# ---- time_of_day_counter ----
**time_of_day_counter: the metal 3 layer**

The bar under the picture is 20 µm long.
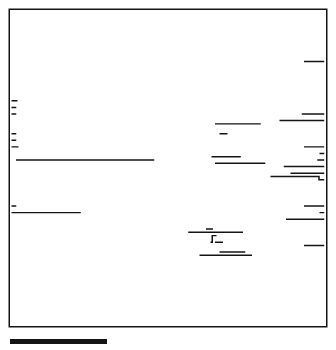

### src/rtl/time_of_day_counter.sv
// Time-of-day counter: BCD hh:mm:ss driven by a 1 Hz strobe, with a set mode,
// 24 h or 12 h AM/PM counting and a one-cycle day-rollover pulse.
module time_of_day_counter #(
   parameter bit MODE_24H = 1'b1
) (
   input  logic       clk,
   input  logic       reset,
   input  logic       tick,
   input  logic       set_en,
   input  logic       inc_min,
   input  logic       inc_hour,
   output logic [3:0] sec_ones,
   output logic [3:0] sec_tens,
   output logic [3:0] min_ones,
   output logic [3:0] min_tens,
   output logic [3:0] hr_ones,
   output logic [3:0] hr_tens,
   output logic       pm,
   output logic       day_tick
);

   typedef enum logic {RUN = 1'b0, SET = 1'b1} mode_t;

   // Next value of a 00..59 BCD field plus its carry out.
   typedef struct packed {
      logic [3:0] tens;
      logic [3:0] ones;
      logic       carry;
   } d60_t;

   // Next hour digits, pm flag and whether this step is the midnight rollover.
   typedef struct packed {
      logic [3:0] tens;
      logic [3:0] ones;
      logic       pm;
      logic       day;
   } hour_t;

   localparam logic [3:0] HR_RST_T = MODE_24H ? 4'd0 : 4'd1;
   localparam logic [3:0] HR_RST_O = MODE_24H ? 4'd0 : 4'd2;

   function automatic d60_t step60(input logic [3:0] t, input logic [3:0] o);
      d60_t r;
      r.tens  = t;
      r.ones  = o + 4'd1;
      r.carry = 1'b0;
      if (o == 4'd9) begin
         r.ones = 4'd0;
         if (t == 4'd5) begin
            r.tens  = 4'd0;
            r.carry = 1'b1;
         end else begin
            r.tens = t + 4'd1;
         end
      end
      return r;
   endfunction

   function automatic hour_t hour_step(input logic [3:0] t, input logic [3:0] o,
                                       input logic p);
      hour_t h;
      h.tens = t;
      h.ones = o + 4'd1;
      h.pm   = p;
      h.day  = 1'b0;
      if (MODE_24H) begin
         if (t == 4'd2 && o == 4'd3) begin
            h.tens = 4'd0;
            h.ones = 4'd0;
            h.day  = 1'b1;
         end else if (o == 4'd9) begin
            h.tens = t + 4'd1;
            h.ones = 4'd0;
         end
      end else begin
         if (t == 4'd1 && o == 4'd2) begin
            // 12 -> 01 keeps the half-day
            h.tens = 4'd0;
            h.ones = 4'd1;
         end else if (t == 4'd1 && o == 4'd1) begin
            // 11 -> 12 flips AM/PM; leaving PM is midnight
            h.ones = 4'd2;
            h.pm   = ~p;
            h.day  = p;
         end else if (o == 4'd9) begin
            h.tens = 4'd1;
            h.ones = 4'd0;
         end
      end
      return h;
   endfunction

   mode_t      state;
   logic [3:0] sec_base_t, sec_base_o;
   d60_t       sec_nx, min_nx;
   hour_t      hr_nx;
   logic [3:0] n_so, n_st, n_mo, n_mt, n_ho, n_ht;
   logic       n_pm, n_day;

   // First run cycle after set mode counts from a clean 00 seconds.
   assign sec_base_t = (state == SET) ? 4'd0 : sec_tens;
   assign sec_base_o = (state == SET) ? 4'd0 : sec_ones;
   assign sec_nx     = step60(sec_base_t, sec_base_o);
   assign min_nx     = step60(min_tens, min_ones);
   assign hr_nx      = hour_step(hr_tens, hr_ones, pm);

   // Next-state selection; set_en takes priority so a coincident tick is dropped.
   always_comb begin
      n_so  = sec_ones;
      n_st  = sec_tens;
      n_mo  = min_ones;
      n_mt  = min_tens;
      n_ho  = hr_ones;
      n_ht  = hr_tens;
      n_pm  = pm;
      n_day = 1'b0;
      if (set_en) begin
         n_so = 4'd0;
         n_st = 4'd0;
         if (inc_min) begin
            n_mt = min_nx.tens;
            n_mo = min_nx.ones;
         end
         if (inc_hour) begin
            n_ht = hr_nx.tens;
            n_ho = hr_nx.ones;
            n_pm = hr_nx.pm;
         end
      end else if (tick) begin
         n_st = sec_nx.tens;
         n_so = sec_nx.ones;
         if (sec_nx.carry) begin
            n_mt = min_nx.tens;
            n_mo = min_nx.ones;
            if (min_nx.carry) begin
               n_ht  = hr_nx.tens;
               n_ho  = hr_nx.ones;
               n_pm  = hr_nx.pm;
               n_day = hr_nx.day;
            end
         end
      end
   end

   // Mode FSM tracks set_en every cycle.
   always_ff @(posedge clk or negedge reset) begin
      if (!reset) state <= RUN;
      else        state <= set_en ? SET : RUN;
   end

   // Registered time digits and rollover pulse.
   always_ff @(posedge clk or negedge reset) begin
      if (!reset) begin
         sec_ones <= 4'd0;
         sec_tens <= 4'd0;
         min_ones <= 4'd0;
         min_tens <= 4'd0;
         hr_ones  <= HR_RST_O;
         hr_tens  <= HR_RST_T;
         pm       <= 1'b0;
         day_tick <= 1'b0;
      end else begin
         sec_ones <= n_so;
         sec_tens <= n_st;
         min_ones <= n_mo;
         min_tens <= n_mt;
         hr_ones  <= n_ho;
         hr_tens  <= n_ht;
         pm       <= n_pm;
         day_tick <= n_day;
      end
   end

endmodule

### config.mk
export PLATFORM = sky130hd
export DESIGN_NAME = time_of_day_counter
export DESIGN_NICKNAME = d
export VERILOG_FILES = /design/src/rtl/time_of_day_counter.sv
export SDC_FILE = /design/constraint.sdc
export NUM_CORES = 1
export LEC_CHECK = 0
export CORE_MARGIN = 4
export CORE_UTILIZATION = 45
export CTS_CLUSTER_SIZE = 40
export DETAILED_ROUTE_END_ITERATION = 6
export PLACE_DENSITY = 0.81
export SLEW_MARGIN = 20
export SYNTH_ARGS = -nofsm -noshare
export SYNTH_HDL_FRONTEND = slang
export SYNTH_SLANG_ARGS = --single-unit
### constraint.sdc
create_clock -name clk -period 2.15 [get_ports clk]
set_input_delay 0.215 -clock clk [delete_from_list [all_inputs] [get_ports clk]]
set_output_delay 0.215 -clock clk [all_outputs]
set_load 0.02 [all_outputs]
# ---- mdu_iter ----
<file path="src/rtl/mdu_iter.sv">
`default_nettype none
// ============================================================================
// mdu_iter : iterative shift-add / restoring-divide MUL/DIV/REM unit, 1 bit/cycle
// req fields flattened: op 2'b00 MUL, 2'b01 DIV, 2'b10 REM, 2'b11 MUL.  Rev 1.0
// ============================================================================
module mdu_iter #(
    parameter int XLEN = 64
) (
    input  logic            clk,
    input  logic            reset,
    input  logic            req_valid,
    input  logic            req_dw,
    input  logic [1:0]      req_op,
    input  logic [XLEN-1:0] req_ia,
    input  logic [XLEN-1:0] req_ia_orig,
    input  logic [XLEN-1:0] req_ib,
    input  logic            req_signed,
    output logic            req_ready,
    input  logic            flush,
    output logic            resp_valid,
    output logic [XLEN-1:0] resp_data,
    input  logic            resp_ready
);

    localparam logic [1:0] c_op_div = 2'b01;
    localparam logic [1:0] c_op_rem = 2'b10;

    typedef enum logic [1:0] {
        S_IDLE = 2'd0,
        S_BUSY = 2'd1,
        S_FIX  = 2'd2,
        S_DONE = 2'd3
    } state_t;

    state_t r_state, w_next;

    logic [5:0]      r_cnt;
    logic [1:0]      r_op;
    logic            r_dw;
    logic            r_neg;
    logic [XLEN-1:0] r_x;   // MUL accumulator / DIV partial remainder
    logic [XLEN-1:0] r_y;   // MUL shifted multiplicand / DIV divisor
    logic [XLEN-1:0] r_z;   // MUL shifted multiplier / DIV quotient

    logic [XLEN-1:0] w_a, w_b, w_amag, w_bmag, w_min, w_orig, w_special_data;
    logic            w_sa, w_sb, w_is_div, w_is_rem, w_b_zero, w_ovf, w_special;
    logic            w_accept, w_neg;
    logic [XLEN:0]   w_shift, w_diff;
    logic [XLEN-1:0] w_sel, w_res;

    // Operand preparation for the request presented this cycle
    assign w_a      = req_dw ? req_ia : {{32{req_signed & req_ia[31]}}, req_ia[31:0]};
    assign w_b      = req_dw ? req_ib : {{32{req_signed & req_ib[31]}}, req_ib[31:0]};
    assign w_sa     = req_signed & w_a[XLEN-1];
    assign w_sb     = req_signed & w_b[XLEN-1];
    assign w_amag   = w_sa ? -w_a : w_a;
    assign w_bmag   = w_sb ? -w_b : w_b;
    assign w_is_div = (req_op == c_op_div);
    assign w_is_rem = (req_op == c_op_rem);
    assign w_neg    = w_is_rem ? w_sa : (w_sa ^ w_sb);
    assign w_min    = req_dw ? 64'h8000_0000_0000_0000 : 64'hFFFF_FFFF_8000_0000;
    assign w_orig   = req_dw ? req_ia_orig : {{32{req_ia_orig[31]}}, req_ia_orig[31:0]};
    assign w_b_zero = (w_b == '0);
    assign w_ovf    = req_signed && (w_a == w_min) && (w_b == '1);
    assign w_special = (w_is_div || w_is_rem) && (w_b_zero || w_ovf);
    assign w_accept = req_valid && (r_state == S_IDLE) && !flush;

    always_comb begin
        w_special_data = '0;
        if (w_b_zero)
            w_special_data = w_is_div ? '1 : w_orig;
        else if (w_is_div)
            w_special_data = w_a;
    end

    // 65-bit trial subtraction so unsigned divisors with bit 63 set still work
    assign w_shift = {r_x, r_z[XLEN-1]};
    assign w_diff  = w_shift - {1'b0, r_y};

    assign w_sel = (r_op == c_op_div) ? r_z : r_x;
    assign w_res = r_neg ? -w_sel : w_sel;

    always_ff @(posedge clk or posedge reset) begin
        if (reset)
            r_state <= S_IDLE;
        else
            r_state <= w_next;
    end

    always_comb begin
        w_next     = r_state;
        req_ready  = 1'b0;
        resp_valid = 1'b0;
        case (r_state)
            S_IDLE: begin
                req_ready = 1'b1;
                if (w_accept)
                    w_next = w_special ? S_DONE : S_BUSY;
            end
            S_BUSY: begin
                if (flush)
                    w_next = S_IDLE;
                else if (r_cnt == 6'd0)
                    w_next = S_FIX;
            end
            S_FIX: begin
                w_next = flush ? S_IDLE : S_DONE;
            end
            S_DONE: begin
                resp_valid = 1'b1;
                if (flush || resp_ready)
                    w_next = S_IDLE;
            end
            default: w_next = S_IDLE;
        endcase
    end

    always_ff @(posedge clk or posedge reset) begin
        if (reset) begin
            r_cnt     <= '0;
            r_op      <= '0;
            r_dw      <= 1'b0;
            r_neg     <= 1'b0;
            r_x       <= '0;
            r_y       <= '0;
            r_z       <= '0;
            resp_data <= '0;
        end else begin
            case (r_state)
                S_IDLE: begin
                    if (w_accept) begin
                        r_op  <= req_op;
                        r_dw  <= req_dw;
                        r_neg <= w_neg;
                        r_cnt <= req_dw ? 6'd63 : 6'd31;
                        r_x   <= '0;
                        r_y   <= w_bmag;
                        // word divides pre-shift so the 32 iterations see bits [31:0]
                        if ((w_is_div || w_is_rem) && !req_dw)
                            r_z <= {w_amag[31:0], 32'b0};
                        else
                            r_z <= w_amag;
                        if (w_special)
                            resp_data <= w_special_data;
                    end
                end
                S_BUSY: begin
                    r_cnt <= r_cnt - 6'd1;
                    if ((r_op == c_op_div) || (r_op == c_op_rem)) begin
                        if (!w_diff[XLEN]) begin
                            r_x <= w_diff[XLEN-1:0];
                            r_z <= {r_z[XLEN-2:0], 1'b1};
                        end else begin
                            r_x <= w_shift[XLEN-1:0];
                            r_z <= {r_z[XLEN-2:0], 1'b0};
                        end
                    end else begin
                        r_x <= r_x + (r_z[0] ? r_y : '0);
                        r_y <= {r_y[XLEN-2:0], 1'b0};
                        r_z <= {1'b0, r_z[XLEN-1:1]};
                    end
                end
                S_FIX: begin
                    resp_data <= r_dw ? w_res : {{32{w_res[31]}}, w_res[31:0]};
                end
                default: ;
            endcase
        end
    end

endmodule
`default_nettype wire

</file>
<file path="config.mk">
export PLATFORM = sky130hd
export DESIGN_NAME = mdu_iter
export DESIGN_NICKNAME = d
export VERILOG_FILES = /design/src/rtl/mdu_iter.sv
export SDC_FILE = /design/constraint.sdc
export NUM_CORES = 2
export LEC_CHECK = 0
export ABC_AREA = 0
export CAP_MARGIN = 20
export CORE_MARGIN = 1.5
export CORE_UTILIZATION = 40
export CTS_CLUSTER_DIAMETER = 30
export DETAILED_ROUTE_END_ITERATION = 6
export SLEW_MARGIN = 20
export SYNTH_ARGS = -nofsm -noshare
export SYNTH_HDL_FRONTEND = slang
export SYNTH_SLANG_ARGS = --single-unit
export TNS_END_PERCENT = 30
</file>
<file path="constraint.sdc">
create_clock -name clk -period 12.3 [get_ports clk]
set_input_delay 1.845 -clock clk [delete_from_list [all_inputs] [get_ports clk]]
set_output_delay 1.845 -clock clk [all_outputs]
set_load 0.01 [all_outputs]
</file>
# ---- gamepad_pmod_input ----
$ cat src/rtl/gamepad_pkg.sv
// Shared constants for the gamepad PMOD front end: button bit positions within a
// pad word, the absent-pad code and the default auto-repeat set.
package gamepad_pkg;

  localparam int unsigned PAD_BITS = 12;

  localparam int unsigned BTN_R      = 0;
  localparam int unsigned BTN_L      = 1;
  localparam int unsigned BTN_X      = 2;
  localparam int unsigned BTN_A      = 3;
  localparam int unsigned BTN_RIGHT  = 4;
  localparam int unsigned BTN_LEFT   = 5;
  localparam int unsigned BTN_DOWN   = 6;
  localparam int unsigned BTN_UP     = 7;
  localparam int unsigned BTN_START  = 8;
  localparam int unsigned BTN_SELECT = 9;
  localparam int unsigned BTN_Y      = 10;
  localparam int unsigned BTN_B      = 11;

  localparam logic [PAD_BITS-1:0] REPEAT_MASK_DEFAULT = 12'h0F0;
  localparam logic [PAD_BITS-1:0] ABSENT_CODE         = 12'hFFF;

  function automatic int unsigned max_u(input int unsigned a, input int unsigned b);
    return (a > b) ? a : b;
  endfunction

endpackage

$ cat src/rtl/gamepad_btn_event.sv
// Per-pad button decoder: registered levels, press/release pulses, presence and
// frame-counted auto-repeat for the masked buttons.
module gamepad_btn_event
  import gamepad_pkg::*;
#(
  parameter logic [PAD_BITS-1:0] REPEAT_MASK  = REPEAT_MASK_DEFAULT,
  parameter int unsigned         REPEAT_DELAY = 20,
  parameter int unsigned         REPEAT_RATE  = 6
) (
  input  logic                clk,
  input  logic                rst_n,
  input  logic [PAD_BITS-1:0] word_i,
  input  logic                accept_i,
  input  logic                timeout_i,
  input  logic                present_i,
  output logic [PAD_BITS-1:0] buttons_o,
  output logic [PAD_BITS-1:0] pressed_o,
  output logic [PAD_BITS-1:0] released_o,
  output logic [PAD_BITS-1:0] repeat_evt_o,
  output logic                present_o
);

  localparam int unsigned CntW = $clog2(max_u(REPEAT_DELAY, REPEAT_RATE) + 1);

  logic [PAD_BITS-1:0] lvl_q, lvl_d;
  logic [PAD_BITS-1:0] pressed_q, pressed_d;
  logic [PAD_BITS-1:0] released_q, released_d;
  logic [PAD_BITS-1:0] rep_q, rep_d;
  logic [PAD_BITS-1:0] rpt_on_q, rpt_on_d;
  logic                present_q, present_d;
  logic                regain_q, regain_d;
  logic [CntW-1:0]     cnt_q [PAD_BITS];
  logic [CntW-1:0]     cnt_d [PAD_BITS];
  logic [PAD_BITS-1:0] new_lvl, base, held;
  logic [CntW-1:0]     tgt;

  always_comb begin
    lvl_d      = lvl_q;
    present_d  = present_q;
    regain_d   = regain_q;
    rpt_on_d   = rpt_on_q;
    cnt_d      = cnt_q;
    pressed_d  = '0;
    released_d = '0;
    rep_d      = '0;
    tgt        = '0;
    new_lvl    = present_i ? word_i : '0;
    // A pad returning after absence or timeout takes its new word as baseline;
    // out of reset the baseline is all-released.
    base       = present_q ? lvl_q : (regain_q ? new_lvl : '0);
    held       = new_lvl & lvl_q;
    if (timeout_i) begin
      lvl_d      = '0;
      present_d  = 1'b0;
      regain_d   = 1'b1;
      released_d = lvl_q;
      rpt_on_d   = '0;
      for (int i = 0; i < PAD_BITS; i++) cnt_d[i] = '0;
    end else if (accept_i) begin
      lvl_d      = new_lvl;
      present_d  = present_i;
      regain_d   = ~present_i;
      pressed_d  = new_lvl & ~base;
      released_d = lvl_q & ~new_lvl;
      for (int i = 0; i < PAD_BITS; i++) begin
        tgt = rpt_on_q[i] ? CntW'(REPEAT_RATE) : CntW'(REPEAT_DELAY);
        if (pressed_d[i]) begin
          cnt_d[i]    = '0;
          rpt_on_d[i] = 1'b0;
          rep_d[i]    = 1'b1;
        end else if (held[i]) begin
          if (cnt_q[i] + CntW'(1) == tgt) begin
            cnt_d[i]    = '0;
            rpt_on_d[i] = 1'b1;
            rep_d[i]    = 1'b1;
          end else begin
            cnt_d[i] = cnt_q[i] + CntW'(1);
          end
        end else begin
          cnt_d[i]    = '0;
          rpt_on_d[i] = 1'b0;
        end
      end
      rep_d = rep_d & REPEAT_MASK;
    end
  end

  always_ff @(posedge clk) begin
    if (!rst_n) begin
      lvl_q      <= '0;
      pressed_q  <= '0;
      released_q <= '0;
      rep_q      <= '0;
      rpt_on_q   <= '0;
      present_q  <= 1'b0;
      regain_q   <= 1'b0;
      cnt_q      <= '{default: '0};
    end else begin
      lvl_q      <= lvl_d;
      pressed_q  <= pressed_d;
      released_q <= released_d;
      rep_q      <= rep_d;
      rpt_on_q   <= rpt_on_d;
      present_q  <= present_d;
      regain_q   <= regain_d;
      cnt_q      <= cnt_d;
    end
  end

  assign buttons_o    = lvl_q;
  assign pressed_o    = pressed_q;
  assign released_o   = released_q;
  assign repeat_evt_o = rep_q;
  assign present_o    = present_q;

endmodule

$ cat src/rtl/gamepad_pmod_input.sv
// Multi-pad PMOD gamepad front end: synchronises the serial chain, frames and
// validates it, tracks staleness and hands each pad word to its event decoder.
module gamepad_pmod_input
  import gamepad_pkg::*;
#(
  parameter int unsigned         NUM_PADS       = 2,
  parameter int unsigned         SYNC_STAGES    = 2,
  parameter logic [PAD_BITS-1:0] REPEAT_MASK    = REPEAT_MASK_DEFAULT,
  parameter int unsigned         REPEAT_DELAY   = 20,
  parameter int unsigned         REPEAT_RATE    = 6,
  parameter int unsigned         TIMEOUT_CYCLES = 2_000_000
) (
  input  logic                         clk,
  input  logic                         rst_n,
  input  logic                         pmod_data_i,
  input  logic                         pmod_clk_i,
  input  logic                         pmod_latch_i,
  output logic [NUM_PADS*PAD_BITS-1:0] buttons_o,
  output logic [NUM_PADS*PAD_BITS-1:0] pressed_o,
  output logic [NUM_PADS*PAD_BITS-1:0] released_o,
  output logic [NUM_PADS*PAD_BITS-1:0] repeat_evt_o,
  output logic [NUM_PADS-1:0]          present_o,
  output logic                         stale_o,
  output logic                         frame_strobe_o,
  output logic                         frame_error_o
);

  localparam int unsigned FrameBits = NUM_PADS * PAD_BITS;
  localparam int unsigned CntW      = $clog2(FrameBits + 2);
  localparam int unsigned TmoW      = $clog2(TIMEOUT_CYCLES + 1);

  logic [SYNC_STAGES-1:0] data_sync_q, clk_sync_q, latch_sync_q;
  logic                   clk_prev_q, latch_prev_q;
  logic                   clk_rise, latch_rise;
  logic [FrameBits-1:0]   shift_q, shift_d, capture_q, capture_d;
  logic [CntW-1:0]        cnt_q, cnt_d, cnt_shifted;
  logic [TmoW-1:0]        tmo_q, tmo_d;
  logic                   accept_q, accept_d;
  logic                   err_q, err_d;
  logic                   timeout_q, timeout_d;
  logic                   stale_q, stale_d;
  logic                   frame_strobe_q, frame_error_q;

  assign clk_rise   = clk_sync_q[SYNC_STAGES-1] & ~clk_prev_q;
  assign latch_rise = latch_sync_q[SYNC_STAGES-1] & ~latch_prev_q;

  always_comb begin
    shift_d     = shift_q;
    cnt_shifted = cnt_q;
    if (clk_rise) begin
      shift_d = {shift_q[FrameBits-2:0], data_sync_q[SYNC_STAGES-1]};
      if (cnt_q != CntW'(FrameBits + 1)) cnt_shifted = cnt_q + CntW'(1);
    end
    // A latch in the same cycle as a shift judges the post-shift count.
    accept_d  = latch_rise && (cnt_shifted == CntW'(FrameBits));
    err_d     = latch_rise && !accept_d;
    cnt_d     = latch_rise ? '0 : cnt_shifted;
    capture_d = accept_d ? shift_d : capture_q;
    tmo_d     = accept_d ? '0 :
                (tmo_q == TmoW'(TIMEOUT_CYCLES)) ? tmo_q : tmo_q + TmoW'(1);
    timeout_d = !accept_d && (tmo_q == TmoW'(TIMEOUT_CYCLES - 1));
    stale_d   = timeout_q ? 1'b1 : (accept_q ? 1'b0 : stale_q);
  end

  always_ff @(posedge clk) begin
    if (!rst_n) begin
      data_sync_q    <= '0;
      clk_sync_q     <= '0;
      latch_sync_q   <= '0;
      clk_prev_q     <= 1'b0;
      latch_prev_q   <= 1'b0;
      shift_q        <= '1;
      capture_q      <= '1;
      cnt_q          <= '0;
      tmo_q          <= '0;
      accept_q       <= 1'b0;
      err_q          <= 1'b0;
      timeout_q      <= 1'b0;
      stale_q        <= 1'b1;
      frame_strobe_q <= 1'b0;
      frame_error_q  <= 1'b0;
    end else begin
      data_sync_q    <= {data_sync_q[SYNC_STAGES-2:0], pmod_data_i};
      clk_sync_q     <= {clk_sync_q[SYNC_STAGES-2:0], pmod_clk_i};
      latch_sync_q   <= {latch_sync_q[SYNC_STAGES-2:0], pmod_latch_i};
      clk_prev_q     <= clk_sync_q[SYNC_STAGES-1];
      latch_prev_q   <= latch_sync_q[SYNC_STAGES-1];
      shift_q        <= shift_d;
      capture_q      <= capture_d;
      cnt_q          <= cnt_d;
      tmo_q          <= tmo_d;
      accept_q       <= accept_d;
      err_q          <= err_d;
      timeout_q      <= timeout_d;
      stale_q        <= stale_d;
      frame_strobe_q <= accept_q;
      frame_error_q  <= err_q;
    end
  end

  assign stale_o        = stale_q;
  assign frame_strobe_o = frame_strobe_q;
  assign frame_error_o  = frame_error_q;

  // Pad NUM_PADS-1 is shifted in first, so it ends up in the top slice.
  for (genvar p = 0; p < NUM_PADS; p++) begin : g_pad
    logic [PAD_BITS-1:0] pad_word;
    assign pad_word = capture_q[p*PAD_BITS +: PAD_BITS];

    gamepad_btn_event #(
      .REPEAT_MASK (REPEAT_MASK),
      .REPEAT_DELAY(REPEAT_DELAY),
      .REPEAT_RATE (REPEAT_RATE)
    ) u_btn_event (
      .clk         (clk),
      .rst_n       (rst_n),
      .word_i      (pad_word),
      .accept_i    (accept_q),
      .timeout_i   (timeout_q),
      .present_i   (pad_word != ABSENT_CODE),
      .buttons_o   (buttons_o[p*PAD_BITS +: PAD_BITS]),
      .pressed_o   (pressed_o[p*PAD_BITS +: PAD_BITS]),
      .released_o  (released_o[p*PAD_BITS +: PAD_BITS]),
      .repeat_evt_o(repeat_evt_o[p*PAD_BITS +: PAD_BITS]),
      .present_o   (present_o[p])
    );
  end

endmodule

$ cat config.mk
export PLATFORM = sky130hd
export DESIGN_NAME = gamepad_pmod_input
export DESIGN_NICKNAME = d
export VERILOG_FILES = /design/src/rtl/gamepad_pkg.sv /design/src/rtl/gamepad_btn_event.sv /design/src/rtl/gamepad_pmod_input.sv
export SDC_FILE = /design/constraint.sdc
export NUM_CORES = 1
export LEC_CHECK = 0
export CORE_ASPECT_RATIO = 0.75
export CORE_MARGIN = 5
export CORE_UTILIZATION = 46
export DETAILED_ROUTE_END_ITERATION = 12
export GPL_TIMING_DRIVEN = 0
export PLACE_DENSITY = 0.67
export SETUP_SLACK_MARGIN = 0.1
export SLEW_MARGIN = 20
export SYNTH_ARGS = -nofsm -noshare
export SYNTH_HDL_FRONTEND = slang
export SYNTH_SLANG_ARGS = --single-unit
$ cat constraint.sdc
create_clock -name clk -period 2.6 [get_ports clk]
set_input_delay 0.26 -clock clk [delete_from_list [all_inputs] [get_ports clk]]
set_output_delay 0.26 -clock clk [all_outputs]
set_load 0.01 [all_outputs]
# ---- adc_capture ----
### src/rtl/adda_pkg.sv
// Shared definitions for the DAC output / ADC capture paths.
package adda_pkg;

  typedef enum logic [1:0] {
    IDLE  = 2'd0,
    FLUSH = 2'd1,
    RUN   = 2'd2
  } adcState_t;

  localparam int unsigned ADC_DW           = 14;
  localparam int unsigned DAC_DW           = 14;
  localparam int unsigned DEFAULT_DIV      = 4;
  localparam int unsigned DEFAULT_PIPE_LAT = 7;

  // Counter width able to hold 0..n-1 (never below one bit).
  function automatic int unsigned cntWidth(input int unsigned n);
    return (n > 1) ? int'($clog2(n)) : 1;
  endfunction

endpackage

### src/rtl/adc_clk_gen.sv
// ADC sample-clock divider: divCnt, registered ADC clock and capture strobe.
// The capture strobe marks the last clk cycle of each ADC period, where the
// converter output has settled ahead of the next rising ADC clock.
module adc_clk_gen
  import adda_pkg::*;
#(
  parameter int unsigned DIV = DEFAULT_DIV
) (
  input  logic clk,
  input  logic rst,
  input  logic active,    // FSM will be in FLUSH/RUN after this edge
  input  logic restart,   // FSM currently in IDLE: start a fresh period
  output logic adcClk,
  output logic capture_c
);

  localparam int unsigned CW = cntWidth(DIV);

  logic [CW-1:0] divCnt;
  logic [CW-1:0] divCntNext;

  // Next divider count: cleared outside FLUSH/RUN and on the entry edge.
  always_comb begin
    divCntNext = '0;
    if (active && !restart) begin
      divCntNext = (divCnt == CW'(DIV - 1)) ? '0 : divCnt + CW'(1);
    end
  end

  // Divider and clock register; the clock is high for the first half period.
  always_ff @(posedge clk) begin
    if (rst) begin
      divCnt <= '0;
      adcClk <= 1'b0;
    end else begin
      divCnt <= divCntNext;
      adcClk <= active && (divCntNext < CW'(DIV / 2));
    end
  end

  assign capture_c = (divCnt == CW'(DIV - 1));

endmodule

### src/rtl/adc_capture.sv
// Dual-channel 14-bit pipelined ADC capture: generates the ADC clock, drops
// the pipeline-latency samples after enable and delivers A/B pairs with a
// one-cycle valid strobe plus sticky overrange flags.
// Build option: ADC_TWOS_COMP_EN converts offset binary to two's complement
// (MSB inverted) on capture; undefined passes raw data through.
module adc_capture
  import adda_pkg::*;
#(
  parameter int unsigned DIV      = DEFAULT_DIV,
  parameter int unsigned PIPE_LAT = DEFAULT_PIPE_LAT,
  parameter int unsigned DW       = ADC_DW
) (
  input  logic          clk,
  input  logic          rst,
  input  logic          enable,
  input  logic [DW-1:0] adc_dataA_in,
  input  logic [DW-1:0] adc_dataB_in,
  input  logic          adc_otrA_in,
  input  logic          adc_otrB_in,
  input  logic          ovr_clear,
  output logic          adc_clk_out,
  output logic          adc_pdwn_out,
  output logic [DW-1:0] adc_dataA,
  output logic [DW-1:0] adc_dataB,
  output logic          adc_valid,
  output logic          ovrA,
  output logic          ovrB,
  output logic          busy
);

  localparam int unsigned FW = cntWidth(PIPE_LAT);

  adcState_t     state;
  adcState_t     nextState;
  logic [FW-1:0] flushCnt;
  logic [FW-1:0] flushCntNext;
  logic          capture_c;
  logic          active_c;
  logic          restart_c;
  logic [DW-1:0] sampleA_c;
  logic [DW-1:0] sampleB_c;
  logic [DW-1:0] dataANext;
  logic [DW-1:0] dataBNext;
  logic          validNext;
  logic          ovrANext;
  logic          ovrBNext;

  assign active_c  = (nextState != IDLE);
  assign restart_c = (state == IDLE);

  adc_clk_gen #(
    .DIV(DIV)
  ) uClkGen (
    .clk      (clk),
    .rst      (rst),
    .active   (active_c),
    .restart  (restart_c),
    .adcClk   (adc_clk_out),
    .capture_c(capture_c)
  );

`ifdef ADC_TWOS_COMP_EN
  assign sampleA_c = {~adc_dataA_in[DW-1], adc_dataA_in[DW-2:0]};
  assign sampleB_c = {~adc_dataB_in[DW-1], adc_dataB_in[DW-2:0]};
`else
  assign sampleA_c = adc_dataA_in;
  assign sampleB_c = adc_dataB_in;
`endif

  // State register.
  always_ff @(posedge clk) begin
    if (rst) begin
      state <= IDLE;
    end else begin
      state <= nextState;
    end
  end

  // Next state: dropping enable always returns to IDLE on the next edge.
  always_comb begin
    nextState = state;
    unique case (state)
      IDLE:    if (enable) nextState = FLUSH;
      FLUSH: begin
        if (!enable) begin
          nextState = IDLE;
        end else if (capture_c && (flushCnt == FW'(PIPE_LAT - 1))) begin
          nextState = RUN;
        end
      end
      RUN:     if (!enable) nextState = IDLE;
      default: nextState = IDLE;
    endcase
  end

  // Output/datapath next values; a capture with enable low is discarded.
  always_comb begin
    flushCntNext = '0;
    dataANext    = adc_dataA;
    dataBNext    = adc_dataB;
    validNext    = 1'b0;
    ovrANext     = ovrA & ~ovr_clear;
    ovrBNext     = ovrB & ~ovr_clear;
    unique case (state)
      FLUSH: begin
        flushCntNext = flushCnt;
        if (enable && capture_c) flushCntNext = flushCnt + FW'(1);
      end
      RUN: begin
        if (enable && capture_c) begin
          dataANext = sampleA_c;
          dataBNext = sampleB_c;
          validNext = 1'b1;
          ovrANext  = ovrANext | adc_otrA_in;
          ovrBNext  = ovrBNext | adc_otrB_in;
        end
      end
      default: ;
    endcase
  end

  // Output registers; status outputs track the state being entered.
  always_ff @(posedge clk) begin
    if (rst) begin
      flushCnt     <= '0;
      adc_dataA    <= '0;
      adc_dataB    <= '0;
      adc_valid    <= 1'b0;
      ovrA         <= 1'b0;
      ovrB         <= 1'b0;
      busy         <= 1'b0;
      adc_pdwn_out <= 1'b1;
    end else begin
      flushCnt     <= flushCntNext;
      adc_dataA    <= dataANext;
      adc_dataB    <= dataBNext;
      adc_valid    <= validNext;
      ovrA         <= ovrANext;
      ovrB         <= ovrBNext;
      busy         <= active_c;
      adc_pdwn_out <= ~active_c;
    end
  end

endmodule

### config.mk
export PLATFORM = sky130hd
export DESIGN_NAME = adc_capture
export DESIGN_NICKNAME = d
export VERILOG_FILES = /design/src/rtl/adda_pkg.sv /design/src/rtl/adc_clk_gen.sv /design/src/rtl/adc_capture.sv
export SDC_FILE = /design/constraint.sdc
export NUM_CORES = 1
export LEC_CHECK = 0
export CAP_MARGIN = 10
export CORE_ASPECT_RATIO = 0.7
export CORE_MARGIN = 2
export CORE_UTILIZATION = 30
export DETAILED_ROUTE_END_ITERATION = 8
export PLACE_DENSITY = 0.6
export SLEW_MARGIN = 10
export SYNTH_ARGS = -nofsm -noshare
export SYNTH_HDL_FRONTEND = slang
export SYNTH_HIERARCHICAL = 1
export SYNTH_SLANG_ARGS = --single-unit
### constraint.sdc
create_clock -name clk -period 2.6 [get_ports clk]
set_input_delay 0.78 -clock clk [delete_from_list [all_inputs] [get_ports clk]]
set_output_delay 0.78 -clock clk [all_outputs]
set_load 0.01 [all_outputs]
**adc_capture: where the registers sit**

Other sequential cells in the stronger gray, the rest of the logic in the fainter gray.
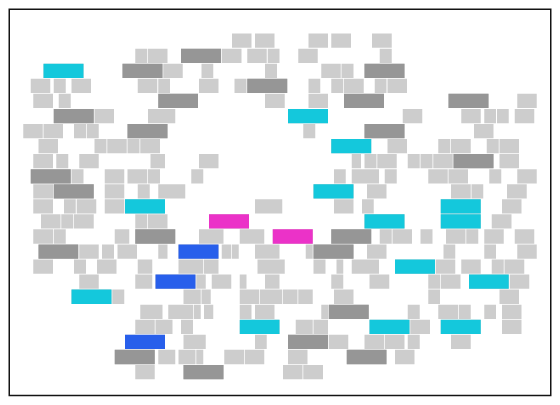
- flushCnt: blue (sequential cells 3)
- adc_dataA: cyan (sequential cells 14)
- uClkGen/divCnt: magenta (sequential cells 2)
- not colored: 22

==> run notes, adc_capture <==
run metrics: vias in the first global route=1374, DRT Wirelength=3820 µm, Final WS setup=0.612 ns, max-slew violations=0, flop share of the area=31.4%, Pre-antenna DRT Iters=4, clock transition at the registers of the reported paths=0.08 ns, logic area=896 µm², Hold Startpoint=uClkGen/divCnt[0]$_SDFF_PP0_, Cell Rows=23, run status=finished clean, syn avg cell area=10.7 µm², Top cell excl fill/tap=clkdlybuf4s50_1, Data buffer area share=26.8%, Final min period=1.99 ns, CP max FO=17, area delta synth->final=42.2%, Sink Count=41, hold depth=1, Async S/R FF share, synth=0%, Floorplan Utilization=31.6%, Fin. Hold Viols=0, mux share=15.9%
adc_capture: synthesized netlist by cell type, types with 2 or more instances:
library cell / n / area share [%]
ha_1: 3 / 2.0
nor2_1: 2 / 0.41
clkbuf_1: 6 / 1.2
mux2i_1: 28 / 15
nor4b_1: 2 / 0.95
nand2b_1: 56 / 19
a21oi_1: 3 / 0.82
buf_6: 3 / 1.8
and2_1: 2 / 0.68
inv_1: 4 / 0.82
buf_8: 2 / 1.6
dfxtp_1: 41 / 45
adc_capture: per-layer routing:
metal	part of all wire [%]	GRT usage, %
met1	53	16.2
met2	36	16.6
met3	10	6.25
met4	0.21	2.31
met5	0	0
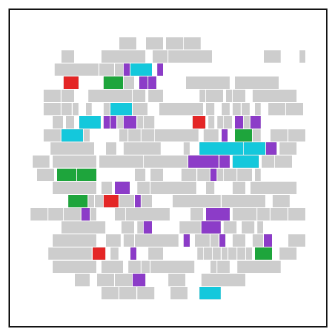
**Above:** time_of_day_counter (logic cells by family).
- fa/ha/maj cells: cyan (cells 8)
- mux cells: green (cells 6)
- non-inverting ao/oa cells: red (cells 4)
- nand cells: purple (cells 25)

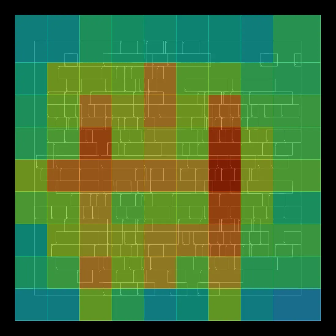
**Above:** time_of_day_counter (congestion heat map).
final core area utilization: 64.0%
Total GRT Usage: 16.7%

## Picture notes: 'the metal 3 layer' of time_of_day_counter
- wire length on this layer: 171 µm
- main direction: horizontal
- share of all routed wire: 5.2%
- longest straight run: 28.3 µm

==> run notes, time_of_day_counter <==
run metrics: GR Util met2=28.4%, Cell Rows=20, sequential share of power=44.3%, run status=finished clean, area leader, netlist=dfrtp_1, core area=3100 µm², CTS tree=yes, net switching power=0.695 mW, initial antenna violation count=0, dpl ws=-0.0651 ns, clock network area share=1.32%, CP startpoint=state$_DFF_PN0_, crit-path max cell delay=0.50 ns, WP data arrival=2.30 ns, clkbuf count=4, Worst Skew=0.0129 ns, Initial DRC Count=146, Multi-In Gates=110, CTS Hold Bufs=0, Max Fclk=475 MHz, register share after synthesis=43.9%, CP max FO=8, vias in the first global route=1257, top cells, area=dfrtp_1, ha_1, nor2_1, invs w/o clock=6, routed wire length on met3=171 µm, Comb power frac=44.1%, clock transition at the registers of the reported paths=0.14 ns, Pre-antenna DRT Iters=4, count leader, synth=dfrtp_1, CP endpoint=hr_ones[0]$_DFFE_PN0P_, die width=65.4 µm, Met1 Wirelength=1460 µm, IO Pins=32, sequential logic power=0.795 mW, CP cell instances=nor2b_2 -> ha_2 -> and3b_2 -> nand3_4 -> o31ai_4 -> buf_4 -> mux2_1, # Taps=44, total power draw=1.79 mW, clk root buf=clkbuf_4, Floorplan Utilization=47.7%, max-slew violations=0, Die Area=4270 µm², syn avg cell area=10.1 µm², Placed Area=1890 µm², mux share=4.39%, Top Layer Used=met4, busiest grt layer=met2, Data buffer area share=20.8%, Simple Share, Synth=23.8%, post-synth top area share=43.9%, Final period util=97.9%, measured slew at the worst slew-check pin=0.623 ns, yosys stat area=1480 µm²
-- time_of_day_counter: worst reg2reg max path, delay by kind of cell, from the launching register on --
| kind | cells | cell delay, ns |
|---|---|---|
| AND-OR/OR-AND | 1 | 0.32 |
| adder cells (fa/ha/maj) | 1 | 0.20 |
| buffers and inverters | 1 | 0.18 |
| flip-flops | 1 | 0.50 |
| multiplexers | 1 | 0.31 |
| AND/OR/NAND/NOR | 3 | 0.47 |
-- time_of_day_counter: what timing repair did --
action | in CTS | in global routing
setup buffers | 0 | 5
setup endpoints to repair | 10 | 13
gates resized | 1 | 7
endpoints found under the hold margin | 0 | 0
pin swaps | 2 | 2
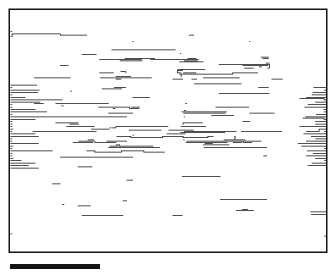
**Above:** gamepad_pmod_input (the metal 3 layer).
The bar under the picture is 50 µm long.
- share of all routed wire: 8.1%
- longest straight run: 64.6 µm
- nets with wire on the layer: 146

==> run notes, gamepad_pmod_input <==
run metrics: Longest Clk Path Bufs=3, Buf+Inv Stages, Crit Path=1, run status=finished clean, Flops=220, sequential logic power=3.39 mW, Leak Pwr=5.03 nW, Final period util=90.5%, WP data arrival=2.74 ns, IO buf count=88, R2R setup slack=0.25 ns, xor+xnor area frac=3.03%, Worst Skew=0.0107 ns, clock network area share=6.87%, Top Layout Cells=dfxtp_1, a21oi_1, nor2_1, clkdlybuf4s50_1, nand2_1, peak supply drop=0.000334 V, Max Fclk=425 MHz, antenna cells=0, Die Ht=135 µm
==> gamepad_pmod_input: sequential cells by signal (all words and copies together) (netlist names), 5 cells and up <==
signal / count
g_pad.u_btn_event.cnt_q: 40
capture_q: 24
g_pad.u_btn_event.buttons_o: 24
g_pad.u_btn_event.pressed_o: 24
g_pad.u_btn_event.released_o: 24
shift_q: 24
tmo_q: 21
g_pad.u_btn_event.repeat_evt_o: 8
g_pad.u_btn_event.rpt_on_q: 8
cnt_q: 5
==> gamepad_pmod_input: layer usage <==
metal,part of all wire (%),GRT usage [%]
met4,1.8,4.77
met5,0,0
met2,40,29.5
met3,8.1,4.34
met1,50,33.1
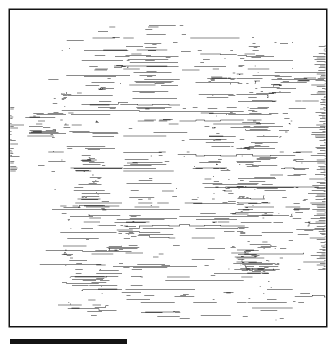
**Above:** mdu_iter (the metal 3 layer).
The bar under the picture is 100 µm long.
- longest straight run: 109 µm
- nets with wire on the layer: 597
- share of all routed wire: 8.1%
- main direction: horizontal

==> run notes, mdu_iter <==
run metrics: share of cells above drive strength 1=6.65%, worst hold slack=0.495 ns, invs w/o clock=136, die width=270 µm, Finish-stage setup viols=0, core area=70300 µm², Hold Startpoint=resp_data[19]$_DFFE_PP0P_, critical path's top delay family=simple AND/OR/NAND/NOR gates, synth warn=0, Max-Cap Viols=0, run status=finished clean, Post-synth EDFFs=0, Die Ht=270 µm, WP data arrival=6.79 ns, placed instance count=4776, Multi-In Gates=3127, IO buf count=266, Routability Congestion=1.00, initial antenna violation count=2, top cells, area=dfrtp_1, a21oi_1, ha_1, clock network area share=8.40%, RSZ-0062 raised after global routing=false, Floorplan Utilization=40.5%, xor+xnor area frac=8.77%
[mdu_iter: state kept, by name, summed over array words and instances, names as in the netlist]
name       cells
r_state        2
r_cnt          6
r_x           64
r_y           64
r_op           2
r_z           64
resp_data     64
r_neg          1
r_dw           1
[mdu_iter: layer usage]
layer	wire length [µm]	up-vias
met5	0	-
met3	9620	218
met2	49700	1453
li1	-	14200
met4	4980	0
met1	55300	14300
[mdu_iter: where the power goes]
group	total (mW)	internal [mW]	switching, mW
combinational	4.80	1.88	2.92
sequential	1.57	1.13	0.443
clock	2.21	1.53	0.672

# ---- mp_fifo_sched ----
**mp_fifo_sched: congestion heat map**

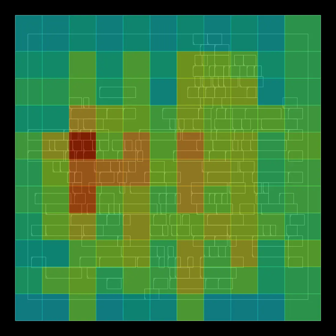

[src/rtl/mp_fifo_sched.sv]
// Round-robin scheduler feeding a 2-stage click FIFO over 2-phase drive/free, with credit tracking and owner-ID reporting on retire.
// Grant and drive follow the edge that samples a request; requests wait while a drive is unacknowledged or credits are exhausted.

module mp_fifo_sched_idq #(
  parameter int W     = 2,
  parameter int DEPTH = 2
) (
  input  logic         clk,
  input  logic         rst_n,
  input  logic         push_i,
  input  logic [W-1:0] din_i,
  input  logic         pop_i,
  output logic [W-1:0] dout_o,
  output logic         empty_o
);
  localparam int AW = (DEPTH > 1) ? $clog2(DEPTH) : 1;
  localparam int CW = $clog2(DEPTH + 1);

  logic [W-1:0]  mem_q [DEPTH];
  logic [AW-1:0] wr_q, rd_q;
  logic [CW-1:0] cnt_q;
  logic          push_ok, pop_ok;

  assign empty_o = (cnt_q == '0);
  assign pop_ok  = pop_i && !empty_o;
  assign push_ok = push_i && ((cnt_q != CW'(DEPTH)) || pop_ok);
  assign dout_o  = mem_q[rd_q];

  function automatic logic [AW-1:0] nxt(input logic [AW-1:0] p);
    return (p == AW'(DEPTH - 1)) ? '0 : p + AW'(1);
  endfunction

  always_ff @(posedge clk or negedge rst_n) begin
    if (!rst_n) begin
      for (int i = 0; i < DEPTH; i++) mem_q[i] <= '0;
      wr_q  <= '0;
      rd_q  <= '0;
      cnt_q <= '0;
    end else begin
      if (push_ok) begin
        mem_q[wr_q] <= din_i;
        wr_q        <= nxt(wr_q);
      end
      if (pop_ok) rd_q <= nxt(rd_q);
      case ({push_ok, pop_ok})
        2'b10:   cnt_q <= cnt_q + CW'(1);
        2'b01:   cnt_q <= cnt_q - CW'(1);
        default: ;
      endcase
    end
  end
endmodule

module mp_fifo_sched #(
  parameter  int NREQ    = 4,
  parameter  int DEPTH   = 2,
  parameter  int IDW     = 2,
  parameter  int TIMEOUT = 64,
  localparam int CRW     = $clog2(DEPTH + 1)
) (
  input  logic            clk,
  input  logic            rst_n,
  input  logic [NREQ-1:0] i_req,
  output logic [NREQ-1:0] o_gnt,
  output logic            o_drive,
  input  logic            i_free,
  input  logic            i_driveNext,
  output logic            o_freeNext,
  output logic            o_done_vld,
  output logic [IDW-1:0]  o_done_id,
  output logic [CRW-1:0]  o_credits,
  output logic            o_err
);
  localparam int TW = $clog2(TIMEOUT + 1);
  localparam logic [IDW:0] NREQ_L = (IDW + 1)'(NREQ);

  typedef enum logic [0:0] {IDLE, WAIT_ACK} state_t;

  state_t          state_q, state_d;
  logic [TW-1:0]   cnt_q, cnt_d;
  logic [IDW-1:0]  ptr_q, ptr_d;
  logic [NREQ-1:0] gnt_q, gnt_d;
  logic            drive_q, drive_d;
  logic            free_next_q, free_next_d;
  logic            done_vld_q, done_vld_d;
  logic [IDW-1:0]  done_id_q, done_id_d;
  logic [CRW-1:0]  credits_q, credits_d;
  logic            err_q, err_d;

  logic free_s1_q, free_s_q, dn_s1_q, dn_s_q, dn_d_q;

  logic [2*NREQ-1:0] req2;
  logic [NREQ-1:0]   rot;
  logic [IDW-1:0]    off, win_id;
  logic [IDW:0]      sum;
  logic              issue, retire, retire_ok;
  logic              idq_empty;
  logic [IDW-1:0]    idq_head;

  // Rotate requests so the pointer sits at bit 0; the lowest set bit is the winner's offset.
  assign req2 = {i_req, i_req};
  always_comb begin
    rot = NREQ'(req2 >> ptr_q);
    off = '0;
    for (int j = NREQ - 1; j >= 0; j--) begin
      if (rot[j]) off = IDW'(j);
    end
    sum = {1'b0, ptr_q} + {1'b0, off};
    if (sum >= NREQ_L) sum = sum - NREQ_L;
    win_id = sum[IDW-1:0];
  end

  assign issue     = (state_q == IDLE) && (|i_req) && (credits_q != '0);
  assign retire    = dn_s_q ^ dn_d_q;
  assign retire_ok = retire && !idq_empty;

  mp_fifo_sched_idq #(.W(IDW), .DEPTH(DEPTH)) u_idq (
    .clk    (clk),
    .rst_n  (rst_n),
    .push_i (issue),
    .din_i  (win_id),
    .pop_i  (retire_ok),
    .dout_o (idq_head),
    .empty_o(idq_empty)
  );

  always_comb begin
    state_d     = state_q;
    cnt_d       = cnt_q;
    ptr_d       = ptr_q;
    gnt_d       = '0;
    drive_d     = drive_q;
    free_next_d = free_next_q ^ retire;
    done_vld_d  = retire_ok;
    done_id_d   = retire_ok ? idq_head : done_id_q;
    credits_d   = credits_q;
    err_d       = err_q;

    case (state_q)
      IDLE: begin
        if (issue) begin
          gnt_d   = NREQ'(1) << win_id;
          drive_d = ~drive_q;
          ptr_d   = (win_id == IDW'(NREQ - 1)) ? '0 : win_id + IDW'(1);
          cnt_d   = '0;
          state_d = WAIT_ACK;
        end
      end
      WAIT_ACK: begin
        if (free_s_q == drive_q) begin
          cnt_d   = '0;
          state_d = IDLE;
        end else begin
          if (cnt_q != TW'(TIMEOUT)) cnt_d = cnt_q + TW'(1);
          if (cnt_d == TW'(TIMEOUT)) err_d = 1'b1;
        end
      end
      default: state_d = IDLE;
    endcase

    // A retire with no recorded owner is a protocol violation from the FIFO side.
    if (retire && !retire_ok) err_d = 1'b1;
    case ({issue, retire_ok})
      2'b10: credits_d = credits_q - CRW'(1);
      2'b01: begin
        if (credits_q == CRW'(DEPTH)) err_d = 1'b1;
        else credits_d = credits_q + CRW'(1);
      end
      default: ;
    endcase
  end

  always_ff @(posedge clk or negedge rst_n) begin
    if (!rst_n) begin
      state_q     <= IDLE;
      cnt_q       <= '0;
      ptr_q       <= '0;
      gnt_q       <= '0;
      drive_q     <= 1'b0;
      free_next_q <= 1'b0;
      done_vld_q  <= 1'b0;
      done_id_q   <= '0;
      credits_q   <= CRW'(DEPTH);
      err_q       <= 1'b0;
      free_s1_q   <= 1'b0;
      free_s_q    <= 1'b0;
      dn_s1_q     <= 1'b0;
      dn_s_q      <= 1'b0;
      dn_d_q      <= 1'b0;
    end else begin
      state_q     <= state_d;
      cnt_q       <= cnt_d;
      ptr_q       <= ptr_d;
      gnt_q       <= gnt_d;
      drive_q     <= drive_d;
      free_next_q <= free_next_d;
      done_vld_q  <= done_vld_d;
      done_id_q   <= done_id_d;
      credits_q   <= credits_d;
      err_q       <= err_d;
      free_s1_q   <= i_free;
      free_s_q    <= free_s1_q;
      dn_s1_q     <= i_driveNext;
      dn_s_q      <= dn_s1_q;
      dn_d_q      <= dn_s_q;
    end
  end

  assign o_gnt      = gnt_q;
  assign o_drive    = drive_q;
  assign o_freeNext = free_next_q;
  assign o_done_vld = done_vld_q;
  assign o_done_id  = done_id_q;
  assign o_credits  = credits_q;
  assign o_err      = err_q;
endmodule

[config.mk]
export PLATFORM = sky130hd
export DESIGN_NAME = mp_fifo_sched
export DESIGN_NICKNAME = d
export VERILOG_FILES = /design/src/rtl/mp_fifo_sched.sv
export SDC_FILE = /design/constraint.sdc
export NUM_CORES = 1
export LEC_CHECK = 0
export CAP_MARGIN = 20
export CORE_MARGIN = 3
export CORE_UTILIZATION = 35
export CTS_BUF_LIST = sky130_fd_sc_hd__clkbuf_8
export DETAILED_ROUTE_END_ITERATION = 12
export SLEW_MARGIN = 20
export SYNTH_ARGS = -nofsm -noshare
export SYNTH_HDL_FRONTEND = slang
export SYNTH_SLANG_ARGS = --single-unit
[constraint.sdc]
create_clock -name clk -period 3.9 [get_ports clk]
set_input_delay 0.39 -clock clk [delete_from_list [all_inputs] [get_ports clk]]
set_output_delay 0.39 -clock clk [all_outputs]
set_load 0.02 [all_outputs]
# ---- mem_ctrl ----
File: src/rtl/mem_ctrl.sv
// Serialises whole-request reads (1/2/4 bytes) and a byte write stream onto one byte-wide RAM/IO port.
// Latency: read accepted in cycle 0, r_done_o with assembled data in cycle len+1; writes issue in the accept cycle.
// Backpressure: r_wait_o/w_wait_o stay high through READ and DONE; a full IO buffer only lowers writting_o.
module mem_ctrl (
  input  logic        clk,
  input  logic        rst,
  input  logic        read_i,
  input  logic        sign_i,
  input  logic [2:0]  len_i,
  input  logic [31:0] r_addr_i,
  output logic [31:0] r_data_o,
  output logic        r_done_o,
  output logic        r_wait_o,
  input  logic        write_i,
  input  logic [31:0] w_addr_i,
  input  logic [7:0]  w_data_i,
  output logic        w_wait_o,
  output logic        writting_o,
  input  logic [7:0]  mem_din,
  output logic [7:0]  mem_dout,
  output logic [31:0] mem_a,
  output logic        mem_wr,
  input  logic        io_buffer_full
);

  typedef enum logic [1:0] {IDLE, READ, DONE} state_t;

  state_t          state;
  logic [2:0]      cnt;
  logic [2:0]      len_q;
  logic            sign_q;
  logic [31:0]     addr_q;
  logic [3:0][7:0] buf_q;
  logic [3:0][7:0] buf_nxt;
  logic [31:0]     result;
  logic [1:0]      lane;
  logic            idle;
  logic            len_ok;
  logic            w_io;
  logic            rd_accept;

  assign idle       = (state == IDLE);
  assign len_ok     = (len_i == 3'd1) || (len_i == 3'd2) || (len_i == 3'd4);
  assign w_io       = (w_addr_i[17:16] == 2'b11);
  assign writting_o = write_i & idle & ~(w_io & io_buffer_full);
  // The write has priority: a simultaneous read is simply not accepted.
  assign rd_accept  = read_i & idle & ~write_i & len_ok;
  assign r_wait_o   = ~idle | write_i;
  assign w_wait_o   = ~idle;
  // In READ, cnt = k means byte k-1 is arriving on mem_din (cnt 4 wraps to lane 3).
  assign lane       = cnt[1:0] - 2'd1;

  // Buffer including the byte arriving this cycle, so the final byte can go straight into r_data_o.
  always_comb begin
    buf_nxt = buf_q;
    if (state == READ && cnt != 3'd0) begin
      buf_nxt[lane] = mem_din;
    end
  end

  // Assemble and optionally sign-extend according to the latched length.
  always_comb begin
    case (len_q)
      3'd4:    result = buf_nxt;
      3'd2:    result = {{16{sign_q & buf_nxt[1][7]}}, buf_nxt[1], buf_nxt[0]};
      default: result = {{24{sign_q & buf_nxt[0][7]}}, buf_nxt[0]};
    endcase
  end

  // Drive the byte port: accepted write, first read byte (from the request), later read bytes, else idle zeros.
  always_comb begin
    mem_a    = 32'd0;
    mem_wr   = 1'b0;
    mem_dout = 8'd0;
    if (writting_o) begin
      mem_a    = w_addr_i;
      mem_wr   = 1'b1;
      mem_dout = w_data_i;
    end else if (rd_accept) begin
      mem_a = r_addr_i;
    end else if (state == READ && cnt < len_q) begin
      mem_a = addr_q + {29'd0, cnt};
    end
  end

  // Read FSM: latch the request, collect bytes, register the result with a one-cycle done pulse.
  always_ff @(posedge clk or negedge rst) begin
    if (!rst) begin
      state    <= IDLE;
      cnt      <= 3'd0;
      len_q    <= 3'd0;
      sign_q   <= 1'b0;
      addr_q   <= 32'd0;
      buf_q    <= '0;
      r_data_o <= 32'd0;
      r_done_o <= 1'b0;
    end else begin
      r_done_o <= 1'b0;
      case (state)
        IDLE: begin
          if (rd_accept) begin
            state  <= READ;
            cnt    <= 3'd1;
            len_q  <= len_i;
            sign_q <= sign_i;
            addr_q <= r_addr_i;
          end
        end
        READ: begin
          buf_q <= buf_nxt;
          if (cnt == len_q) begin
            state    <= DONE;
            cnt      <= 3'd0;
            r_data_o <= result;
            r_done_o <= 1'b1;
          end else begin
            cnt <= cnt + 3'd1;
          end
        end
        DONE: begin
          state <= IDLE;
        end
        default: begin
          state <= IDLE;
          cnt   <= 3'd0;
        end
      endcase
    end
  end

endmodule

File: config.mk
export PLATFORM = sky130hd
export DESIGN_NAME = mem_ctrl
export DESIGN_NICKNAME = d
export VERILOG_FILES = /design/src/rtl/mem_ctrl.sv
export SDC_FILE = /design/constraint.sdc
export NUM_CORES = 1
export LEC_CHECK = 0
export CORE_MARGIN = 2
export CORE_UTILIZATION = 38
export CTS_CLUSTER_DIAMETER = 100
export DETAILED_ROUTE_END_ITERATION = 6
export MAX_ROUTING_LAYER = met4
export PLACE_DENSITY = 0.69
export SLEW_MARGIN = 10
export SYNTH_ARGS = -nofsm -noshare
export SYNTH_HDL_FRONTEND = slang
export SYNTH_SLANG_ARGS = --single-unit
File: constraint.sdc
create_clock -name clk -period 3.48 [get_ports clk]
set_clock_uncertainty 0.15 [all_clocks]
set_input_delay 1.044 -clock clk [delete_from_list [all_inputs] [get_ports clk]]
set_output_delay 1.044 -clock clk [all_outputs]
set_load 0.1 [all_outputs]
# ---- speed_meter ----
$ cat src/rtl/speed_pkg.sv
// Shared speed-path constants: default tachometer parameters and FSM state encoding.
package speed_pkg;

  localparam int GATE_CYCLES_DEF = 25_000_000;
  localparam int CNT_W_DEF       = 16;
  localparam int FILTER_DEF      = 4;
  localparam int STALL_GATES_DEF = 4;

  localparam logic [0:0] ST_IDLE = 1'b0;
  localparam logic [0:0] ST_RUN  = 1'b1;

  // Bits needed to hold values 0..max_val, never less than one.
  function automatic int cnt_width(input int max_val);
    int w;
    w = $clog2(max_val + 1);
    return (w < 1) ? 1 : w;
  endfunction

endpackage

$ cat src/rtl/pulse_filter.sv
// Encoder input conditioning: 2-FF sync, FILTER-cycle glitch filter, registered rising-edge pulse.
// Pin-to-edge_out latency is 2 + FILTER + 1 cycles; no flow control.
module pulse_filter
  import speed_pkg::*;
#(
  parameter int FILTER = FILTER_DEF
) (
  input  logic clk,
  input  logic rst,
  input  logic d_in,
  output logic edge_out
);

  localparam int FW = cnt_width(FILTER - 1);
  localparam logic [FW-1:0] F_LAST = FW'(FILTER - 1);

  logic          sync1;
  logic          sync2;
  logic          filt;
  logic          filt_q;
  logic [FW-1:0] stable_cnt;

  always_ff @(posedge clk or posedge rst) begin
    if (rst) begin
      sync1      <= 1'b0;
      sync2      <= 1'b0;
      filt       <= 1'b0;
      filt_q     <= 1'b0;
      stable_cnt <= '0;
      edge_out   <= 1'b0;
    end else begin
      sync1    <= d_in;
      sync2    <= sync1;
      filt_q   <= filt;
      edge_out <= filt & ~filt_q;
      // Any return to the accepted level restarts the qualification run.
      if (sync2 == filt) begin
        stable_cnt <= '0;
      end else if (stable_cnt == F_LAST) begin
        filt       <= sync2;
        stable_cnt <= '0;
      end else begin
        stable_cnt <= stable_cnt + 1'b1;
      end
    end
  end

endmodule

$ cat src/rtl/speed_meter.sv
// Encoder tachometer: counts filtered rising edges per GATE_CYCLES window, latches speed/overflow/stall.
// One speed_valid strobe per completed window; dropping enable discards the partial window.
module speed_meter
  import speed_pkg::*;
#(
  parameter int GATE_CYCLES = GATE_CYCLES_DEF,
  parameter int CNT_W       = CNT_W_DEF,
  parameter int FILTER      = FILTER_DEF,
  parameter int STALL_GATES = STALL_GATES_DEF
) (
  input  logic             clk,
  input  logic             rst,
  input  logic             enc_a,
  input  logic             enable,
  output logic [CNT_W-1:0] speed,
  output logic             speed_valid,
  output logic             overflow,
  output logic             stall
);

  localparam int GW = cnt_width(GATE_CYCLES - 1);
  localparam int SW = cnt_width(STALL_GATES);
  localparam logic [GW-1:0] GATE_LAST = GW'(GATE_CYCLES - 1);
  localparam logic [SW-1:0] STALL_MAX = SW'(STALL_GATES);

  logic [0:0]       state;
  logic [GW-1:0]    gate_cnt;
  logic [CNT_W-1:0] pulse_cnt;
  logic             sat;
  logic [SW-1:0]    zero_cnt;
  logic             edge_det;

  logic [CNT_W-1:0] cnt_now;
  logic             sat_now;
  logic [SW-1:0]    zero_next;

  pulse_filter #(.FILTER(FILTER)) u_filter (
    .clk      (clk),
    .rst      (rst),
    .d_in     (enc_a),
    .edge_out (edge_det)
  );

  // Count as it stands including this cycle's edge, so the terminal cycle's edge is kept.
  always_comb begin
    cnt_now = pulse_cnt;
    sat_now = sat;
    if (edge_det) begin
      if (pulse_cnt == {CNT_W{1'b1}}) sat_now = 1'b1;
      else                            cnt_now = pulse_cnt + 1'b1;
    end
    zero_next = '0;
    if (cnt_now == '0) zero_next = (zero_cnt == STALL_MAX) ? zero_cnt : zero_cnt + 1'b1;
  end

  always_ff @(posedge clk or posedge rst) begin
    if (rst) begin
      state       <= ST_IDLE;
      gate_cnt    <= '0;
      pulse_cnt   <= '0;
      sat         <= 1'b0;
      zero_cnt    <= '0;
      speed       <= '0;
      speed_valid <= 1'b0;
      overflow    <= 1'b0;
      stall       <= 1'b0;
    end else begin
      speed_valid <= 1'b0;
      if (state == ST_IDLE || !enable) begin
        state     <= enable ? ST_RUN : ST_IDLE;
        gate_cnt  <= '0;
        pulse_cnt <= '0;
        sat       <= 1'b0;
      end else if (gate_cnt == GATE_LAST) begin
        speed       <= cnt_now;
        overflow    <= sat_now;
        speed_valid <= 1'b1;
        zero_cnt    <= zero_next;
        stall       <= (zero_next == STALL_MAX);
        gate_cnt    <= '0;
        pulse_cnt   <= '0;
        sat         <= 1'b0;
      end else begin
        gate_cnt  <= gate_cnt + 1'b1;
        pulse_cnt <= cnt_now;
        sat       <= sat_now;
      end
    end
  end

endmodule
$ cat config.mk
export PLATFORM = sky130hd
export DESIGN_NAME = speed_meter
export DESIGN_NICKNAME = d
export VERILOG_FILES = /design/src/rtl/speed_pkg.sv /design/src/rtl/pulse_filter.sv /design/src/rtl/speed_meter.sv
export SDC_FILE = /design/constraint.sdc
export NUM_CORES = 1
export LEC_CHECK = 0
export CORE_MARGIN = 2
export CORE_UTILIZATION = 45
export DETAILED_ROUTE_END_ITERATION = 10
export GPL_TIMING_DRIVEN = 0
export RECOVER_POWER = 25
export SLEW_MARGIN = 20
export SYNTH_ARGS = -nofsm -noshare
export SYNTH_HDL_FRONTEND = slang
export SYNTH_SLANG_ARGS = --single-unit
export TNS_END_PERCENT = 20
$ cat constraint.sdc
create_clock -name clk -period 3.2 [get_ports clk]
set_input_delay 0.64 -clock clk [delete_from_list [all_inputs] [get_ports clk]]
set_output_delay 0.64 -clock clk [all_outputs]
set_load 0.1 [all_outputs]

==> layout pictures side by side <==
The metal 3 layer.
The bar under the picture is 20 µm long.
(a)
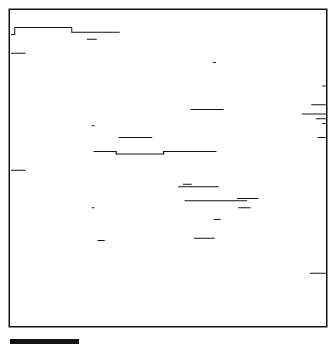
(b)
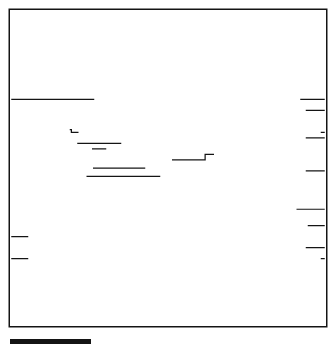
(c)
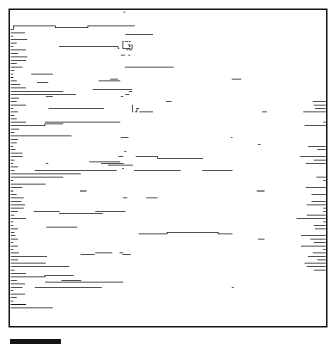
(c) -> mem_ctrl
(a) -> speed_meter
(b) -> mp_fifo_sched

**speed_meter: where the registers sit**

Other sequential cells in the stronger gray, the rest of the logic in the fainter gray.
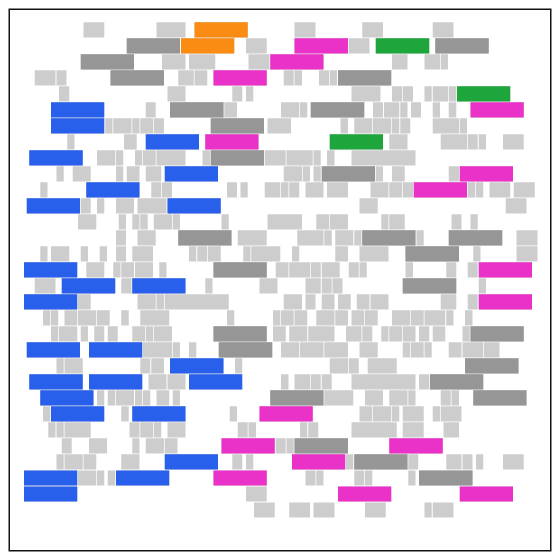
- speed: magenta (sequential cells 16)
- gate_cnt: blue (sequential cells 25)
- zero_cnt: green (sequential cells 3)
- u_filter.stable_cnt: orange (sequential cells 2)

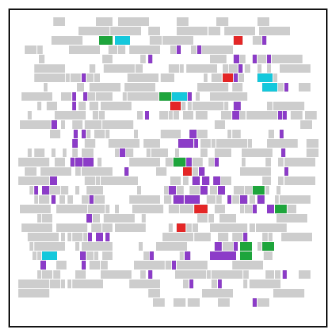
**Above:** speed_meter (logic cells by family).
- mux cells: green (cells 8)
- fa/ha/maj cells: cyan (cells 5)
- non-inverting ao/oa cells: red (cells 6)
- nand cells: purple (cells 75)

==> run notes, speed_meter <==
run metrics: Net count, final=393, Synth flops=72, r2r startpoint=pulse_cnt[0]$_DFF_PP0_, crit path capture type=flip-flop, via count=2567, Longest Clk Path Bufs=2, Initial DRC Count=114, RSZ-0062 raised after global routing=true, count leader, synth=dfrtp_1, total CTS buffers=9, clkbuf count=10, run status=finished clean, Floorplan Utilization=45.6%, Final WS setup=0.193 ns, post-DP HPWL=4900 µm, CTS resizes=0, Final period util=94.0%, measured slew at the worst slew-check pin=1.38 ns, dpl ws=0.171 ns, Max Fclk=333 MHz, max-slew violations=0, Worst Hold Class=reg -> reg, CP startpoint=pulse_cnt[0]$_DFF_PP0_, Async S/R FF share, synth=100%, Multi-In Gates=255, Fin. Hold Viols=0, Biggest register=gate_cnt, CP Depth=9, worst reg2reg path depth=9, Finish-stage setup viols=0, top cells, area=dfrtp_1, nor2_1, nand2_1, H-Tree Level Count=3, max reg flops=25, Top Layout Cells=dfrtp_1, nor2_1, nand2_1, o21ai_0, clkdlybuf4s50_1, Data buffer area share=7.79%, Routability Congestion=0.858, Setup Fix Bufs, Post-CTS=0, R2R setup slack=0.19 ns, Late-Pin Clk Latency=0.35 ns, logic area=1550 µm², Buf+Inv Stages, Crit Path=1, share of cells above drive strength 1=8.74%, Log Warnings=28, Sink Count=72, pin count of the biggest net entering global routing=58
## speed_meter: cell families (layout without fill, tap and decap cells)
logic type	after synthesis	after routing	share of synthesized area, %
multiplexers	8	8	2.35
adder cells (fa/ha/maj)	5	5	1.80
flip-flops	72	72	52.0
AND-OR/OR-AND	50	50	8.73
buffers and inverters	22	62	3.32
XOR/XNOR	30	30	7.80
AND/OR/NAND/NOR	162	162	24.0
## speed_meter: per-layer routing
metal	routed length [µm]	share of wire [%]	global-route usage, %
met4	132	1.9	7.84
met3	171	2.5	2.71
met5	0	0	0
met2	3250	47	29.8
met1	3320	48	23.5
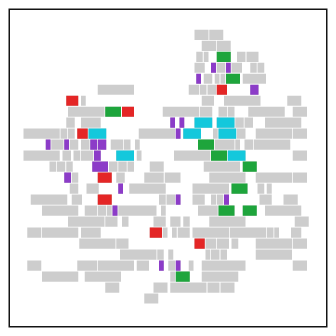
**Above:** mp_fifo_sched (logic cells by family).
- fa/ha/maj cells: cyan (cells 7)
- mux cells: green (cells 10)
- non-inverting ao/oa cells: red (cells 8)
- nand cells: purple (cells 20)

## Picture notes: 'congestion heat map' of mp_fifo_sched
Total GRT Usage: 10.4%
GR Util met2: 15.9%
final core area utilization: 44.6%
GRT met3 Usage: 3.10%
WL/cell: 11.3 µm

==> run notes, mp_fifo_sched <==
run metrics: Post-synth EDFFs=0, Die Area=6120 µm², run status=finished clean, Synth flops=35, register area=877 µm², comb area leader=simple AND/OR/NAND/NOR gates, via count=1278, clock transition at the registers of the reported paths=0.07 ns, global-route wire length before repair=5060 µm, Final WS setup=1.49 ns, Die Ht=78.2 µm, Async S/R FF share, synth=100%, Post-Syn Area=1830 µm², Complex Gates by Area=11.9%, max-slew violations=0, measured slew at the worst slew-check pin=0.578 ns, share of cells above drive strength 1=9.18%, invs w/o clock=6, Log Warnings=30, yosys stat area=1830 µm², area leader, netlist=dfrtp_1, Buf+Inv Stages, Crit Path=1, fill count=459, Pre-antenna DRT Iters=4, antenna cells=0
-- mp_fifo_sched: registers in the layout, indices dropped and copies added (netlist names), 2 cells and up --
| name | flops |
|---|---|
| o_credits | 2 |
| u_idq.mem_q | 4 |
| ptr_q | 2 |
| o_done_id | 2 |
| o_gnt | 4 |
| cnt_q | 7 |
| u_idq.cnt_q | 2 |
-- mp_fifo_sched: layer usage --
layer  up-vias  share of wire [%]  GRT usage [%]
li1        656                  -              -
met1       598                 49           13.7
met2        22                 47           15.9
met3         2                4.1           3.10
met4         0               0.57           4.72
met5         -                  0              0
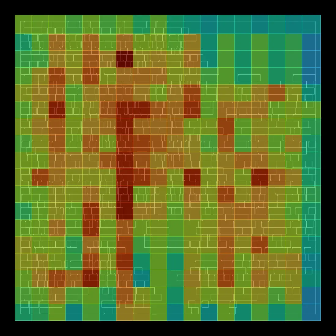
**Above:** mem_ctrl (congestion heat map).
GRT met3 Usage: 5.18%
GR Util met2: 38.4%
final core area utilization: 65.8%
busiest grt layer: met2

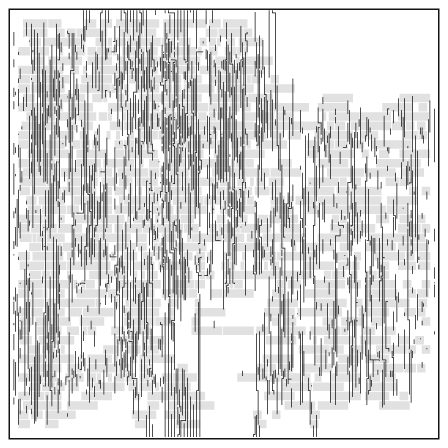
**Above:** mem_ctrl (signal wires on met2).
Cells faint in the background.
- wire length on this layer: 8770 µm
- share of all routed wire: 49%
- longest straight run: 46.6 µm
- nets with wire on the layer: 799

==> run notes, mem_ctrl <==
run metrics: Late-Pin Clk Latency=0.34 ns, Die Ht=125 µm, global-route wire length before repair=28400 µm, Yosys Instances=560, r2r startpoint=cnt[1]$_DFFE_PN0P_, Max Fclk=263 MHz, Via density=5.24, total gr overflow=0, Fin. Hold Viols=0, # Taps=184, run status=complete, but fails checks, Die Area=15600 µm², share of cells above drive strength 1=39.7%, Final Non-Filler Cells=998, clock transition at the registers of the reported paths=0.07 ns, flop share of the area=27.9%, Initial DRC Count=304, Flops=106, syn_nets=662, hold depth=1, crit path capture type=primary output, CP startpoint=addr_q[2]$_DFFE_PN0P_, Async S/R FF share, synth=100%, Top cell excl fill/tap=nand2_1, DRT Wirelength=18000 µm, clkbuf count=11, antenna cells=0, Post-Syn Instances=560, via count=5227, H-Tree Level Count=3, Final period util=109%, worst hold slack=0.340 ns, fill count=1075, vias in the first global route=5512, CP endpoint=mem_a[31], Final WS setup=-0.317 ns, post-DP HPWL=12800 µm, top cells, area=dfrtp_1, nand2_1, mux2_2, worst reg2reg path depth=8, register share after synthesis=47.7%, failing checks=setup timing, startpoint types=flip-flop, Setup Fix Bufs, Post-CTS=37, Hold Startpoint=buf_q[31]$_DFFE_PN0N_, placed instance count=954, Longest Clk Path Bufs=2, max-slew violations=0, IO Pins=166, register area=2650 µm², total CTS buffers=9, CTS Hold Bufs=0, pin count of the biggest net entering global routing=62, Post-synth EDFFs=0, Finish-stage setup viols=42, Top FF cell, synth=dfrtp_1, Worst Path Required=2.29 ns, Largest regs=addr_q x32, buf_q x32, r_data_o x32, Routability Congestion=0.833, Worst Hold Class=reg -> reg, clk root buf=clkbuf_16, IO buf count=165, R2R setup slack=0.72 ns, CTS resizes=100
[mem_ctrl: worst max-delay path: stages, from the launching register on]
cell and delay, ns:
dfrtp_1 0.41, ha_4 0.28, o211ai_1 0.10, or2_1 0.29
or4_4 0.44, or4_4 0.46, nand3_4 0.11, buf_12 0.17
[mem_ctrl: metal layers]
metal | vias up | wire (µm) | track usage, %
met3 | 31 | 1160 | 5.18
met2 | 216 | 8770 | 38.4
met5 | - | 0 | -
met1 | 2526 | 7650 | 29.3
li1 | 2454 | - | -
met4 | 0 | 372 | 7.58

# ---- pipe_scroller ----
**pipe_scroller: logic cells by family**

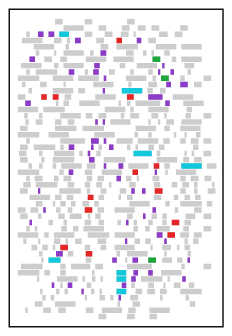

--- config.mk ---
export PLATFORM = sky130hd
export DESIGN_NAME = pipe_scroller
export DESIGN_NICKNAME = d
export VERILOG_FILES = /design/src/rtl/pipe_scroller.sv
export SDC_FILE = /design/constraint.sdc
export NUM_CORES = 1
export LEC_CHECK = 0
export CAP_MARGIN = 10
export CELL_PAD_IN_SITES_DETAIL_PLACEMENT = 2
export CELL_PAD_IN_SITES_GLOBAL_PLACEMENT = 2
export CORE_AREA = 2 2 90 135
export CTS_CLUSTER_DIAMETER = 150
export DETAILED_ROUTE_END_ITERATION = 10
export DIE_AREA = 0 0 92 137
export GPL_ROUTABILITY_DRIVEN = 1
export PLACE_DENSITY_LB_ADDON = 0.1
export SETUP_SLACK_MARGIN = 0.5
export SYNTH_ARGS = -nofsm -noshare
export SYNTH_HDL_FRONTEND = slang
export SYNTH_SLANG_ARGS = --single-unit
--- constraint.sdc ---
create_clock -name clk -period 2.92 [get_ports clk]
set_input_delay 0.438 -clock clk [delete_from_list [all_inputs] [get_ports clk]]
set_output_delay 0.438 -clock clk [all_outputs]
set_load 0.005 [all_outputs]
--- src/rtl/pipe_scroller.sv ---
// Two-pipe obstacle scroller: moves pipes left once per frame tick, respawns them
// off-screen right with an LFSR-derived gap height, and keeps the cleared-pipe score.
module pipe_scroller #(
    parameter int RESPAWN_X    = 710,
    parameter int PIPE_SPACING = 355,
    parameter int SPEED        = 2,
    parameter int BIRD_X       = 100,
    parameter int GAP_BASE     = 150,
    parameter int PIPE1_Y0     = 240,
    parameter int PIPE2_Y0     = 320
) (
    input  logic        clk,
    input  logic        reset,
    input  logic        frame_tick,
    input  logic        start,
    input  logic        restart,
    input  logic        collision,
    output logic [10:0] pipe1_x,
    output logic [10:0] pipe1_y,
    output logic [10:0] pipe2_x,
    output logic [10:0] pipe2_y,
    output logic        score_pulse,
    output logic [7:0]  score,
    output logic        running
);

    localparam logic [1:0] ST_WAIT = 2'd0;
    localparam logic [1:0] ST_RUN  = 2'd1;
    localparam logic [1:0] ST_STOP = 2'd2;

    localparam logic [10:0] X1_INIT  = 11'(RESPAWN_X);
    localparam logic [10:0] X2_INIT  = 11'(RESPAWN_X + PIPE_SPACING);
    localparam logic [10:0] Y1_INIT  = 11'(PIPE1_Y0);
    localparam logic [10:0] Y2_INIT  = 11'(PIPE2_Y0);
    localparam logic [10:0] SPEED_C  = 11'(SPEED);
    localparam logic [10:0] BIRD_X_C = 11'(BIRD_X);
    localparam logic [10:0] GAP_C    = 11'(GAP_BASE);
    localparam logic [7:0]  LFSR_SEED = 8'hA5;

    logic [1:0]  state_q, state_d;
    logic [10:0] p1x_q, p1x_d, p1y_q, p1y_d;
    logic [10:0] p2x_q, p2x_d, p2y_q, p2y_d;
    logic [7:0]  score_q, score_d;
    logic        pulse_q, pulse_d;
    logic [7:0]  lfsr_q, lfsr_d;

    logic        move;
    logic        respawn1, respawn2;
    logic        cross1, cross2;
    logic [10:0] gap_y;

    function automatic logic crossed(input logic [10:0] x);
        return (x >= BIRD_X_C) && (x >= SPEED_C) && ((x - SPEED_C) < BIRD_X_C);
    endfunction

    function automatic logic [7:0] sat_add(input logic [7:0] s, input logic [1:0] n);
        logic [8:0] sum;
        sum = {1'b0, s} + {7'd0, n};
        return sum[8] ? 8'hFF : sum[7:0];
    endfunction

    // Fibonacci LFSR x^8+x^6+x^5+x^4+1, free-running in every state.
    assign lfsr_d = {lfsr_q[6:0], lfsr_q[7] ^ lfsr_q[5] ^ lfsr_q[4] ^ lfsr_q[3]};

    assign gap_y    = GAP_C + {3'b000, lfsr_q};
    assign respawn1 = (p1x_q < SPEED_C);
    assign respawn2 = (p2x_q < SPEED_C);
    assign cross1   = crossed(p1x_q);
    assign cross2   = crossed(p2x_q);

    // Collision takes priority over a simultaneous frame tick.
    assign move = (state_q == ST_RUN) && !restart && !collision && frame_tick;

    always_comb begin
        state_d = state_q;
        p1x_d   = p1x_q;
        p1y_d   = p1y_q;
        p2x_d   = p2x_q;
        p2y_d   = p2y_q;
        score_d = score_q;
        pulse_d = 1'b0;

        if (restart) begin
            state_d = ST_WAIT;
            p1x_d   = X1_INIT;
            p1y_d   = Y1_INIT;
            p2x_d   = X2_INIT;
            p2y_d   = Y2_INIT;
            score_d = 8'd0;
        end else begin
            case (state_q)
                ST_WAIT: if (start) state_d = ST_RUN;
                ST_RUN:  if (collision) state_d = ST_STOP;
                ST_STOP: state_d = ST_STOP;
                default: state_d = ST_WAIT;
            endcase
        end

        if (move) begin
            if (respawn1) begin
                p1x_d = X1_INIT;
                p1y_d = gap_y;
            end else begin
                p1x_d = p1x_q - SPEED_C;
            end
            if (respawn2) begin
                p2x_d = X1_INIT;
                p2y_d = gap_y;
            end else begin
                p2x_d = p2x_q - SPEED_C;
            end
            // Both crossings on one tick share a single pulse but count twice.
            score_d = sat_add(score_q, {1'b0, cross1} + {1'b0, cross2});
            pulse_d = cross1 | cross2;
        end
    end

    always_ff @(posedge clk or posedge reset) begin
        if (reset) begin
            state_q <= ST_WAIT;
            p1x_q   <= X1_INIT;
            p1y_q   <= Y1_INIT;
            p2x_q   <= X2_INIT;
            p2y_q   <= Y2_INIT;
            score_q <= 8'd0;
            pulse_q <= 1'b0;
            lfsr_q  <= LFSR_SEED;
        end else begin
            state_q <= state_d;
            p1x_q   <= p1x_d;
            p1y_q   <= p1y_d;
            p2x_q   <= p2x_d;
            p2y_q   <= p2y_d;
            score_q <= score_d;
            pulse_q <= pulse_d;
            lfsr_q  <= lfsr_d;
        end
    end

    assign pipe1_x     = p1x_q;
    assign pipe1_y     = p1y_q;
    assign pipe2_x     = p2x_q;
    assign pipe2_y     = p2y_q;
    assign score       = score_q;
    assign score_pulse = pulse_q;
    assign running     = (state_q == ST_RUN);

endmodule

# ---- commit_trace_buffer_flat ----
**src/rtl/commit_trace_if.sv**
```systemverilog
// Commit-side and trace-side signals of commit_trace_buffer.
// master: retirement source plus trace consumer; slave: the trace buffer.
interface commit_trace_if;
  logic        ret_valid;
  logic [31:0] ret_pc;
  logic [31:0] ret_inst;
  logic        ret_reg_write;
  logic [4:0]  ret_write_reg;
  logic [31:0] ret_write_data;
  logic        ret_mem_read;
  logic        ret_mem_write;
  logic [31:0] ret_mem_addr;
  logic [31:0] ret_mem_data;
  logic        ret_halt;

  logic        out_valid;
  logic        out_ready;
  logic [31:0] out_inum;
  logic [2:0]  out_kind;
  logic [31:0] out_pc;
  logic [4:0]  out_reg;
  logic [31:0] out_value;
  logic [31:0] out_addr;
  logic [31:0] out_data;

  modport master (
    output ret_valid, ret_pc, ret_inst, ret_reg_write, ret_write_reg, ret_write_data,
           ret_mem_read, ret_mem_write, ret_mem_addr, ret_mem_data, ret_halt, out_ready,
    input  out_valid, out_inum, out_kind, out_pc, out_reg, out_value, out_addr, out_data
  );

  modport slave (
    input  ret_valid, ret_pc, ret_inst, ret_reg_write, ret_write_reg, ret_write_data,
           ret_mem_read, ret_mem_write, ret_mem_addr, ret_mem_data, ret_halt, out_ready,
    output out_valid, out_inum, out_kind, out_pc, out_reg, out_value, out_addr, out_data
  );
endinterface

```
**src/rtl/commit_trace_buffer.sv**
```systemverilog
// Numbers retiring instructions into trace records and buffers them in a registered FIFO.
// Optional: define COMMIT_TRACE_FILTER_EN to drop kind-0 (branch/NOP) records while keeping numbering.
module commit_trace_buffer #(
  parameter int DEPTH = 16,
  parameter int CNT_W = 16
) (
  input  logic                  clk,
  input  logic                  rst,
  commit_trace_if.slave         tr,
  output logic                  halted,
  output logic                  done,
  output logic                  overflow,
  output logic [CNT_W-1:0]      drop_count,
  output logic [$clog2(DEPTH):0] level
);
  localparam int AW = $clog2(DEPTH);
  localparam int LW = AW + 1;
  localparam logic [LW-1:0] FULL_LEVEL = LW'(DEPTH);

  typedef enum logic {RUN, HALTED} state_t;

  typedef struct packed {
    logic [31:0] inum;
    logic [2:0]  kind;
    logic [31:0] pc;
    logic [4:0]  rd;
    logic [31:0] value;
    logic [31:0] addr;
    logic [31:0] data;
  } rec_t;

  state_t           stateReg, stateNext;
  rec_t             mem [DEPTH];
  rec_t             recNext;
  rec_t             headRec;
  logic [2:0]       kind;
  logic [AW-1:0]    wrPtrReg, rdPtrReg;
  logic [LW-1:0]    levelReg, levelNext;
  logic [31:0]      inumReg, inumNext;
  logic             overflowReg, overflowNext;
  logic [CNT_W-1:0] dropReg, dropNext;
  logic             doneReg, doneNext;
  logic             accept, pushReq, push, pop, drop;

  // Record kind, first match wins.
  always_comb begin
    kind = 3'd0;
    if (tr.ret_halt)                              kind = 3'd5;
    else if (tr.ret_reg_write && tr.ret_mem_write) kind = 3'd4;
    else if (tr.ret_reg_write && tr.ret_mem_read)  kind = 3'd2;
    else if (tr.ret_reg_write)                     kind = 3'd1;
    else if (tr.ret_mem_write)                     kind = 3'd3;
  end

  // Only the fields meaningful for the kind are carried; the rest stay zero.
  always_comb begin
    recNext      = '0;
    recNext.inum = inumReg;
    recNext.kind = kind;
    recNext.pc   = tr.ret_pc;
    case (kind)
      3'd1: begin
        recNext.rd    = tr.ret_write_reg;
        recNext.value = tr.ret_write_data;
      end
      3'd2: begin
        recNext.rd    = tr.ret_write_reg;
        recNext.value = tr.ret_write_data;
        recNext.addr  = tr.ret_mem_addr;
      end
      3'd3: begin
        recNext.addr  = tr.ret_mem_addr;
        recNext.data  = tr.ret_mem_data;
      end
      3'd4: begin
        recNext.rd    = tr.ret_write_reg;
        recNext.value = tr.ret_write_data;
        recNext.addr  = tr.ret_mem_addr;
        recNext.data  = tr.ret_mem_data;
      end
      default: ;
    endcase
  end

  always_comb begin
    stateNext    = stateReg;
    accept       = tr.ret_valid && (stateReg == RUN);
`ifdef COMMIT_TRACE_FILTER_EN
    pushReq      = accept && (kind != 3'd0);
`else
    pushReq      = accept;
`endif
    pop          = (levelReg != '0) && tr.out_ready;
    push         = pushReq && ((levelReg != FULL_LEVEL) || pop);
    drop         = pushReq && !push;
    levelNext    = levelReg;
    if (push && !pop)      levelNext = levelReg + LW'(1);
    else if (!push && pop) levelNext = levelReg - LW'(1);
    inumNext     = accept ? inumReg + 32'd1 : inumReg;
    if (accept && tr.ret_halt) stateNext = HALTED;
    overflowNext = overflowReg || drop;
    dropNext     = dropReg;
    if (drop && (dropReg != {CNT_W{1'b1}})) dropNext = dropReg + CNT_W'(1);
    doneNext     = (stateNext == HALTED) && (levelNext == '0);
  end

  always_ff @(posedge clk) begin
    if (rst) begin
      stateReg    <= RUN;
      wrPtrReg    <= '0;
      rdPtrReg    <= '0;
      levelReg    <= '0;
      inumReg     <= '0;
      overflowReg <= 1'b0;
      dropReg     <= '0;
      doneReg     <= 1'b0;
    end else begin
      stateReg    <= stateNext;
      levelReg    <= levelNext;
      inumReg     <= inumNext;
      overflowReg <= overflowNext;
      dropReg     <= dropNext;
      doneReg     <= doneNext;
      if (push) wrPtrReg <= wrPtrReg + AW'(1);
      if (pop)  rdPtrReg <= rdPtrReg + AW'(1);
    end
  end

  // Storage is not reset; the head is masked while the FIFO is empty.
  always_ff @(posedge clk) begin
    if (push) mem[wrPtrReg] <= recNext;
  end

  always_comb begin
    headRec = '0;
    if (levelReg != '0) headRec = mem[rdPtrReg];
  end

  assign tr.out_valid = (levelReg != '0);
  assign tr.out_inum  = headRec.inum;
  assign tr.out_kind  = headRec.kind;
  assign tr.out_pc    = headRec.pc;
  assign tr.out_reg   = headRec.rd;
  assign tr.out_value = headRec.value;
  assign tr.out_addr  = headRec.addr;
  assign tr.out_data  = headRec.data;

  assign halted     = (stateReg == HALTED);
  assign done       = doneReg;
  assign overflow   = overflowReg;
  assign drop_count = dropReg;
  assign level      = levelReg;
endmodule
```
**src/flat_wrapper.sv**
```systemverilog
// flat-port wrapper written by rule: the top's interface ports become plain ports
module commit_trace_buffer_flat 
#(
  parameter int DEPTH = 16,
  parameter int CNT_W = 16
)
  (clk, rst, halted, done, overflow, drop_count, level, tr_ret_valid, tr_ret_pc, tr_ret_inst, tr_ret_reg_write, tr_ret_write_reg, tr_ret_write_data, tr_ret_mem_read, tr_ret_mem_write, tr_ret_mem_addr, tr_ret_mem_data, tr_ret_halt, tr_out_ready, tr_out_valid, tr_out_inum, tr_out_kind, tr_out_pc, tr_out_reg, tr_out_value, tr_out_addr, tr_out_data);
  commit_trace_if tr_i ();
  input  logic clk;
  input  logic rst;
  output logic halted;
  output logic done;
  output logic overflow;
  output logic [CNT_W-1:0] drop_count;
  output logic [$clog2(DEPTH):0] level;
  input wire logic [$bits(tr_i.ret_valid)-1:0] tr_ret_valid;
  input wire logic [$bits(tr_i.ret_pc)-1:0] tr_ret_pc;
  input wire logic [$bits(tr_i.ret_inst)-1:0] tr_ret_inst;
  input wire logic [$bits(tr_i.ret_reg_write)-1:0] tr_ret_reg_write;
  input wire logic [$bits(tr_i.ret_write_reg)-1:0] tr_ret_write_reg;
  input wire logic [$bits(tr_i.ret_write_data)-1:0] tr_ret_write_data;
  input wire logic [$bits(tr_i.ret_mem_read)-1:0] tr_ret_mem_read;
  input wire logic [$bits(tr_i.ret_mem_write)-1:0] tr_ret_mem_write;
  input wire logic [$bits(tr_i.ret_mem_addr)-1:0] tr_ret_mem_addr;
  input wire logic [$bits(tr_i.ret_mem_data)-1:0] tr_ret_mem_data;
  input wire logic [$bits(tr_i.ret_halt)-1:0] tr_ret_halt;
  input wire logic [$bits(tr_i.out_ready)-1:0] tr_out_ready;
  output wire logic [$bits(tr_i.out_valid)-1:0] tr_out_valid;
  output wire logic [$bits(tr_i.out_inum)-1:0] tr_out_inum;
  output wire logic [$bits(tr_i.out_kind)-1:0] tr_out_kind;
  output wire logic [$bits(tr_i.out_pc)-1:0] tr_out_pc;
  output wire logic [$bits(tr_i.out_reg)-1:0] tr_out_reg;
  output wire logic [$bits(tr_i.out_value)-1:0] tr_out_value;
  output wire logic [$bits(tr_i.out_addr)-1:0] tr_out_addr;
  output wire logic [$bits(tr_i.out_data)-1:0] tr_out_data;
  assign tr_i.ret_valid = tr_ret_valid;
  assign tr_i.ret_pc = tr_ret_pc;
  assign tr_i.ret_inst = tr_ret_inst;
  assign tr_i.ret_reg_write = tr_ret_reg_write;
  assign tr_i.ret_write_reg = tr_ret_write_reg;
  assign tr_i.ret_write_data = tr_ret_write_data;
  assign tr_i.ret_mem_read = tr_ret_mem_read;
  assign tr_i.ret_mem_write = tr_ret_mem_write;
  assign tr_i.ret_mem_addr = tr_ret_mem_addr;
  assign tr_i.ret_mem_data = tr_ret_mem_data;
  assign tr_i.ret_halt = tr_ret_halt;
  assign tr_i.out_ready = tr_out_ready;
  assign tr_out_valid = tr_i.out_valid;
  assign tr_out_inum = tr_i.out_inum;
  assign tr_out_kind = tr_i.out_kind;
  assign tr_out_pc = tr_i.out_pc;
  assign tr_out_reg = tr_i.out_reg;
  assign tr_out_value = tr_i.out_value;
  assign tr_out_addr = tr_i.out_addr;
  assign tr_out_data = tr_i.out_data;
  commit_trace_buffer #(.DEPTH(DEPTH), .CNT_W(CNT_W)) u_core (.clk(clk), .rst(rst), .tr(tr_i), .halted(halted), .done(done), .overflow(overflow), .drop_count(drop_count), .level(level));
endmodule
```
**config.mk**
```make
export PLATFORM = sky130hd
export DESIGN_NAME = commit_trace_buffer_flat
export DESIGN_NICKNAME = d
export VERILOG_FILES = /design/src/rtl/commit_trace_if.sv /design/src/rtl/commit_trace_buffer.sv /design/src/flat_wrapper.sv
export SDC_FILE = /design/constraint.sdc
export NUM_CORES = 2
export LEC_CHECK = 0
export ABC_AREA = 1
export CORE_MARGIN = 5
export CORE_UTILIZATION = 41
export DETAILED_ROUTE_END_ITERATION = 6
export PLACE_DENSITY = 0.69
export REMOVE_ABC_BUFFERS = 1
export SLEW_MARGIN = 15
export SYNTH_ARGS = -nofsm -noshare
export SYNTH_HDL_FRONTEND = slang
export SYNTH_SLANG_ARGS = --single-unit
```
**constraint.sdc**
```tcl
create_clock -name clk -period 11.5 [get_ports clk]
set_input_delay 2.3 -clock clk [delete_from_list [all_inputs] [get_ports clk]]
set_output_delay 2.3 -clock clk [all_outputs]
set_load 0.005 [all_outputs]
```
# ---- alu_arbiter ----
## src/rtl/alu_arbiter_pkg.sv

```systemverilog
// alu_arbiter_pkg: shared ALU control codes and arbiter FSM encoding
package alu_arbiter_pkg;
  typedef enum logic [1:0] {S_IDLE, S_EXEC, S_RESP} state_e;
  localparam logic [2:0] ALU_AND = 3'b000;
  localparam logic [2:0] ALU_OR  = 3'b001;
  localparam logic [2:0] ALU_ADD = 3'b010;
  localparam logic [2:0] ALU_SUB = 3'b110;
  localparam logic [2:0] ALU_SLT = 3'b111;
endpackage

```

## src/rtl/alu_arbiter_alu.sv

```systemverilog
// alu: combinational add/sub/and/or/signed-slt unit, zero for unknown codes
module alu
  import alu_arbiter_pkg::*;
#(
  parameter int DATA_W = 32,
  parameter int CTRL_W = 3
) (
  input  logic [DATA_W-1:0] a,
  input  logic [DATA_W-1:0] b,
  input  logic [CTRL_W-1:0] ctrl,
  output logic [DATA_W-1:0] y
);
  // select the operation result by control code
  always_comb
    y = ctrl == CTRL_W'(ALU_ADD) ? a + b :
        ctrl == CTRL_W'(ALU_SUB) ? a - b :
        ctrl == CTRL_W'(ALU_AND) ? a & b :
        ctrl == CTRL_W'(ALU_OR)  ? a | b :
        ctrl == CTRL_W'(ALU_SLT) ? DATA_W'($signed(a) < $signed(b)) : '0;
endmodule

```

## src/rtl/alu_arbiter.sv

```systemverilog
// alu_arbiter: round-robin two-requester front end sharing one ALU
module alu_arbiter
  import alu_arbiter_pkg::*;
#(
  parameter int DATA_W = 32,
  parameter int CTRL_W = 3
) (
  input  logic                  clk,
  input  logic                  rst_n,
  input  logic [1:0]            req_valid,
  output logic [1:0]            req_ready,
  input  logic [2*DATA_W-1:0]   req_a,
  input  logic [2*DATA_W-1:0]   req_b,
  input  logic [2*CTRL_W-1:0]   req_ctrl,
  output logic [1:0]            rsp_valid,
  input  logic [1:0]            rsp_ready,
  output logic [DATA_W-1:0]     rsp_result,
  output logic                  rsp_zero,
  output logic                  rsp_err
);
  state_e              state_q, state_d;
  logic                ptr_q, ptr_d, sel_q, sel_d, grant, bad;
  logic [DATA_W-1:0]   a_q, a_d, b_q, b_d, res_q, res_d, alu_y;
  logic [CTRL_W-1:0]   ctrl_q, ctrl_d;
  logic                zero_q, zero_d, err_q, err_d;

  alu #(.DATA_W(DATA_W), .CTRL_W(CTRL_W)) u_alu (.a(a_q), .b(b_q), .ctrl(ctrl_q), .y(alu_y));

  assign rsp_result = res_q;
  assign rsp_zero   = zero_q;
  assign rsp_err    = err_q;

  // arbitration, handshakes and next-state for the single in-flight operation
  always_comb begin
    state_d   = state_q;
    ptr_d     = ptr_q;
    sel_d     = sel_q;
    a_d       = a_q;
    b_d       = b_q;
    ctrl_d    = ctrl_q;
    res_d     = res_q;
    zero_d    = zero_q;
    err_d     = err_q;
    grant     = (&req_valid) ? ptr_q : req_valid[1];
    bad       = !(ctrl_q inside {CTRL_W'(ALU_ADD), CTRL_W'(ALU_SUB), CTRL_W'(ALU_AND),
                                 CTRL_W'(ALU_OR), CTRL_W'(ALU_SLT)});
    req_ready = (rst_n && state_q == S_IDLE && |req_valid) ? 2'b01 << grant : 2'b00;
    rsp_valid = state_q == S_RESP ? 2'b01 << sel_q : 2'b00;
    case (state_q)
      S_IDLE: if (|req_valid) begin
        state_d = S_EXEC;
        sel_d   = grant;
        ptr_d   = !grant;
        a_d     = grant ? req_a[2*DATA_W-1:DATA_W] : req_a[DATA_W-1:0];
        b_d     = grant ? req_b[2*DATA_W-1:DATA_W] : req_b[DATA_W-1:0];
        ctrl_d  = grant ? req_ctrl[2*CTRL_W-1:CTRL_W] : req_ctrl[CTRL_W-1:0];
      end
      S_EXEC: begin
        state_d = S_RESP;
        res_d   = bad ? '0 : alu_y;
        zero_d  = ~|res_d;
        err_d   = bad;
      end
      S_RESP: if (rsp_ready[sel_q]) state_d = S_IDLE;
      default: state_d = S_IDLE;
    endcase
  end

  // state and datapath registers; reset drops any in-flight operation
  always_ff @(posedge clk or negedge rst_n)
    if (!rst_n) begin
      state_q <= S_IDLE;
      ptr_q   <= 1'b0;
      sel_q   <= 1'b0;
      a_q     <= '0;
      b_q     <= '0;
      ctrl_q  <= '0;
      res_q   <= '0;
      zero_q  <= 1'b0;
      err_q   <= 1'b0;
    end else begin
      state_q <= state_d;
      ptr_q   <= ptr_d;
      sel_q   <= sel_d;
      a_q     <= a_d;
      b_q     <= b_d;
      ctrl_q  <= ctrl_d;
      res_q   <= res_d;
      zero_q  <= zero_d;
      err_q   <= err_d;
    end
endmodule

```

## config.mk

```make
export PLATFORM = sky130hd
export DESIGN_NAME = alu_arbiter
export DESIGN_NICKNAME = d
export VERILOG_FILES = /design/src/rtl/alu_arbiter_pkg.sv /design/src/rtl/alu_arbiter_alu.sv /design/src/rtl/alu_arbiter.sv
export SDC_FILE = /design/constraint.sdc
export NUM_CORES = 1
export LEC_CHECK = 0
export CELL_PAD_IN_SITES_DETAIL_PLACEMENT = 0
export CELL_PAD_IN_SITES_GLOBAL_PLACEMENT = 1
export CORE_ASPECT_RATIO = 1.2
export CORE_MARGIN = 3
export CORE_UTILIZATION = 44
export CTS_BUF_LIST = sky130_fd_sc_hd__clkbuf_8
export DETAILED_ROUTE_END_ITERATION = 12
export PLACE_DENSITY = 0.89
export SLEW_MARGIN = 20
export SYNTH_ARGS = -nofsm -noshare
export SYNTH_HDL_FRONTEND = slang
export SYNTH_HIERARCHICAL = 1
export SYNTH_SLANG_ARGS = --single-unit
```

## constraint.sdc

```tcl
create_clock -name clk -period 10.14 [get_ports clk]
set_input_delay 2.028 -clock clk [delete_from_list [all_inputs] [get_ports clk]]
set_output_delay 2.028 -clock clk [all_outputs]
set_load 0.02 [all_outputs]
```

**pipe_scroller: signal wires on met2**

Cells faint in the background.
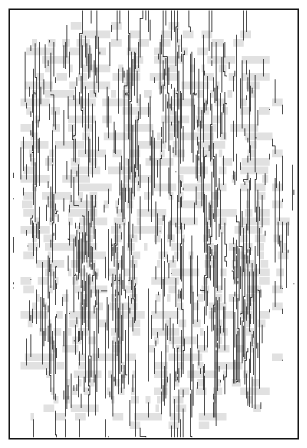
- share of all routed wire: 55%
- wire length on this layer: 6170 µm
- main direction: vertical
- longest straight run: 52.0 µm

Notes on 'logic cells by family' of pipe_scroller above:
- non-inverting ao/oa cells: red (cells 13)
- nand cells: purple (cells 57)
- mux cells: green (cells 3)
- fa/ha/maj cells: cyan (cells 8)

==> run notes, pipe_scroller <==
run metrics: sequential logic power=0.907 mW, Sink Count=62, Final Non-Filler Cells=588, Async S/R FF share, synth=100%, yosys stat area=3270 µm², Final min period=2.89 ns, Post-Syn Area=3270 µm², CP max FO=3, comb area leader=simple AND/OR/NAND/NOR gates, Longest Clk Path Bufs=2, Top FF cell, synth=dfrtp_1, flop share of the area=33.1%, Multi-In Gates=248, fill count=1266, Cell Rows=48, post-synth top area share=33.0%, final core area utilization=41.7%, share of cells above drive strength 1=24.0%, register share after synthesis=48.2%, worst hold slack=0.409 ns, vias in the first global route=3376, Synth flops=62, Via density=5.16, placed instance count=564, run status=finished clean, Final period util=99.0%, worst r2r dst=score[7]$_DFFE_PP0P_, clkbuf count=9, die width=92 µm, Floorplan Utilization=28.6%, Max-Slew Margin vs Limit=47.3%, Final WS setup=0.0281 ns, global-route wire length before repair=18100 µm, mux share=0.920%, clk root buf=clkbuf_16, xor+xnor area frac=3.75%, Logic power comb=0.359 mW, IO Pins=60, combinational share of cell area=35.7%, Hold Startpoint=lfsr_q[0]$_DFF_PP1_, Flops=62, Sw Share=25.6%, Complex Gates by Area=17.2%, Worst Skew=0.00753 ns, post-DP HPWL=7820 µm, initial antenna violation count=0, invs w/o clock=13, CTS resizes=11, syn avg cell area=9.60 µm², top cells, area=dfrtp_1, dfstp_2, o21ai_0, Fin. Hold Viols=0, Comb power frac=14.2%, Data buffer area share=19.0%, clock transition at the registers of the reported paths=0.06 ns, pin count of the biggest net entering global routing=38, # DRC=0, peak supply drop=0.000296 V, Yosys Instances=340, Leak Pwr=1.93 nW, crit path capture type=flip-flop, clock network area share=7.28%, syn_nets=354, Setup Fix Bufs, Post-CTS=5, Net count, final=447, Die Area=12600 µm², core area=11400 µm², Main power group=the clock network, DRT Wirelength=11200 µm, Placed Area=4270 µm², Routability Congestion=0.768
[pipe_scroller: layer usage]
layer / vias up / GRT usage [%] / part of all wire [%]
met4: 0 / 5.97 / 1.2
met1: 1575 / 20.9 / 41
met3: 7 / 3.74 / 2.8
met5: - / 0 / 0
met2: 37 / 34.8 / 55
li1: 1417 / - / -
[pipe_scroller: worst max-delay path: stages (launching register included)]
cell      delay (ns)
dfrtp_1         0.40
or4_4           0.54
or2_1           0.28
o311ai_2        0.26
o211a_1         0.26
fa_2            0.27
buf_6           0.12
nand4_1         0.12
nor2_2          0.14
nand4_1         0.12
mux2i_1         0.20
nor2_1          0.07
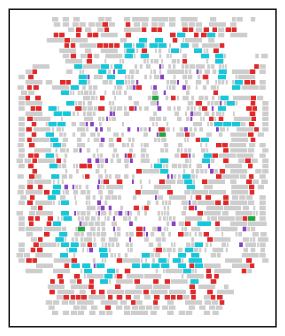
**Above:** alu_arbiter (logic cells by family).
- non-inverting ao/oa cells: red (cells 201; where spread over the die)
- mux cells: green (cells 4)
- fa/ha/maj cells: cyan (cells 98; where spread over the die)
- nand cells: purple (cells 71)

==> run notes, alu_arbiter <==
run metrics: run status=finished clean, Late-Pin Clk Latency=0.40 ns, Cell Rows=57, measured slew at the worst slew-check pin=0.941 ns, Top Layout Cells=clkdlybuf4s50_1, dfrtp_1, a22o_1, inv_1, ha_1, Initial DRC Count=742, DRT Wirelength=28400 µm, Die Area=22600 µm², Met1 Wirelength=12600 µm, mux share=0.465%, global-route wire length before repair=44600 µm, WL/cell=19.2 µm, syn_nets=1317, Fin. Hold Viols=0, Post-Syn Area=9150 µm², Total GRT Usage=24.8%, Post-Syn Instances=1079, sequential share of power=18.0%, Sum Neg Setup Slack=0 ns, post-synth top area share=28.7%, Worst Skew=0.0158 ns, Floorplan Utilization=45.0%, crit path capture type=primary output, Net count, final=1445, Power Internal=2.06 mW, Via density=5.99, routed wire length on met3=1770 µm, antenna cells=0, share of cells above drive strength 1=3.96%, peak supply drop=0.000396 V, worst hold slack=0.515 ns, Die Ht=164 µm, GR Util met2=41.1%, GRT met3 Usage=3.16%, Top cell excl fill/tap=clkdlybuf4s50_1, synth warn=6, Sink Count=105, Final min period=6.38 ns
## alu_arbiter: worst max-delay path, stage by stage
cell             delay, ns
clkdlybuf4s50_1       0.52
a2111oi_4             0.32
buf_4                 0.62
and2_1                0.22
clkdlybuf4s50_1       0.59
## alu_arbiter: area by class of cell
class / count / area (µm²) / area share (%)
sequential: 105 / 2630 / 23.4
clock buffer: 9 / 124 / 1.10
multi-input combinational: 806 / 5880 / 52.3
clock inverter: 7 / 57.6 / 0.512
inverter: 96 / 360 / 3.21
tap: 265 / 332 / 2.95
timing repair buffer: 189 / 1860 / 16.5
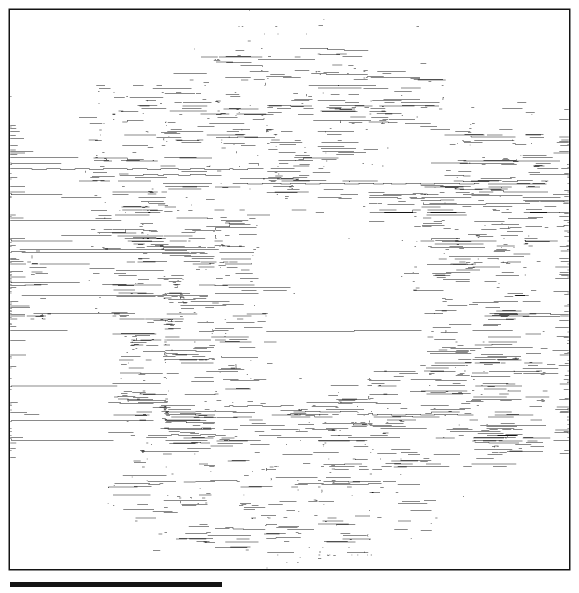
**Above:** commit_trace_buffer_flat (the metal 3 layer).
The bar under the picture is 200 µm long.
- longest straight run: 187 µm
- main direction: horizontal
- share of all routed wire: 8.2%

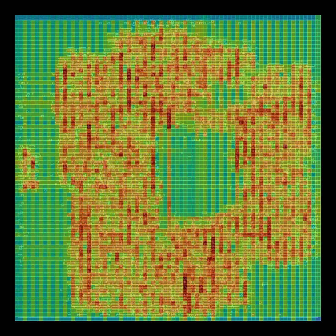
**Above:** commit_trace_buffer_flat (congestion heat map).
GRT met1 Usage: 28.1%
final core area utilization: 47.1%

==> run notes, commit_trace_buffer_flat <==
run metrics: run status=finished clean, Complex Gates by Area=12.5%, CP cell instances=buf_12 -> buf_4 -> buf_4 -> nor2_1 -> nor2_1 -> o21ai_0 -> o211ai_1 -> nand3_1 -> a21oi_1 -> clkdlybuf4s50_1, IO Pins=366, Synth flops=2756, Log Warnings=121, Fin. Hold Viols=0, crit path capture type=primary output, Via density=5.66, max reg flops=2688, total power draw=24.3 mW, Async S/R FF share, synth=0%, Met1 Wirelength=121000 µm, invs w/o clock=166, measured slew at the worst slew-check pin=1.17 ns, fin area=125000 µm², IO buf count=333, Final min period=8.13 ns, logic area=24300 µm², peak supply drop=0.000173 V, Max Fclk=123 MHz, die width=527 µm, register share after synthesis=75.0%, Post-synth EDFFs=2688, Longest Clk Path Bufs=4, R2R setup slack=7.45 ns, busiest grt layer=met2, yosys stat area=109000 µm², Worst Path Required=9.20 ns, Hold Startpoint=u_core.rdPtrReg[3]$_SDFFE_PP0N_, Antenna Violating Nets Remaining=0, crit-path max cell delay=0.83 ns, Biggest register=u_core.mem, Top Layout Cells=edfxtp_1, nor2_1, o21ai_0, o211ai_1, clkdlybuf4s50_1, critical path's top delay family=buffers and inverters, Routability Congestion=0.777, GR Util met2=32.6%, register area=82100 µm², CP Class=reg -> out, Post-Syn Instances=8566, via count=70500, CTS tree=yes, placed instance count=11900, WP data arrival=5.83 ns, Main power group=sequential cells, # DRC=0, CP max stage cell=buf_4, vias in the first global route=68400, Worst Skew=0.0637 ns, Total GRT Usage=20.2%, Multi-In Gates=5048, worst r2r dst=u_core.mem[9][113]$_DFFE_PP_, Die Area=277000 µm², CP max FO=169, routed wire length on met3=23900 µm, synth warn=0
[commit_trace_buffer_flat: synth_stat cells, drive strengths merged, types with 7 or more instances]
master | n | area share (%)
edfxtp | 2688 | 74
nor2 | 2214 | 7.6
o21ai | 1516 | 6.9
o211ai | 651 | 4.5
clkbuf | 386 | 1.3
nand3 | 223 | 1.0
buf | 210 | 1.1
a21oi | 206 | 0.94
nand2 | 166 | 0.57
inv | 162 | 0.56
dfxtp | 68 | 1.2
o221ai | 21 | 0.17
ha | 9 | 0.10
xor2 | 9 | 0.072
nand4 | 7 | 0.040
nor3 | 7 | 0.032

==> screenshots <==
Where the registers sit.
Other sequential cells in the stronger gray, the rest of the logic in the fainter gray.
panel A
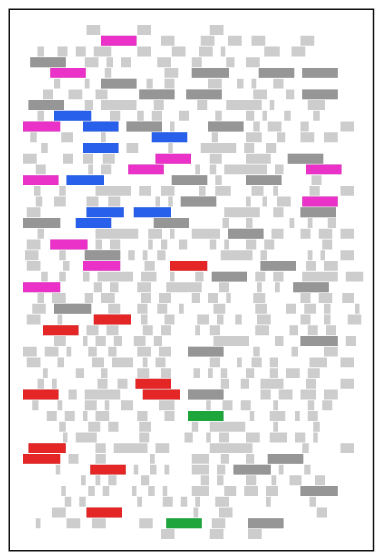
panel B
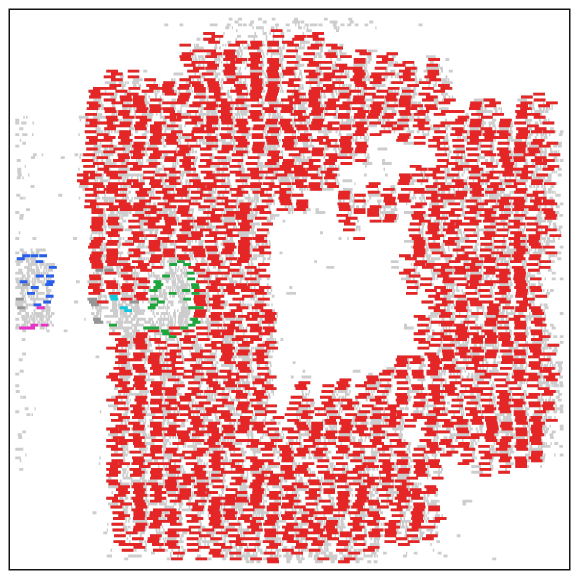
panel C
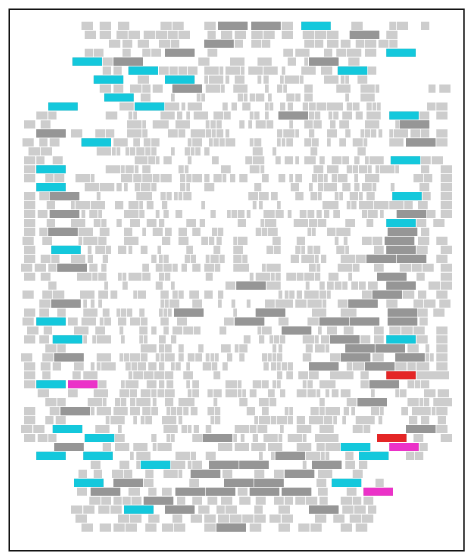
pipe_scroller is panel A.
commit_trace_buffer_flat is panel B.
alu_arbiter is panel C.

Key to panel A:
- pipe1_x: red (sequential cells 10)
- state_q: green (sequential cells 2)
- pipe1_y: magenta (sequential cells 11)
- lfsr_q: blue (sequential cells 8)


# ---- sc1_boot_ctrl_flat ----
`src/rtl/sc1_boot_ctrl_if.sv`:
```
// sc1_boot_ctrl_if: bundles the host load stream, the CPU fetch port, the
// instruction-memory port and the status outputs of the boot controller.
//
// Load handshake: a word transfers on a rising clk edge where load_valid and
// load_ready are both 1. load_ready depends only on controller state, never
// on load_valid. load_data and load_last are meaningful only while load_valid
// is 1. The host may present load_valid at any time; the word is taken only
// when load_ready is also high.
interface sc1_boot_ctrl_if #(
  parameter int DEPTH_I = 8
);
  logic               load_req;
  logic               load_valid;
  logic [31:0]        load_data;
  logic               load_last;
  logic               load_ready;
  logic               cpu_reset;
  logic [DEPTH_I-1:0] cpu_rom_addr;
  logic [31:0]        cpu_rom_data;
  logic [DEPTH_I-1:0] mem_addr;
  logic               mem_we;
  logic [31:0]        mem_wdata;
  logic [31:0]        mem_rdata;
  logic               overflow;
  logic [31:0]        checksum;
  logic [1:0]         dbg_state;  // 0 WAIT, 1 RUN, 2 LOAD, 3 RESTART

  // Controller side
  modport slave (
    input  load_req, load_valid, load_data, load_last, cpu_rom_addr, mem_rdata,
    output load_ready, cpu_reset, cpu_rom_data, mem_addr, mem_we, mem_wdata,
           overflow, checksum, dbg_state
  );

  // Host / CPU / memory side
  modport master (
    output load_req, load_valid, load_data, load_last, cpu_rom_addr, mem_rdata,
    input  load_ready, cpu_reset, cpu_rom_data, mem_addr, mem_we, mem_wdata,
           overflow, checksum, dbg_state
  );
endinterface

```
`src/rtl/sc1_boot_ctrl.sv`:
```
// sc1_boot_ctrl: holds the CPU in reset after power-on, then either lets it
// run from instruction memory or loads a new program from the host stream and
// restarts the CPU.
// Optional feature: define SC1_BOOT_CHECKSUM_EN to build the running sum of
// loaded words on the checksum output; otherwise checksum is tied to 0.
module sc1_boot_ctrl #(
  parameter int DEPTH_I         = 8,
  parameter int RESET_TIMER_BIT = 22,
  parameter int RESTART_CYCLES  = 4
) (
  input  logic           clk,
  input  logic           reset_n,
  sc1_boot_ctrl_if.slave bus
);

  typedef enum logic [1:0] {
    ST_WAIT    = 2'd0,
    ST_RUN     = 2'd1,
    ST_LOAD    = 2'd2,
    ST_RESTART = 2'd3
  } state_t;

  localparam logic [DEPTH_I-1:0]       PTR_MAX      = '1;
  localparam logic [DEPTH_I-1:0]       PTR_ONE      = DEPTH_I'(1);
  localparam logic [RESET_TIMER_BIT:0] TIMER_ONE    = (RESET_TIMER_BIT+1)'(1);
  localparam logic [7:0]               RESTART_LOAD = 8'(RESTART_CYCLES - 1);

  logic [1:0]               sync_q;
  logic                     run_en;
  state_t                   state_q;
  logic [RESET_TIMER_BIT:0] timer_q;
  logic [RESET_TIMER_BIT:0] timer_d;
  logic [DEPTH_I-1:0]       ptr_q;
  logic                     ovf_q;
  logic                     cpu_reset_q;
  logic [7:0]               rcnt_q;
  logic                     load_enter;
  logic                     accept;

  // Reset assertion is immediate; release is re-timed through two flops.
  always_ff @(posedge clk or negedge reset_n) begin
    if (!reset_n) sync_q <= 2'b00;
    else          sync_q <= {sync_q[0], 1'b1};
  end

  assign run_en     = sync_q[1];
  assign timer_d    = timer_q + TIMER_ONE;
  // Any state other than LOAD moves to LOAD when the host requests it.
  assign load_enter = run_en && (state_q != ST_LOAD) && bus.load_req;
  assign accept     = (state_q == ST_LOAD) && bus.load_valid;

  // Main sequencer: state, power-on timer, write pointer, overflow, CPU reset.
  always_ff @(posedge clk or negedge reset_n) begin
    if (!reset_n) begin
      state_q     <= ST_WAIT;
      timer_q     <= '0;
      ptr_q       <= '0;
      ovf_q       <= 1'b0;
      cpu_reset_q <= 1'b1;
      rcnt_q      <= '0;
    end else if (run_en) begin
      if (state_q == ST_WAIT) timer_q <= timer_d;
      if (load_enter) begin
        state_q     <= ST_LOAD;
        ptr_q       <= '0;
        ovf_q       <= 1'b0;
        cpu_reset_q <= 1'b1;
      end else begin
        case (state_q)
          ST_WAIT: begin
            if (timer_d[RESET_TIMER_BIT]) begin
              state_q     <= ST_RUN;
              cpu_reset_q <= 1'b0;
            end
          end
          ST_RUN: begin
            cpu_reset_q <= 1'b0;
          end
          ST_LOAD: begin
            if (bus.load_valid) begin
              ptr_q <= ptr_q + PTR_ONE;
              // Filling the last slot without finishing means later words wrap.
              if ((ptr_q == PTR_MAX) && !bus.load_last) ovf_q <= 1'b1;
              if (bus.load_last) begin
                state_q <= ST_RESTART;
                rcnt_q  <= RESTART_LOAD;
              end
            end
          end
          ST_RESTART: begin
            if (rcnt_q == 8'd0) begin
              state_q     <= ST_RUN;
              cpu_reset_q <= 1'b0;
            end else begin
              rcnt_q <= rcnt_q - 8'd1;
            end
          end
          default: begin
            state_q     <= ST_WAIT;
            cpu_reset_q <= 1'b1;
          end
        endcase
      end
    end
  end

`ifdef SC1_BOOT_CHECKSUM_EN
  logic [31:0] csum_q;

  // Running sum of accepted words, restarted on every load entry.
  always_ff @(posedge clk or negedge reset_n) begin
    if (!reset_n)        csum_q <= '0;
    else if (load_enter) csum_q <= '0;
    else if (accept)     csum_q <= csum_q + bus.load_data;
  end

  assign bus.checksum = csum_q;
`else
  assign bus.checksum = 32'd0;
`endif

  // Memory port is owned by the CPU in RUN and by the load stream otherwise.
  assign bus.load_ready   = (state_q == ST_LOAD);
  assign bus.mem_we       = accept;
  assign bus.mem_addr     = (state_q == ST_RUN) ? bus.cpu_rom_addr : ptr_q;
  assign bus.mem_wdata    = (state_q == ST_LOAD) ? bus.load_data : 32'd0;
  assign bus.cpu_rom_data = (state_q == ST_RUN) ? bus.mem_rdata : 32'd0;
  assign bus.cpu_reset    = cpu_reset_q;
  assign bus.overflow     = ovf_q;
  assign bus.dbg_state    = state_q;

endmodule

```
`src/flat_wrapper.sv`:
```
// flat-port wrapper written by rule: the top's interface ports become plain ports
module sc1_boot_ctrl_flat 
#(
  parameter int DEPTH_I         = 8,
  parameter int RESET_TIMER_BIT = 22,
  parameter int RESTART_CYCLES  = 4
)
  (clk, reset_n, bus_load_req, bus_load_valid, bus_load_data, bus_load_last, bus_cpu_rom_addr, bus_mem_rdata, bus_load_ready, bus_cpu_reset, bus_cpu_rom_data, bus_mem_addr, bus_mem_we, bus_mem_wdata, bus_overflow, bus_checksum, bus_dbg_state);
  sc1_boot_ctrl_if #(.DEPTH_I(DEPTH_I)) bus_i ();
  input  logic clk;
  input  logic reset_n;
  input wire logic [$bits(bus_i.load_req)-1:0] bus_load_req;
  input wire logic [$bits(bus_i.load_valid)-1:0] bus_load_valid;
  input wire logic [$bits(bus_i.load_data)-1:0] bus_load_data;
  input wire logic [$bits(bus_i.load_last)-1:0] bus_load_last;
  input wire logic [$bits(bus_i.cpu_rom_addr)-1:0] bus_cpu_rom_addr;
  input wire logic [$bits(bus_i.mem_rdata)-1:0] bus_mem_rdata;
  output wire logic [$bits(bus_i.load_ready)-1:0] bus_load_ready;
  output wire logic [$bits(bus_i.cpu_reset)-1:0] bus_cpu_reset;
  output wire logic [$bits(bus_i.cpu_rom_data)-1:0] bus_cpu_rom_data;
  output wire logic [$bits(bus_i.mem_addr)-1:0] bus_mem_addr;
  output wire logic [$bits(bus_i.mem_we)-1:0] bus_mem_we;
  output wire logic [$bits(bus_i.mem_wdata)-1:0] bus_mem_wdata;
  output wire logic [$bits(bus_i.overflow)-1:0] bus_overflow;
  output wire logic [$bits(bus_i.checksum)-1:0] bus_checksum;
  output wire logic [$bits(bus_i.dbg_state)-1:0] bus_dbg_state;
  assign bus_i.load_req = bus_load_req;
  assign bus_i.load_valid = bus_load_valid;
  assign bus_i.load_data = bus_load_data;
  assign bus_i.load_last = bus_load_last;
  assign bus_i.cpu_rom_addr = bus_cpu_rom_addr;
  assign bus_i.mem_rdata = bus_mem_rdata;
  assign bus_load_ready = bus_i.load_ready;
  assign bus_cpu_reset = bus_i.cpu_reset;
  assign bus_cpu_rom_data = bus_i.cpu_rom_data;
  assign bus_mem_addr = bus_i.mem_addr;
  assign bus_mem_we = bus_i.mem_we;
  assign bus_mem_wdata = bus_i.mem_wdata;
  assign bus_overflow = bus_i.overflow;
  assign bus_checksum = bus_i.checksum;
  assign bus_dbg_state = bus_i.dbg_state;
  sc1_boot_ctrl #(.DEPTH_I(DEPTH_I), .RESET_TIMER_BIT(RESET_TIMER_BIT), .RESTART_CYCLES(RESTART_CYCLES)) u_core (.clk(clk), .reset_n(reset_n), .bus(bus_i));
endmodule
```
`config.mk`:
```
export PLATFORM = sky130hd
export DESIGN_NAME = sc1_boot_ctrl_flat
export DESIGN_NICKNAME = d
export VERILOG_FILES = /design/src/rtl/sc1_boot_ctrl_if.sv /design/src/rtl/sc1_boot_ctrl.sv /design/src/flat_wrapper.sv
export SDC_FILE = /design/constraint.sdc
export NUM_CORES = 1
export LEC_CHECK = 0
export CORE_UTILIZATION = 37
export CTS_CLUSTER_SIZE = 12
export DETAILED_ROUTE_END_ITERATION = 12
export GPL_TIMING_DRIVEN = 0
export PLACE_DENSITY = 0.85
export REMOVE_ABC_BUFFERS = 1
export SLEW_MARGIN = 20
export SYNTH_ARGS = -nofsm -noshare
export SYNTH_HDL_FRONTEND = slang
export SYNTH_SLANG_ARGS = --single-unit
```
`constraint.sdc`:
```
create_clock -name clk -period 2.5 [get_ports clk]
set_input_delay 0.75 -clock clk [delete_from_list [all_inputs] [get_ports clk]]
set_output_delay 0.75 -clock clk [all_outputs]
set_load 0.005 [all_outputs]
```
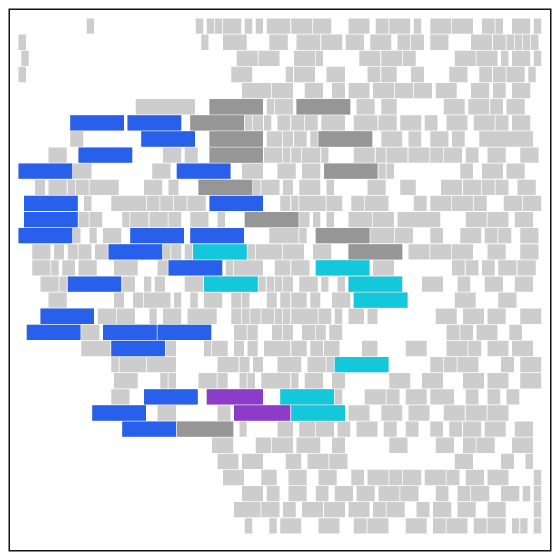
**Above:** sc1_boot_ctrl_flat (where the registers sit).
Other sequential cells in the stronger gray, the rest of the logic in the fainter gray.
- u_core.bus.dbg_state: purple (sequential cells 2)
- u_core.timer_q: blue (sequential cells 23)
- u_core.rcnt_q: cyan (sequential cells 8; where center)

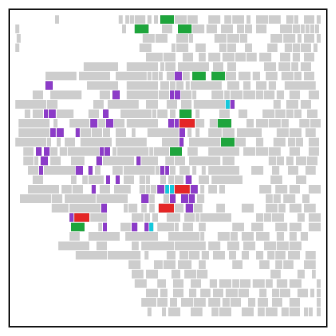
**Above:** sc1_boot_ctrl_flat (logic cells by family).
- fa/ha/maj cells: red (cells 4; where center)
- inv cells: cyan (cells 4; where center)
- nand cells: purple (cells 46)
- mux cells: green (cells 10)

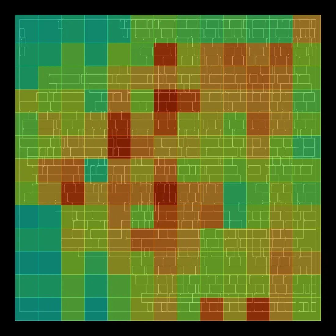
**Above:** sc1_boot_ctrl_flat (congestion heat map).
GR Util met2: 37.4%
WL/cell: 14.6 µm
busiest grt layer: met2
Total GRT Usage: 20.1%
GRT met3 Usage: 4.52%

==> run notes <==
run metrics: logic area=1640 µm², Synth flops=45, CP endpoint=bus_mem_wdata[23], total CTS buffers=5, run status=finished clean, hold depth=0, net switching power=0.765 mW, die width=91.1 µm, Die Area=8300 µm², register area=1130 µm², IO Pins=187, register share after synthesis=38.4%, total power draw=2.36 mW, worst hold endpoint=u_core.sync_q[1]$_DFF_PN0_, Sum Neg Setup Slack=0 ns, Top cell excl fill/tap=clkdlybuf4s50_1, Cell Rows=32, worst reg2reg path depth=7, Async S/R FF share, synth=100%, Final min period=2.46 ns, Post-Syn Area=2940 µm², crit path capture type=primary output, max reg flops=23, clock transition at the registers of the reported paths=0.08 ns, synth warn=0, worst r2r dst=u_core.timer_q[17]$_DFFE_PN0P_, R2R setup slack=0.27 ns, Met1 Wirelength=3530 µm, placed instance count=572, core area=7690 µm², Cell Type Count=39, Top FF cell, synth=dfrtp_1, Final Non-Filler Cells=595, initial antenna violation count=0, antenna cells=0, most frequent CP cell=buf_4, syn avg cell area=9.04 µm², area delta synth->final=58.8%
==> cell type report <==
| class | instances | area share, % |
|---|---|---|
| repair buffers | 173 | 35.8 |
| flip-flops and latches | 45 | 24.2 |
| multi-input cells | 264 | 35.1 |
| clock buffers | 7 | 1.85 |
| inverters | 4 | 0.322 |
| well taps | 102 | 2.73 |
==> logic make-up after synthesis <==
group | share of synthesized area [%]
xor gates and xnor gates | 10.4
muxes | 3.75
DFF | 38.4
adders and majority gates | 1.70
and+or+nand+nor | 31.5
other | 0.256
buffers and inverters | 10.4
AOI/OAI and AO/OA | 3.53


==> layout pictures side by side <==
The metal 3 layer.
shot_01.png
The bar under the picture is 50 µm long.
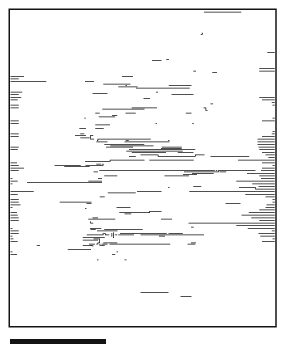
shot_02.png
The bar under the picture is 20 µm long.
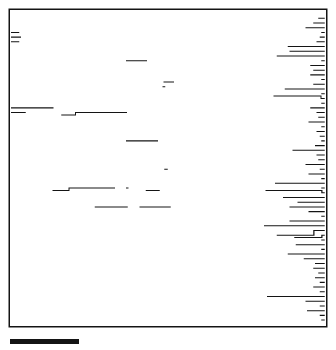
For alu_arbiter, see shot_01.png.
For sc1_boot_ctrl_flat, see shot_02.png.

Key to shot_01.png:
- wire length on this layer: 1770 µm
- nets with wire on the layer: 181
- main direction: horizontal


==> notes/layouts.md <==
Pictures saved along the way, in no particular order.

Signal wires on met2.
Cells faint in the background.
picture 1
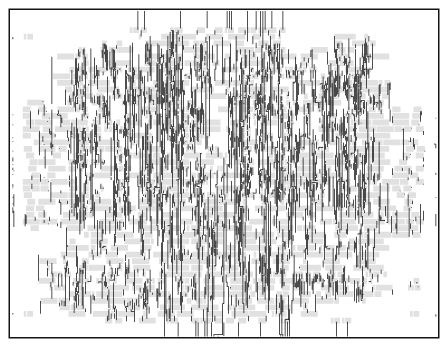
picture 2
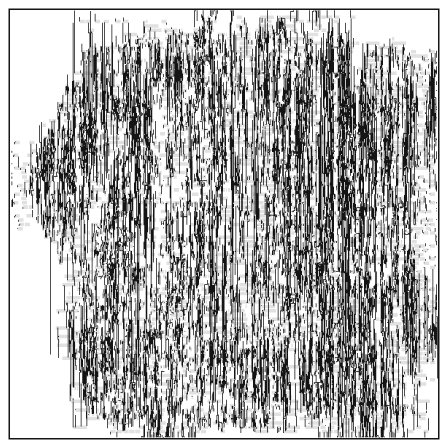
picture 3
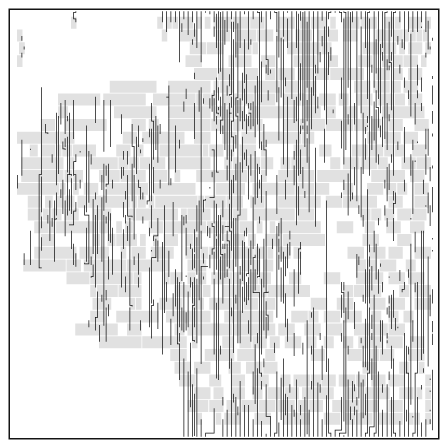
picture 4
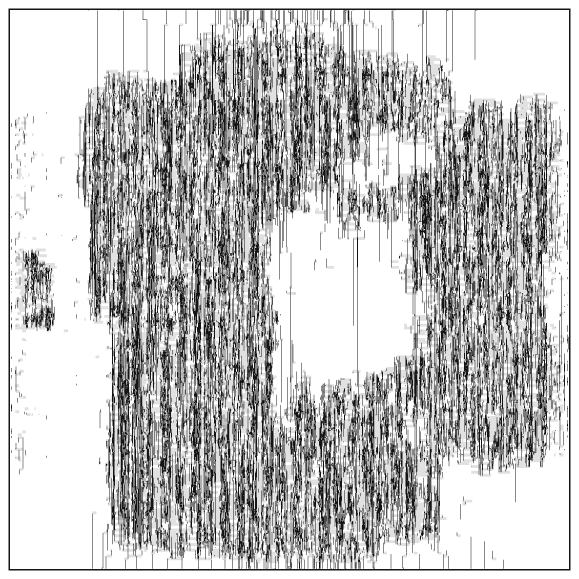
picture 5
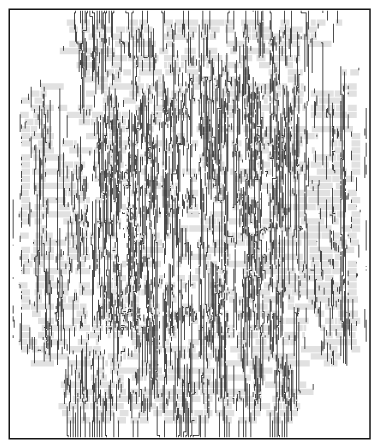
picture 6
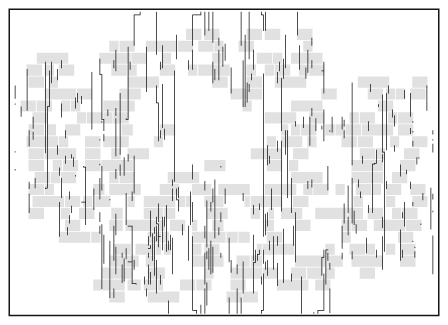
- picture 2 = mdu_iter
- picture 5 = alu_arbiter
- picture 3 = sc1_boot_ctrl_flat
- picture 1 = gamepad_pmod_input
- picture 6 = adc_capture
- picture 4 = commit_trace_buffer_flat

Key to picture 5:
- longest straight run: 70.7 µm
- main direction: vertical
- wire length on this layer: 13500 µm

Power and IR drop assume default switching activity.
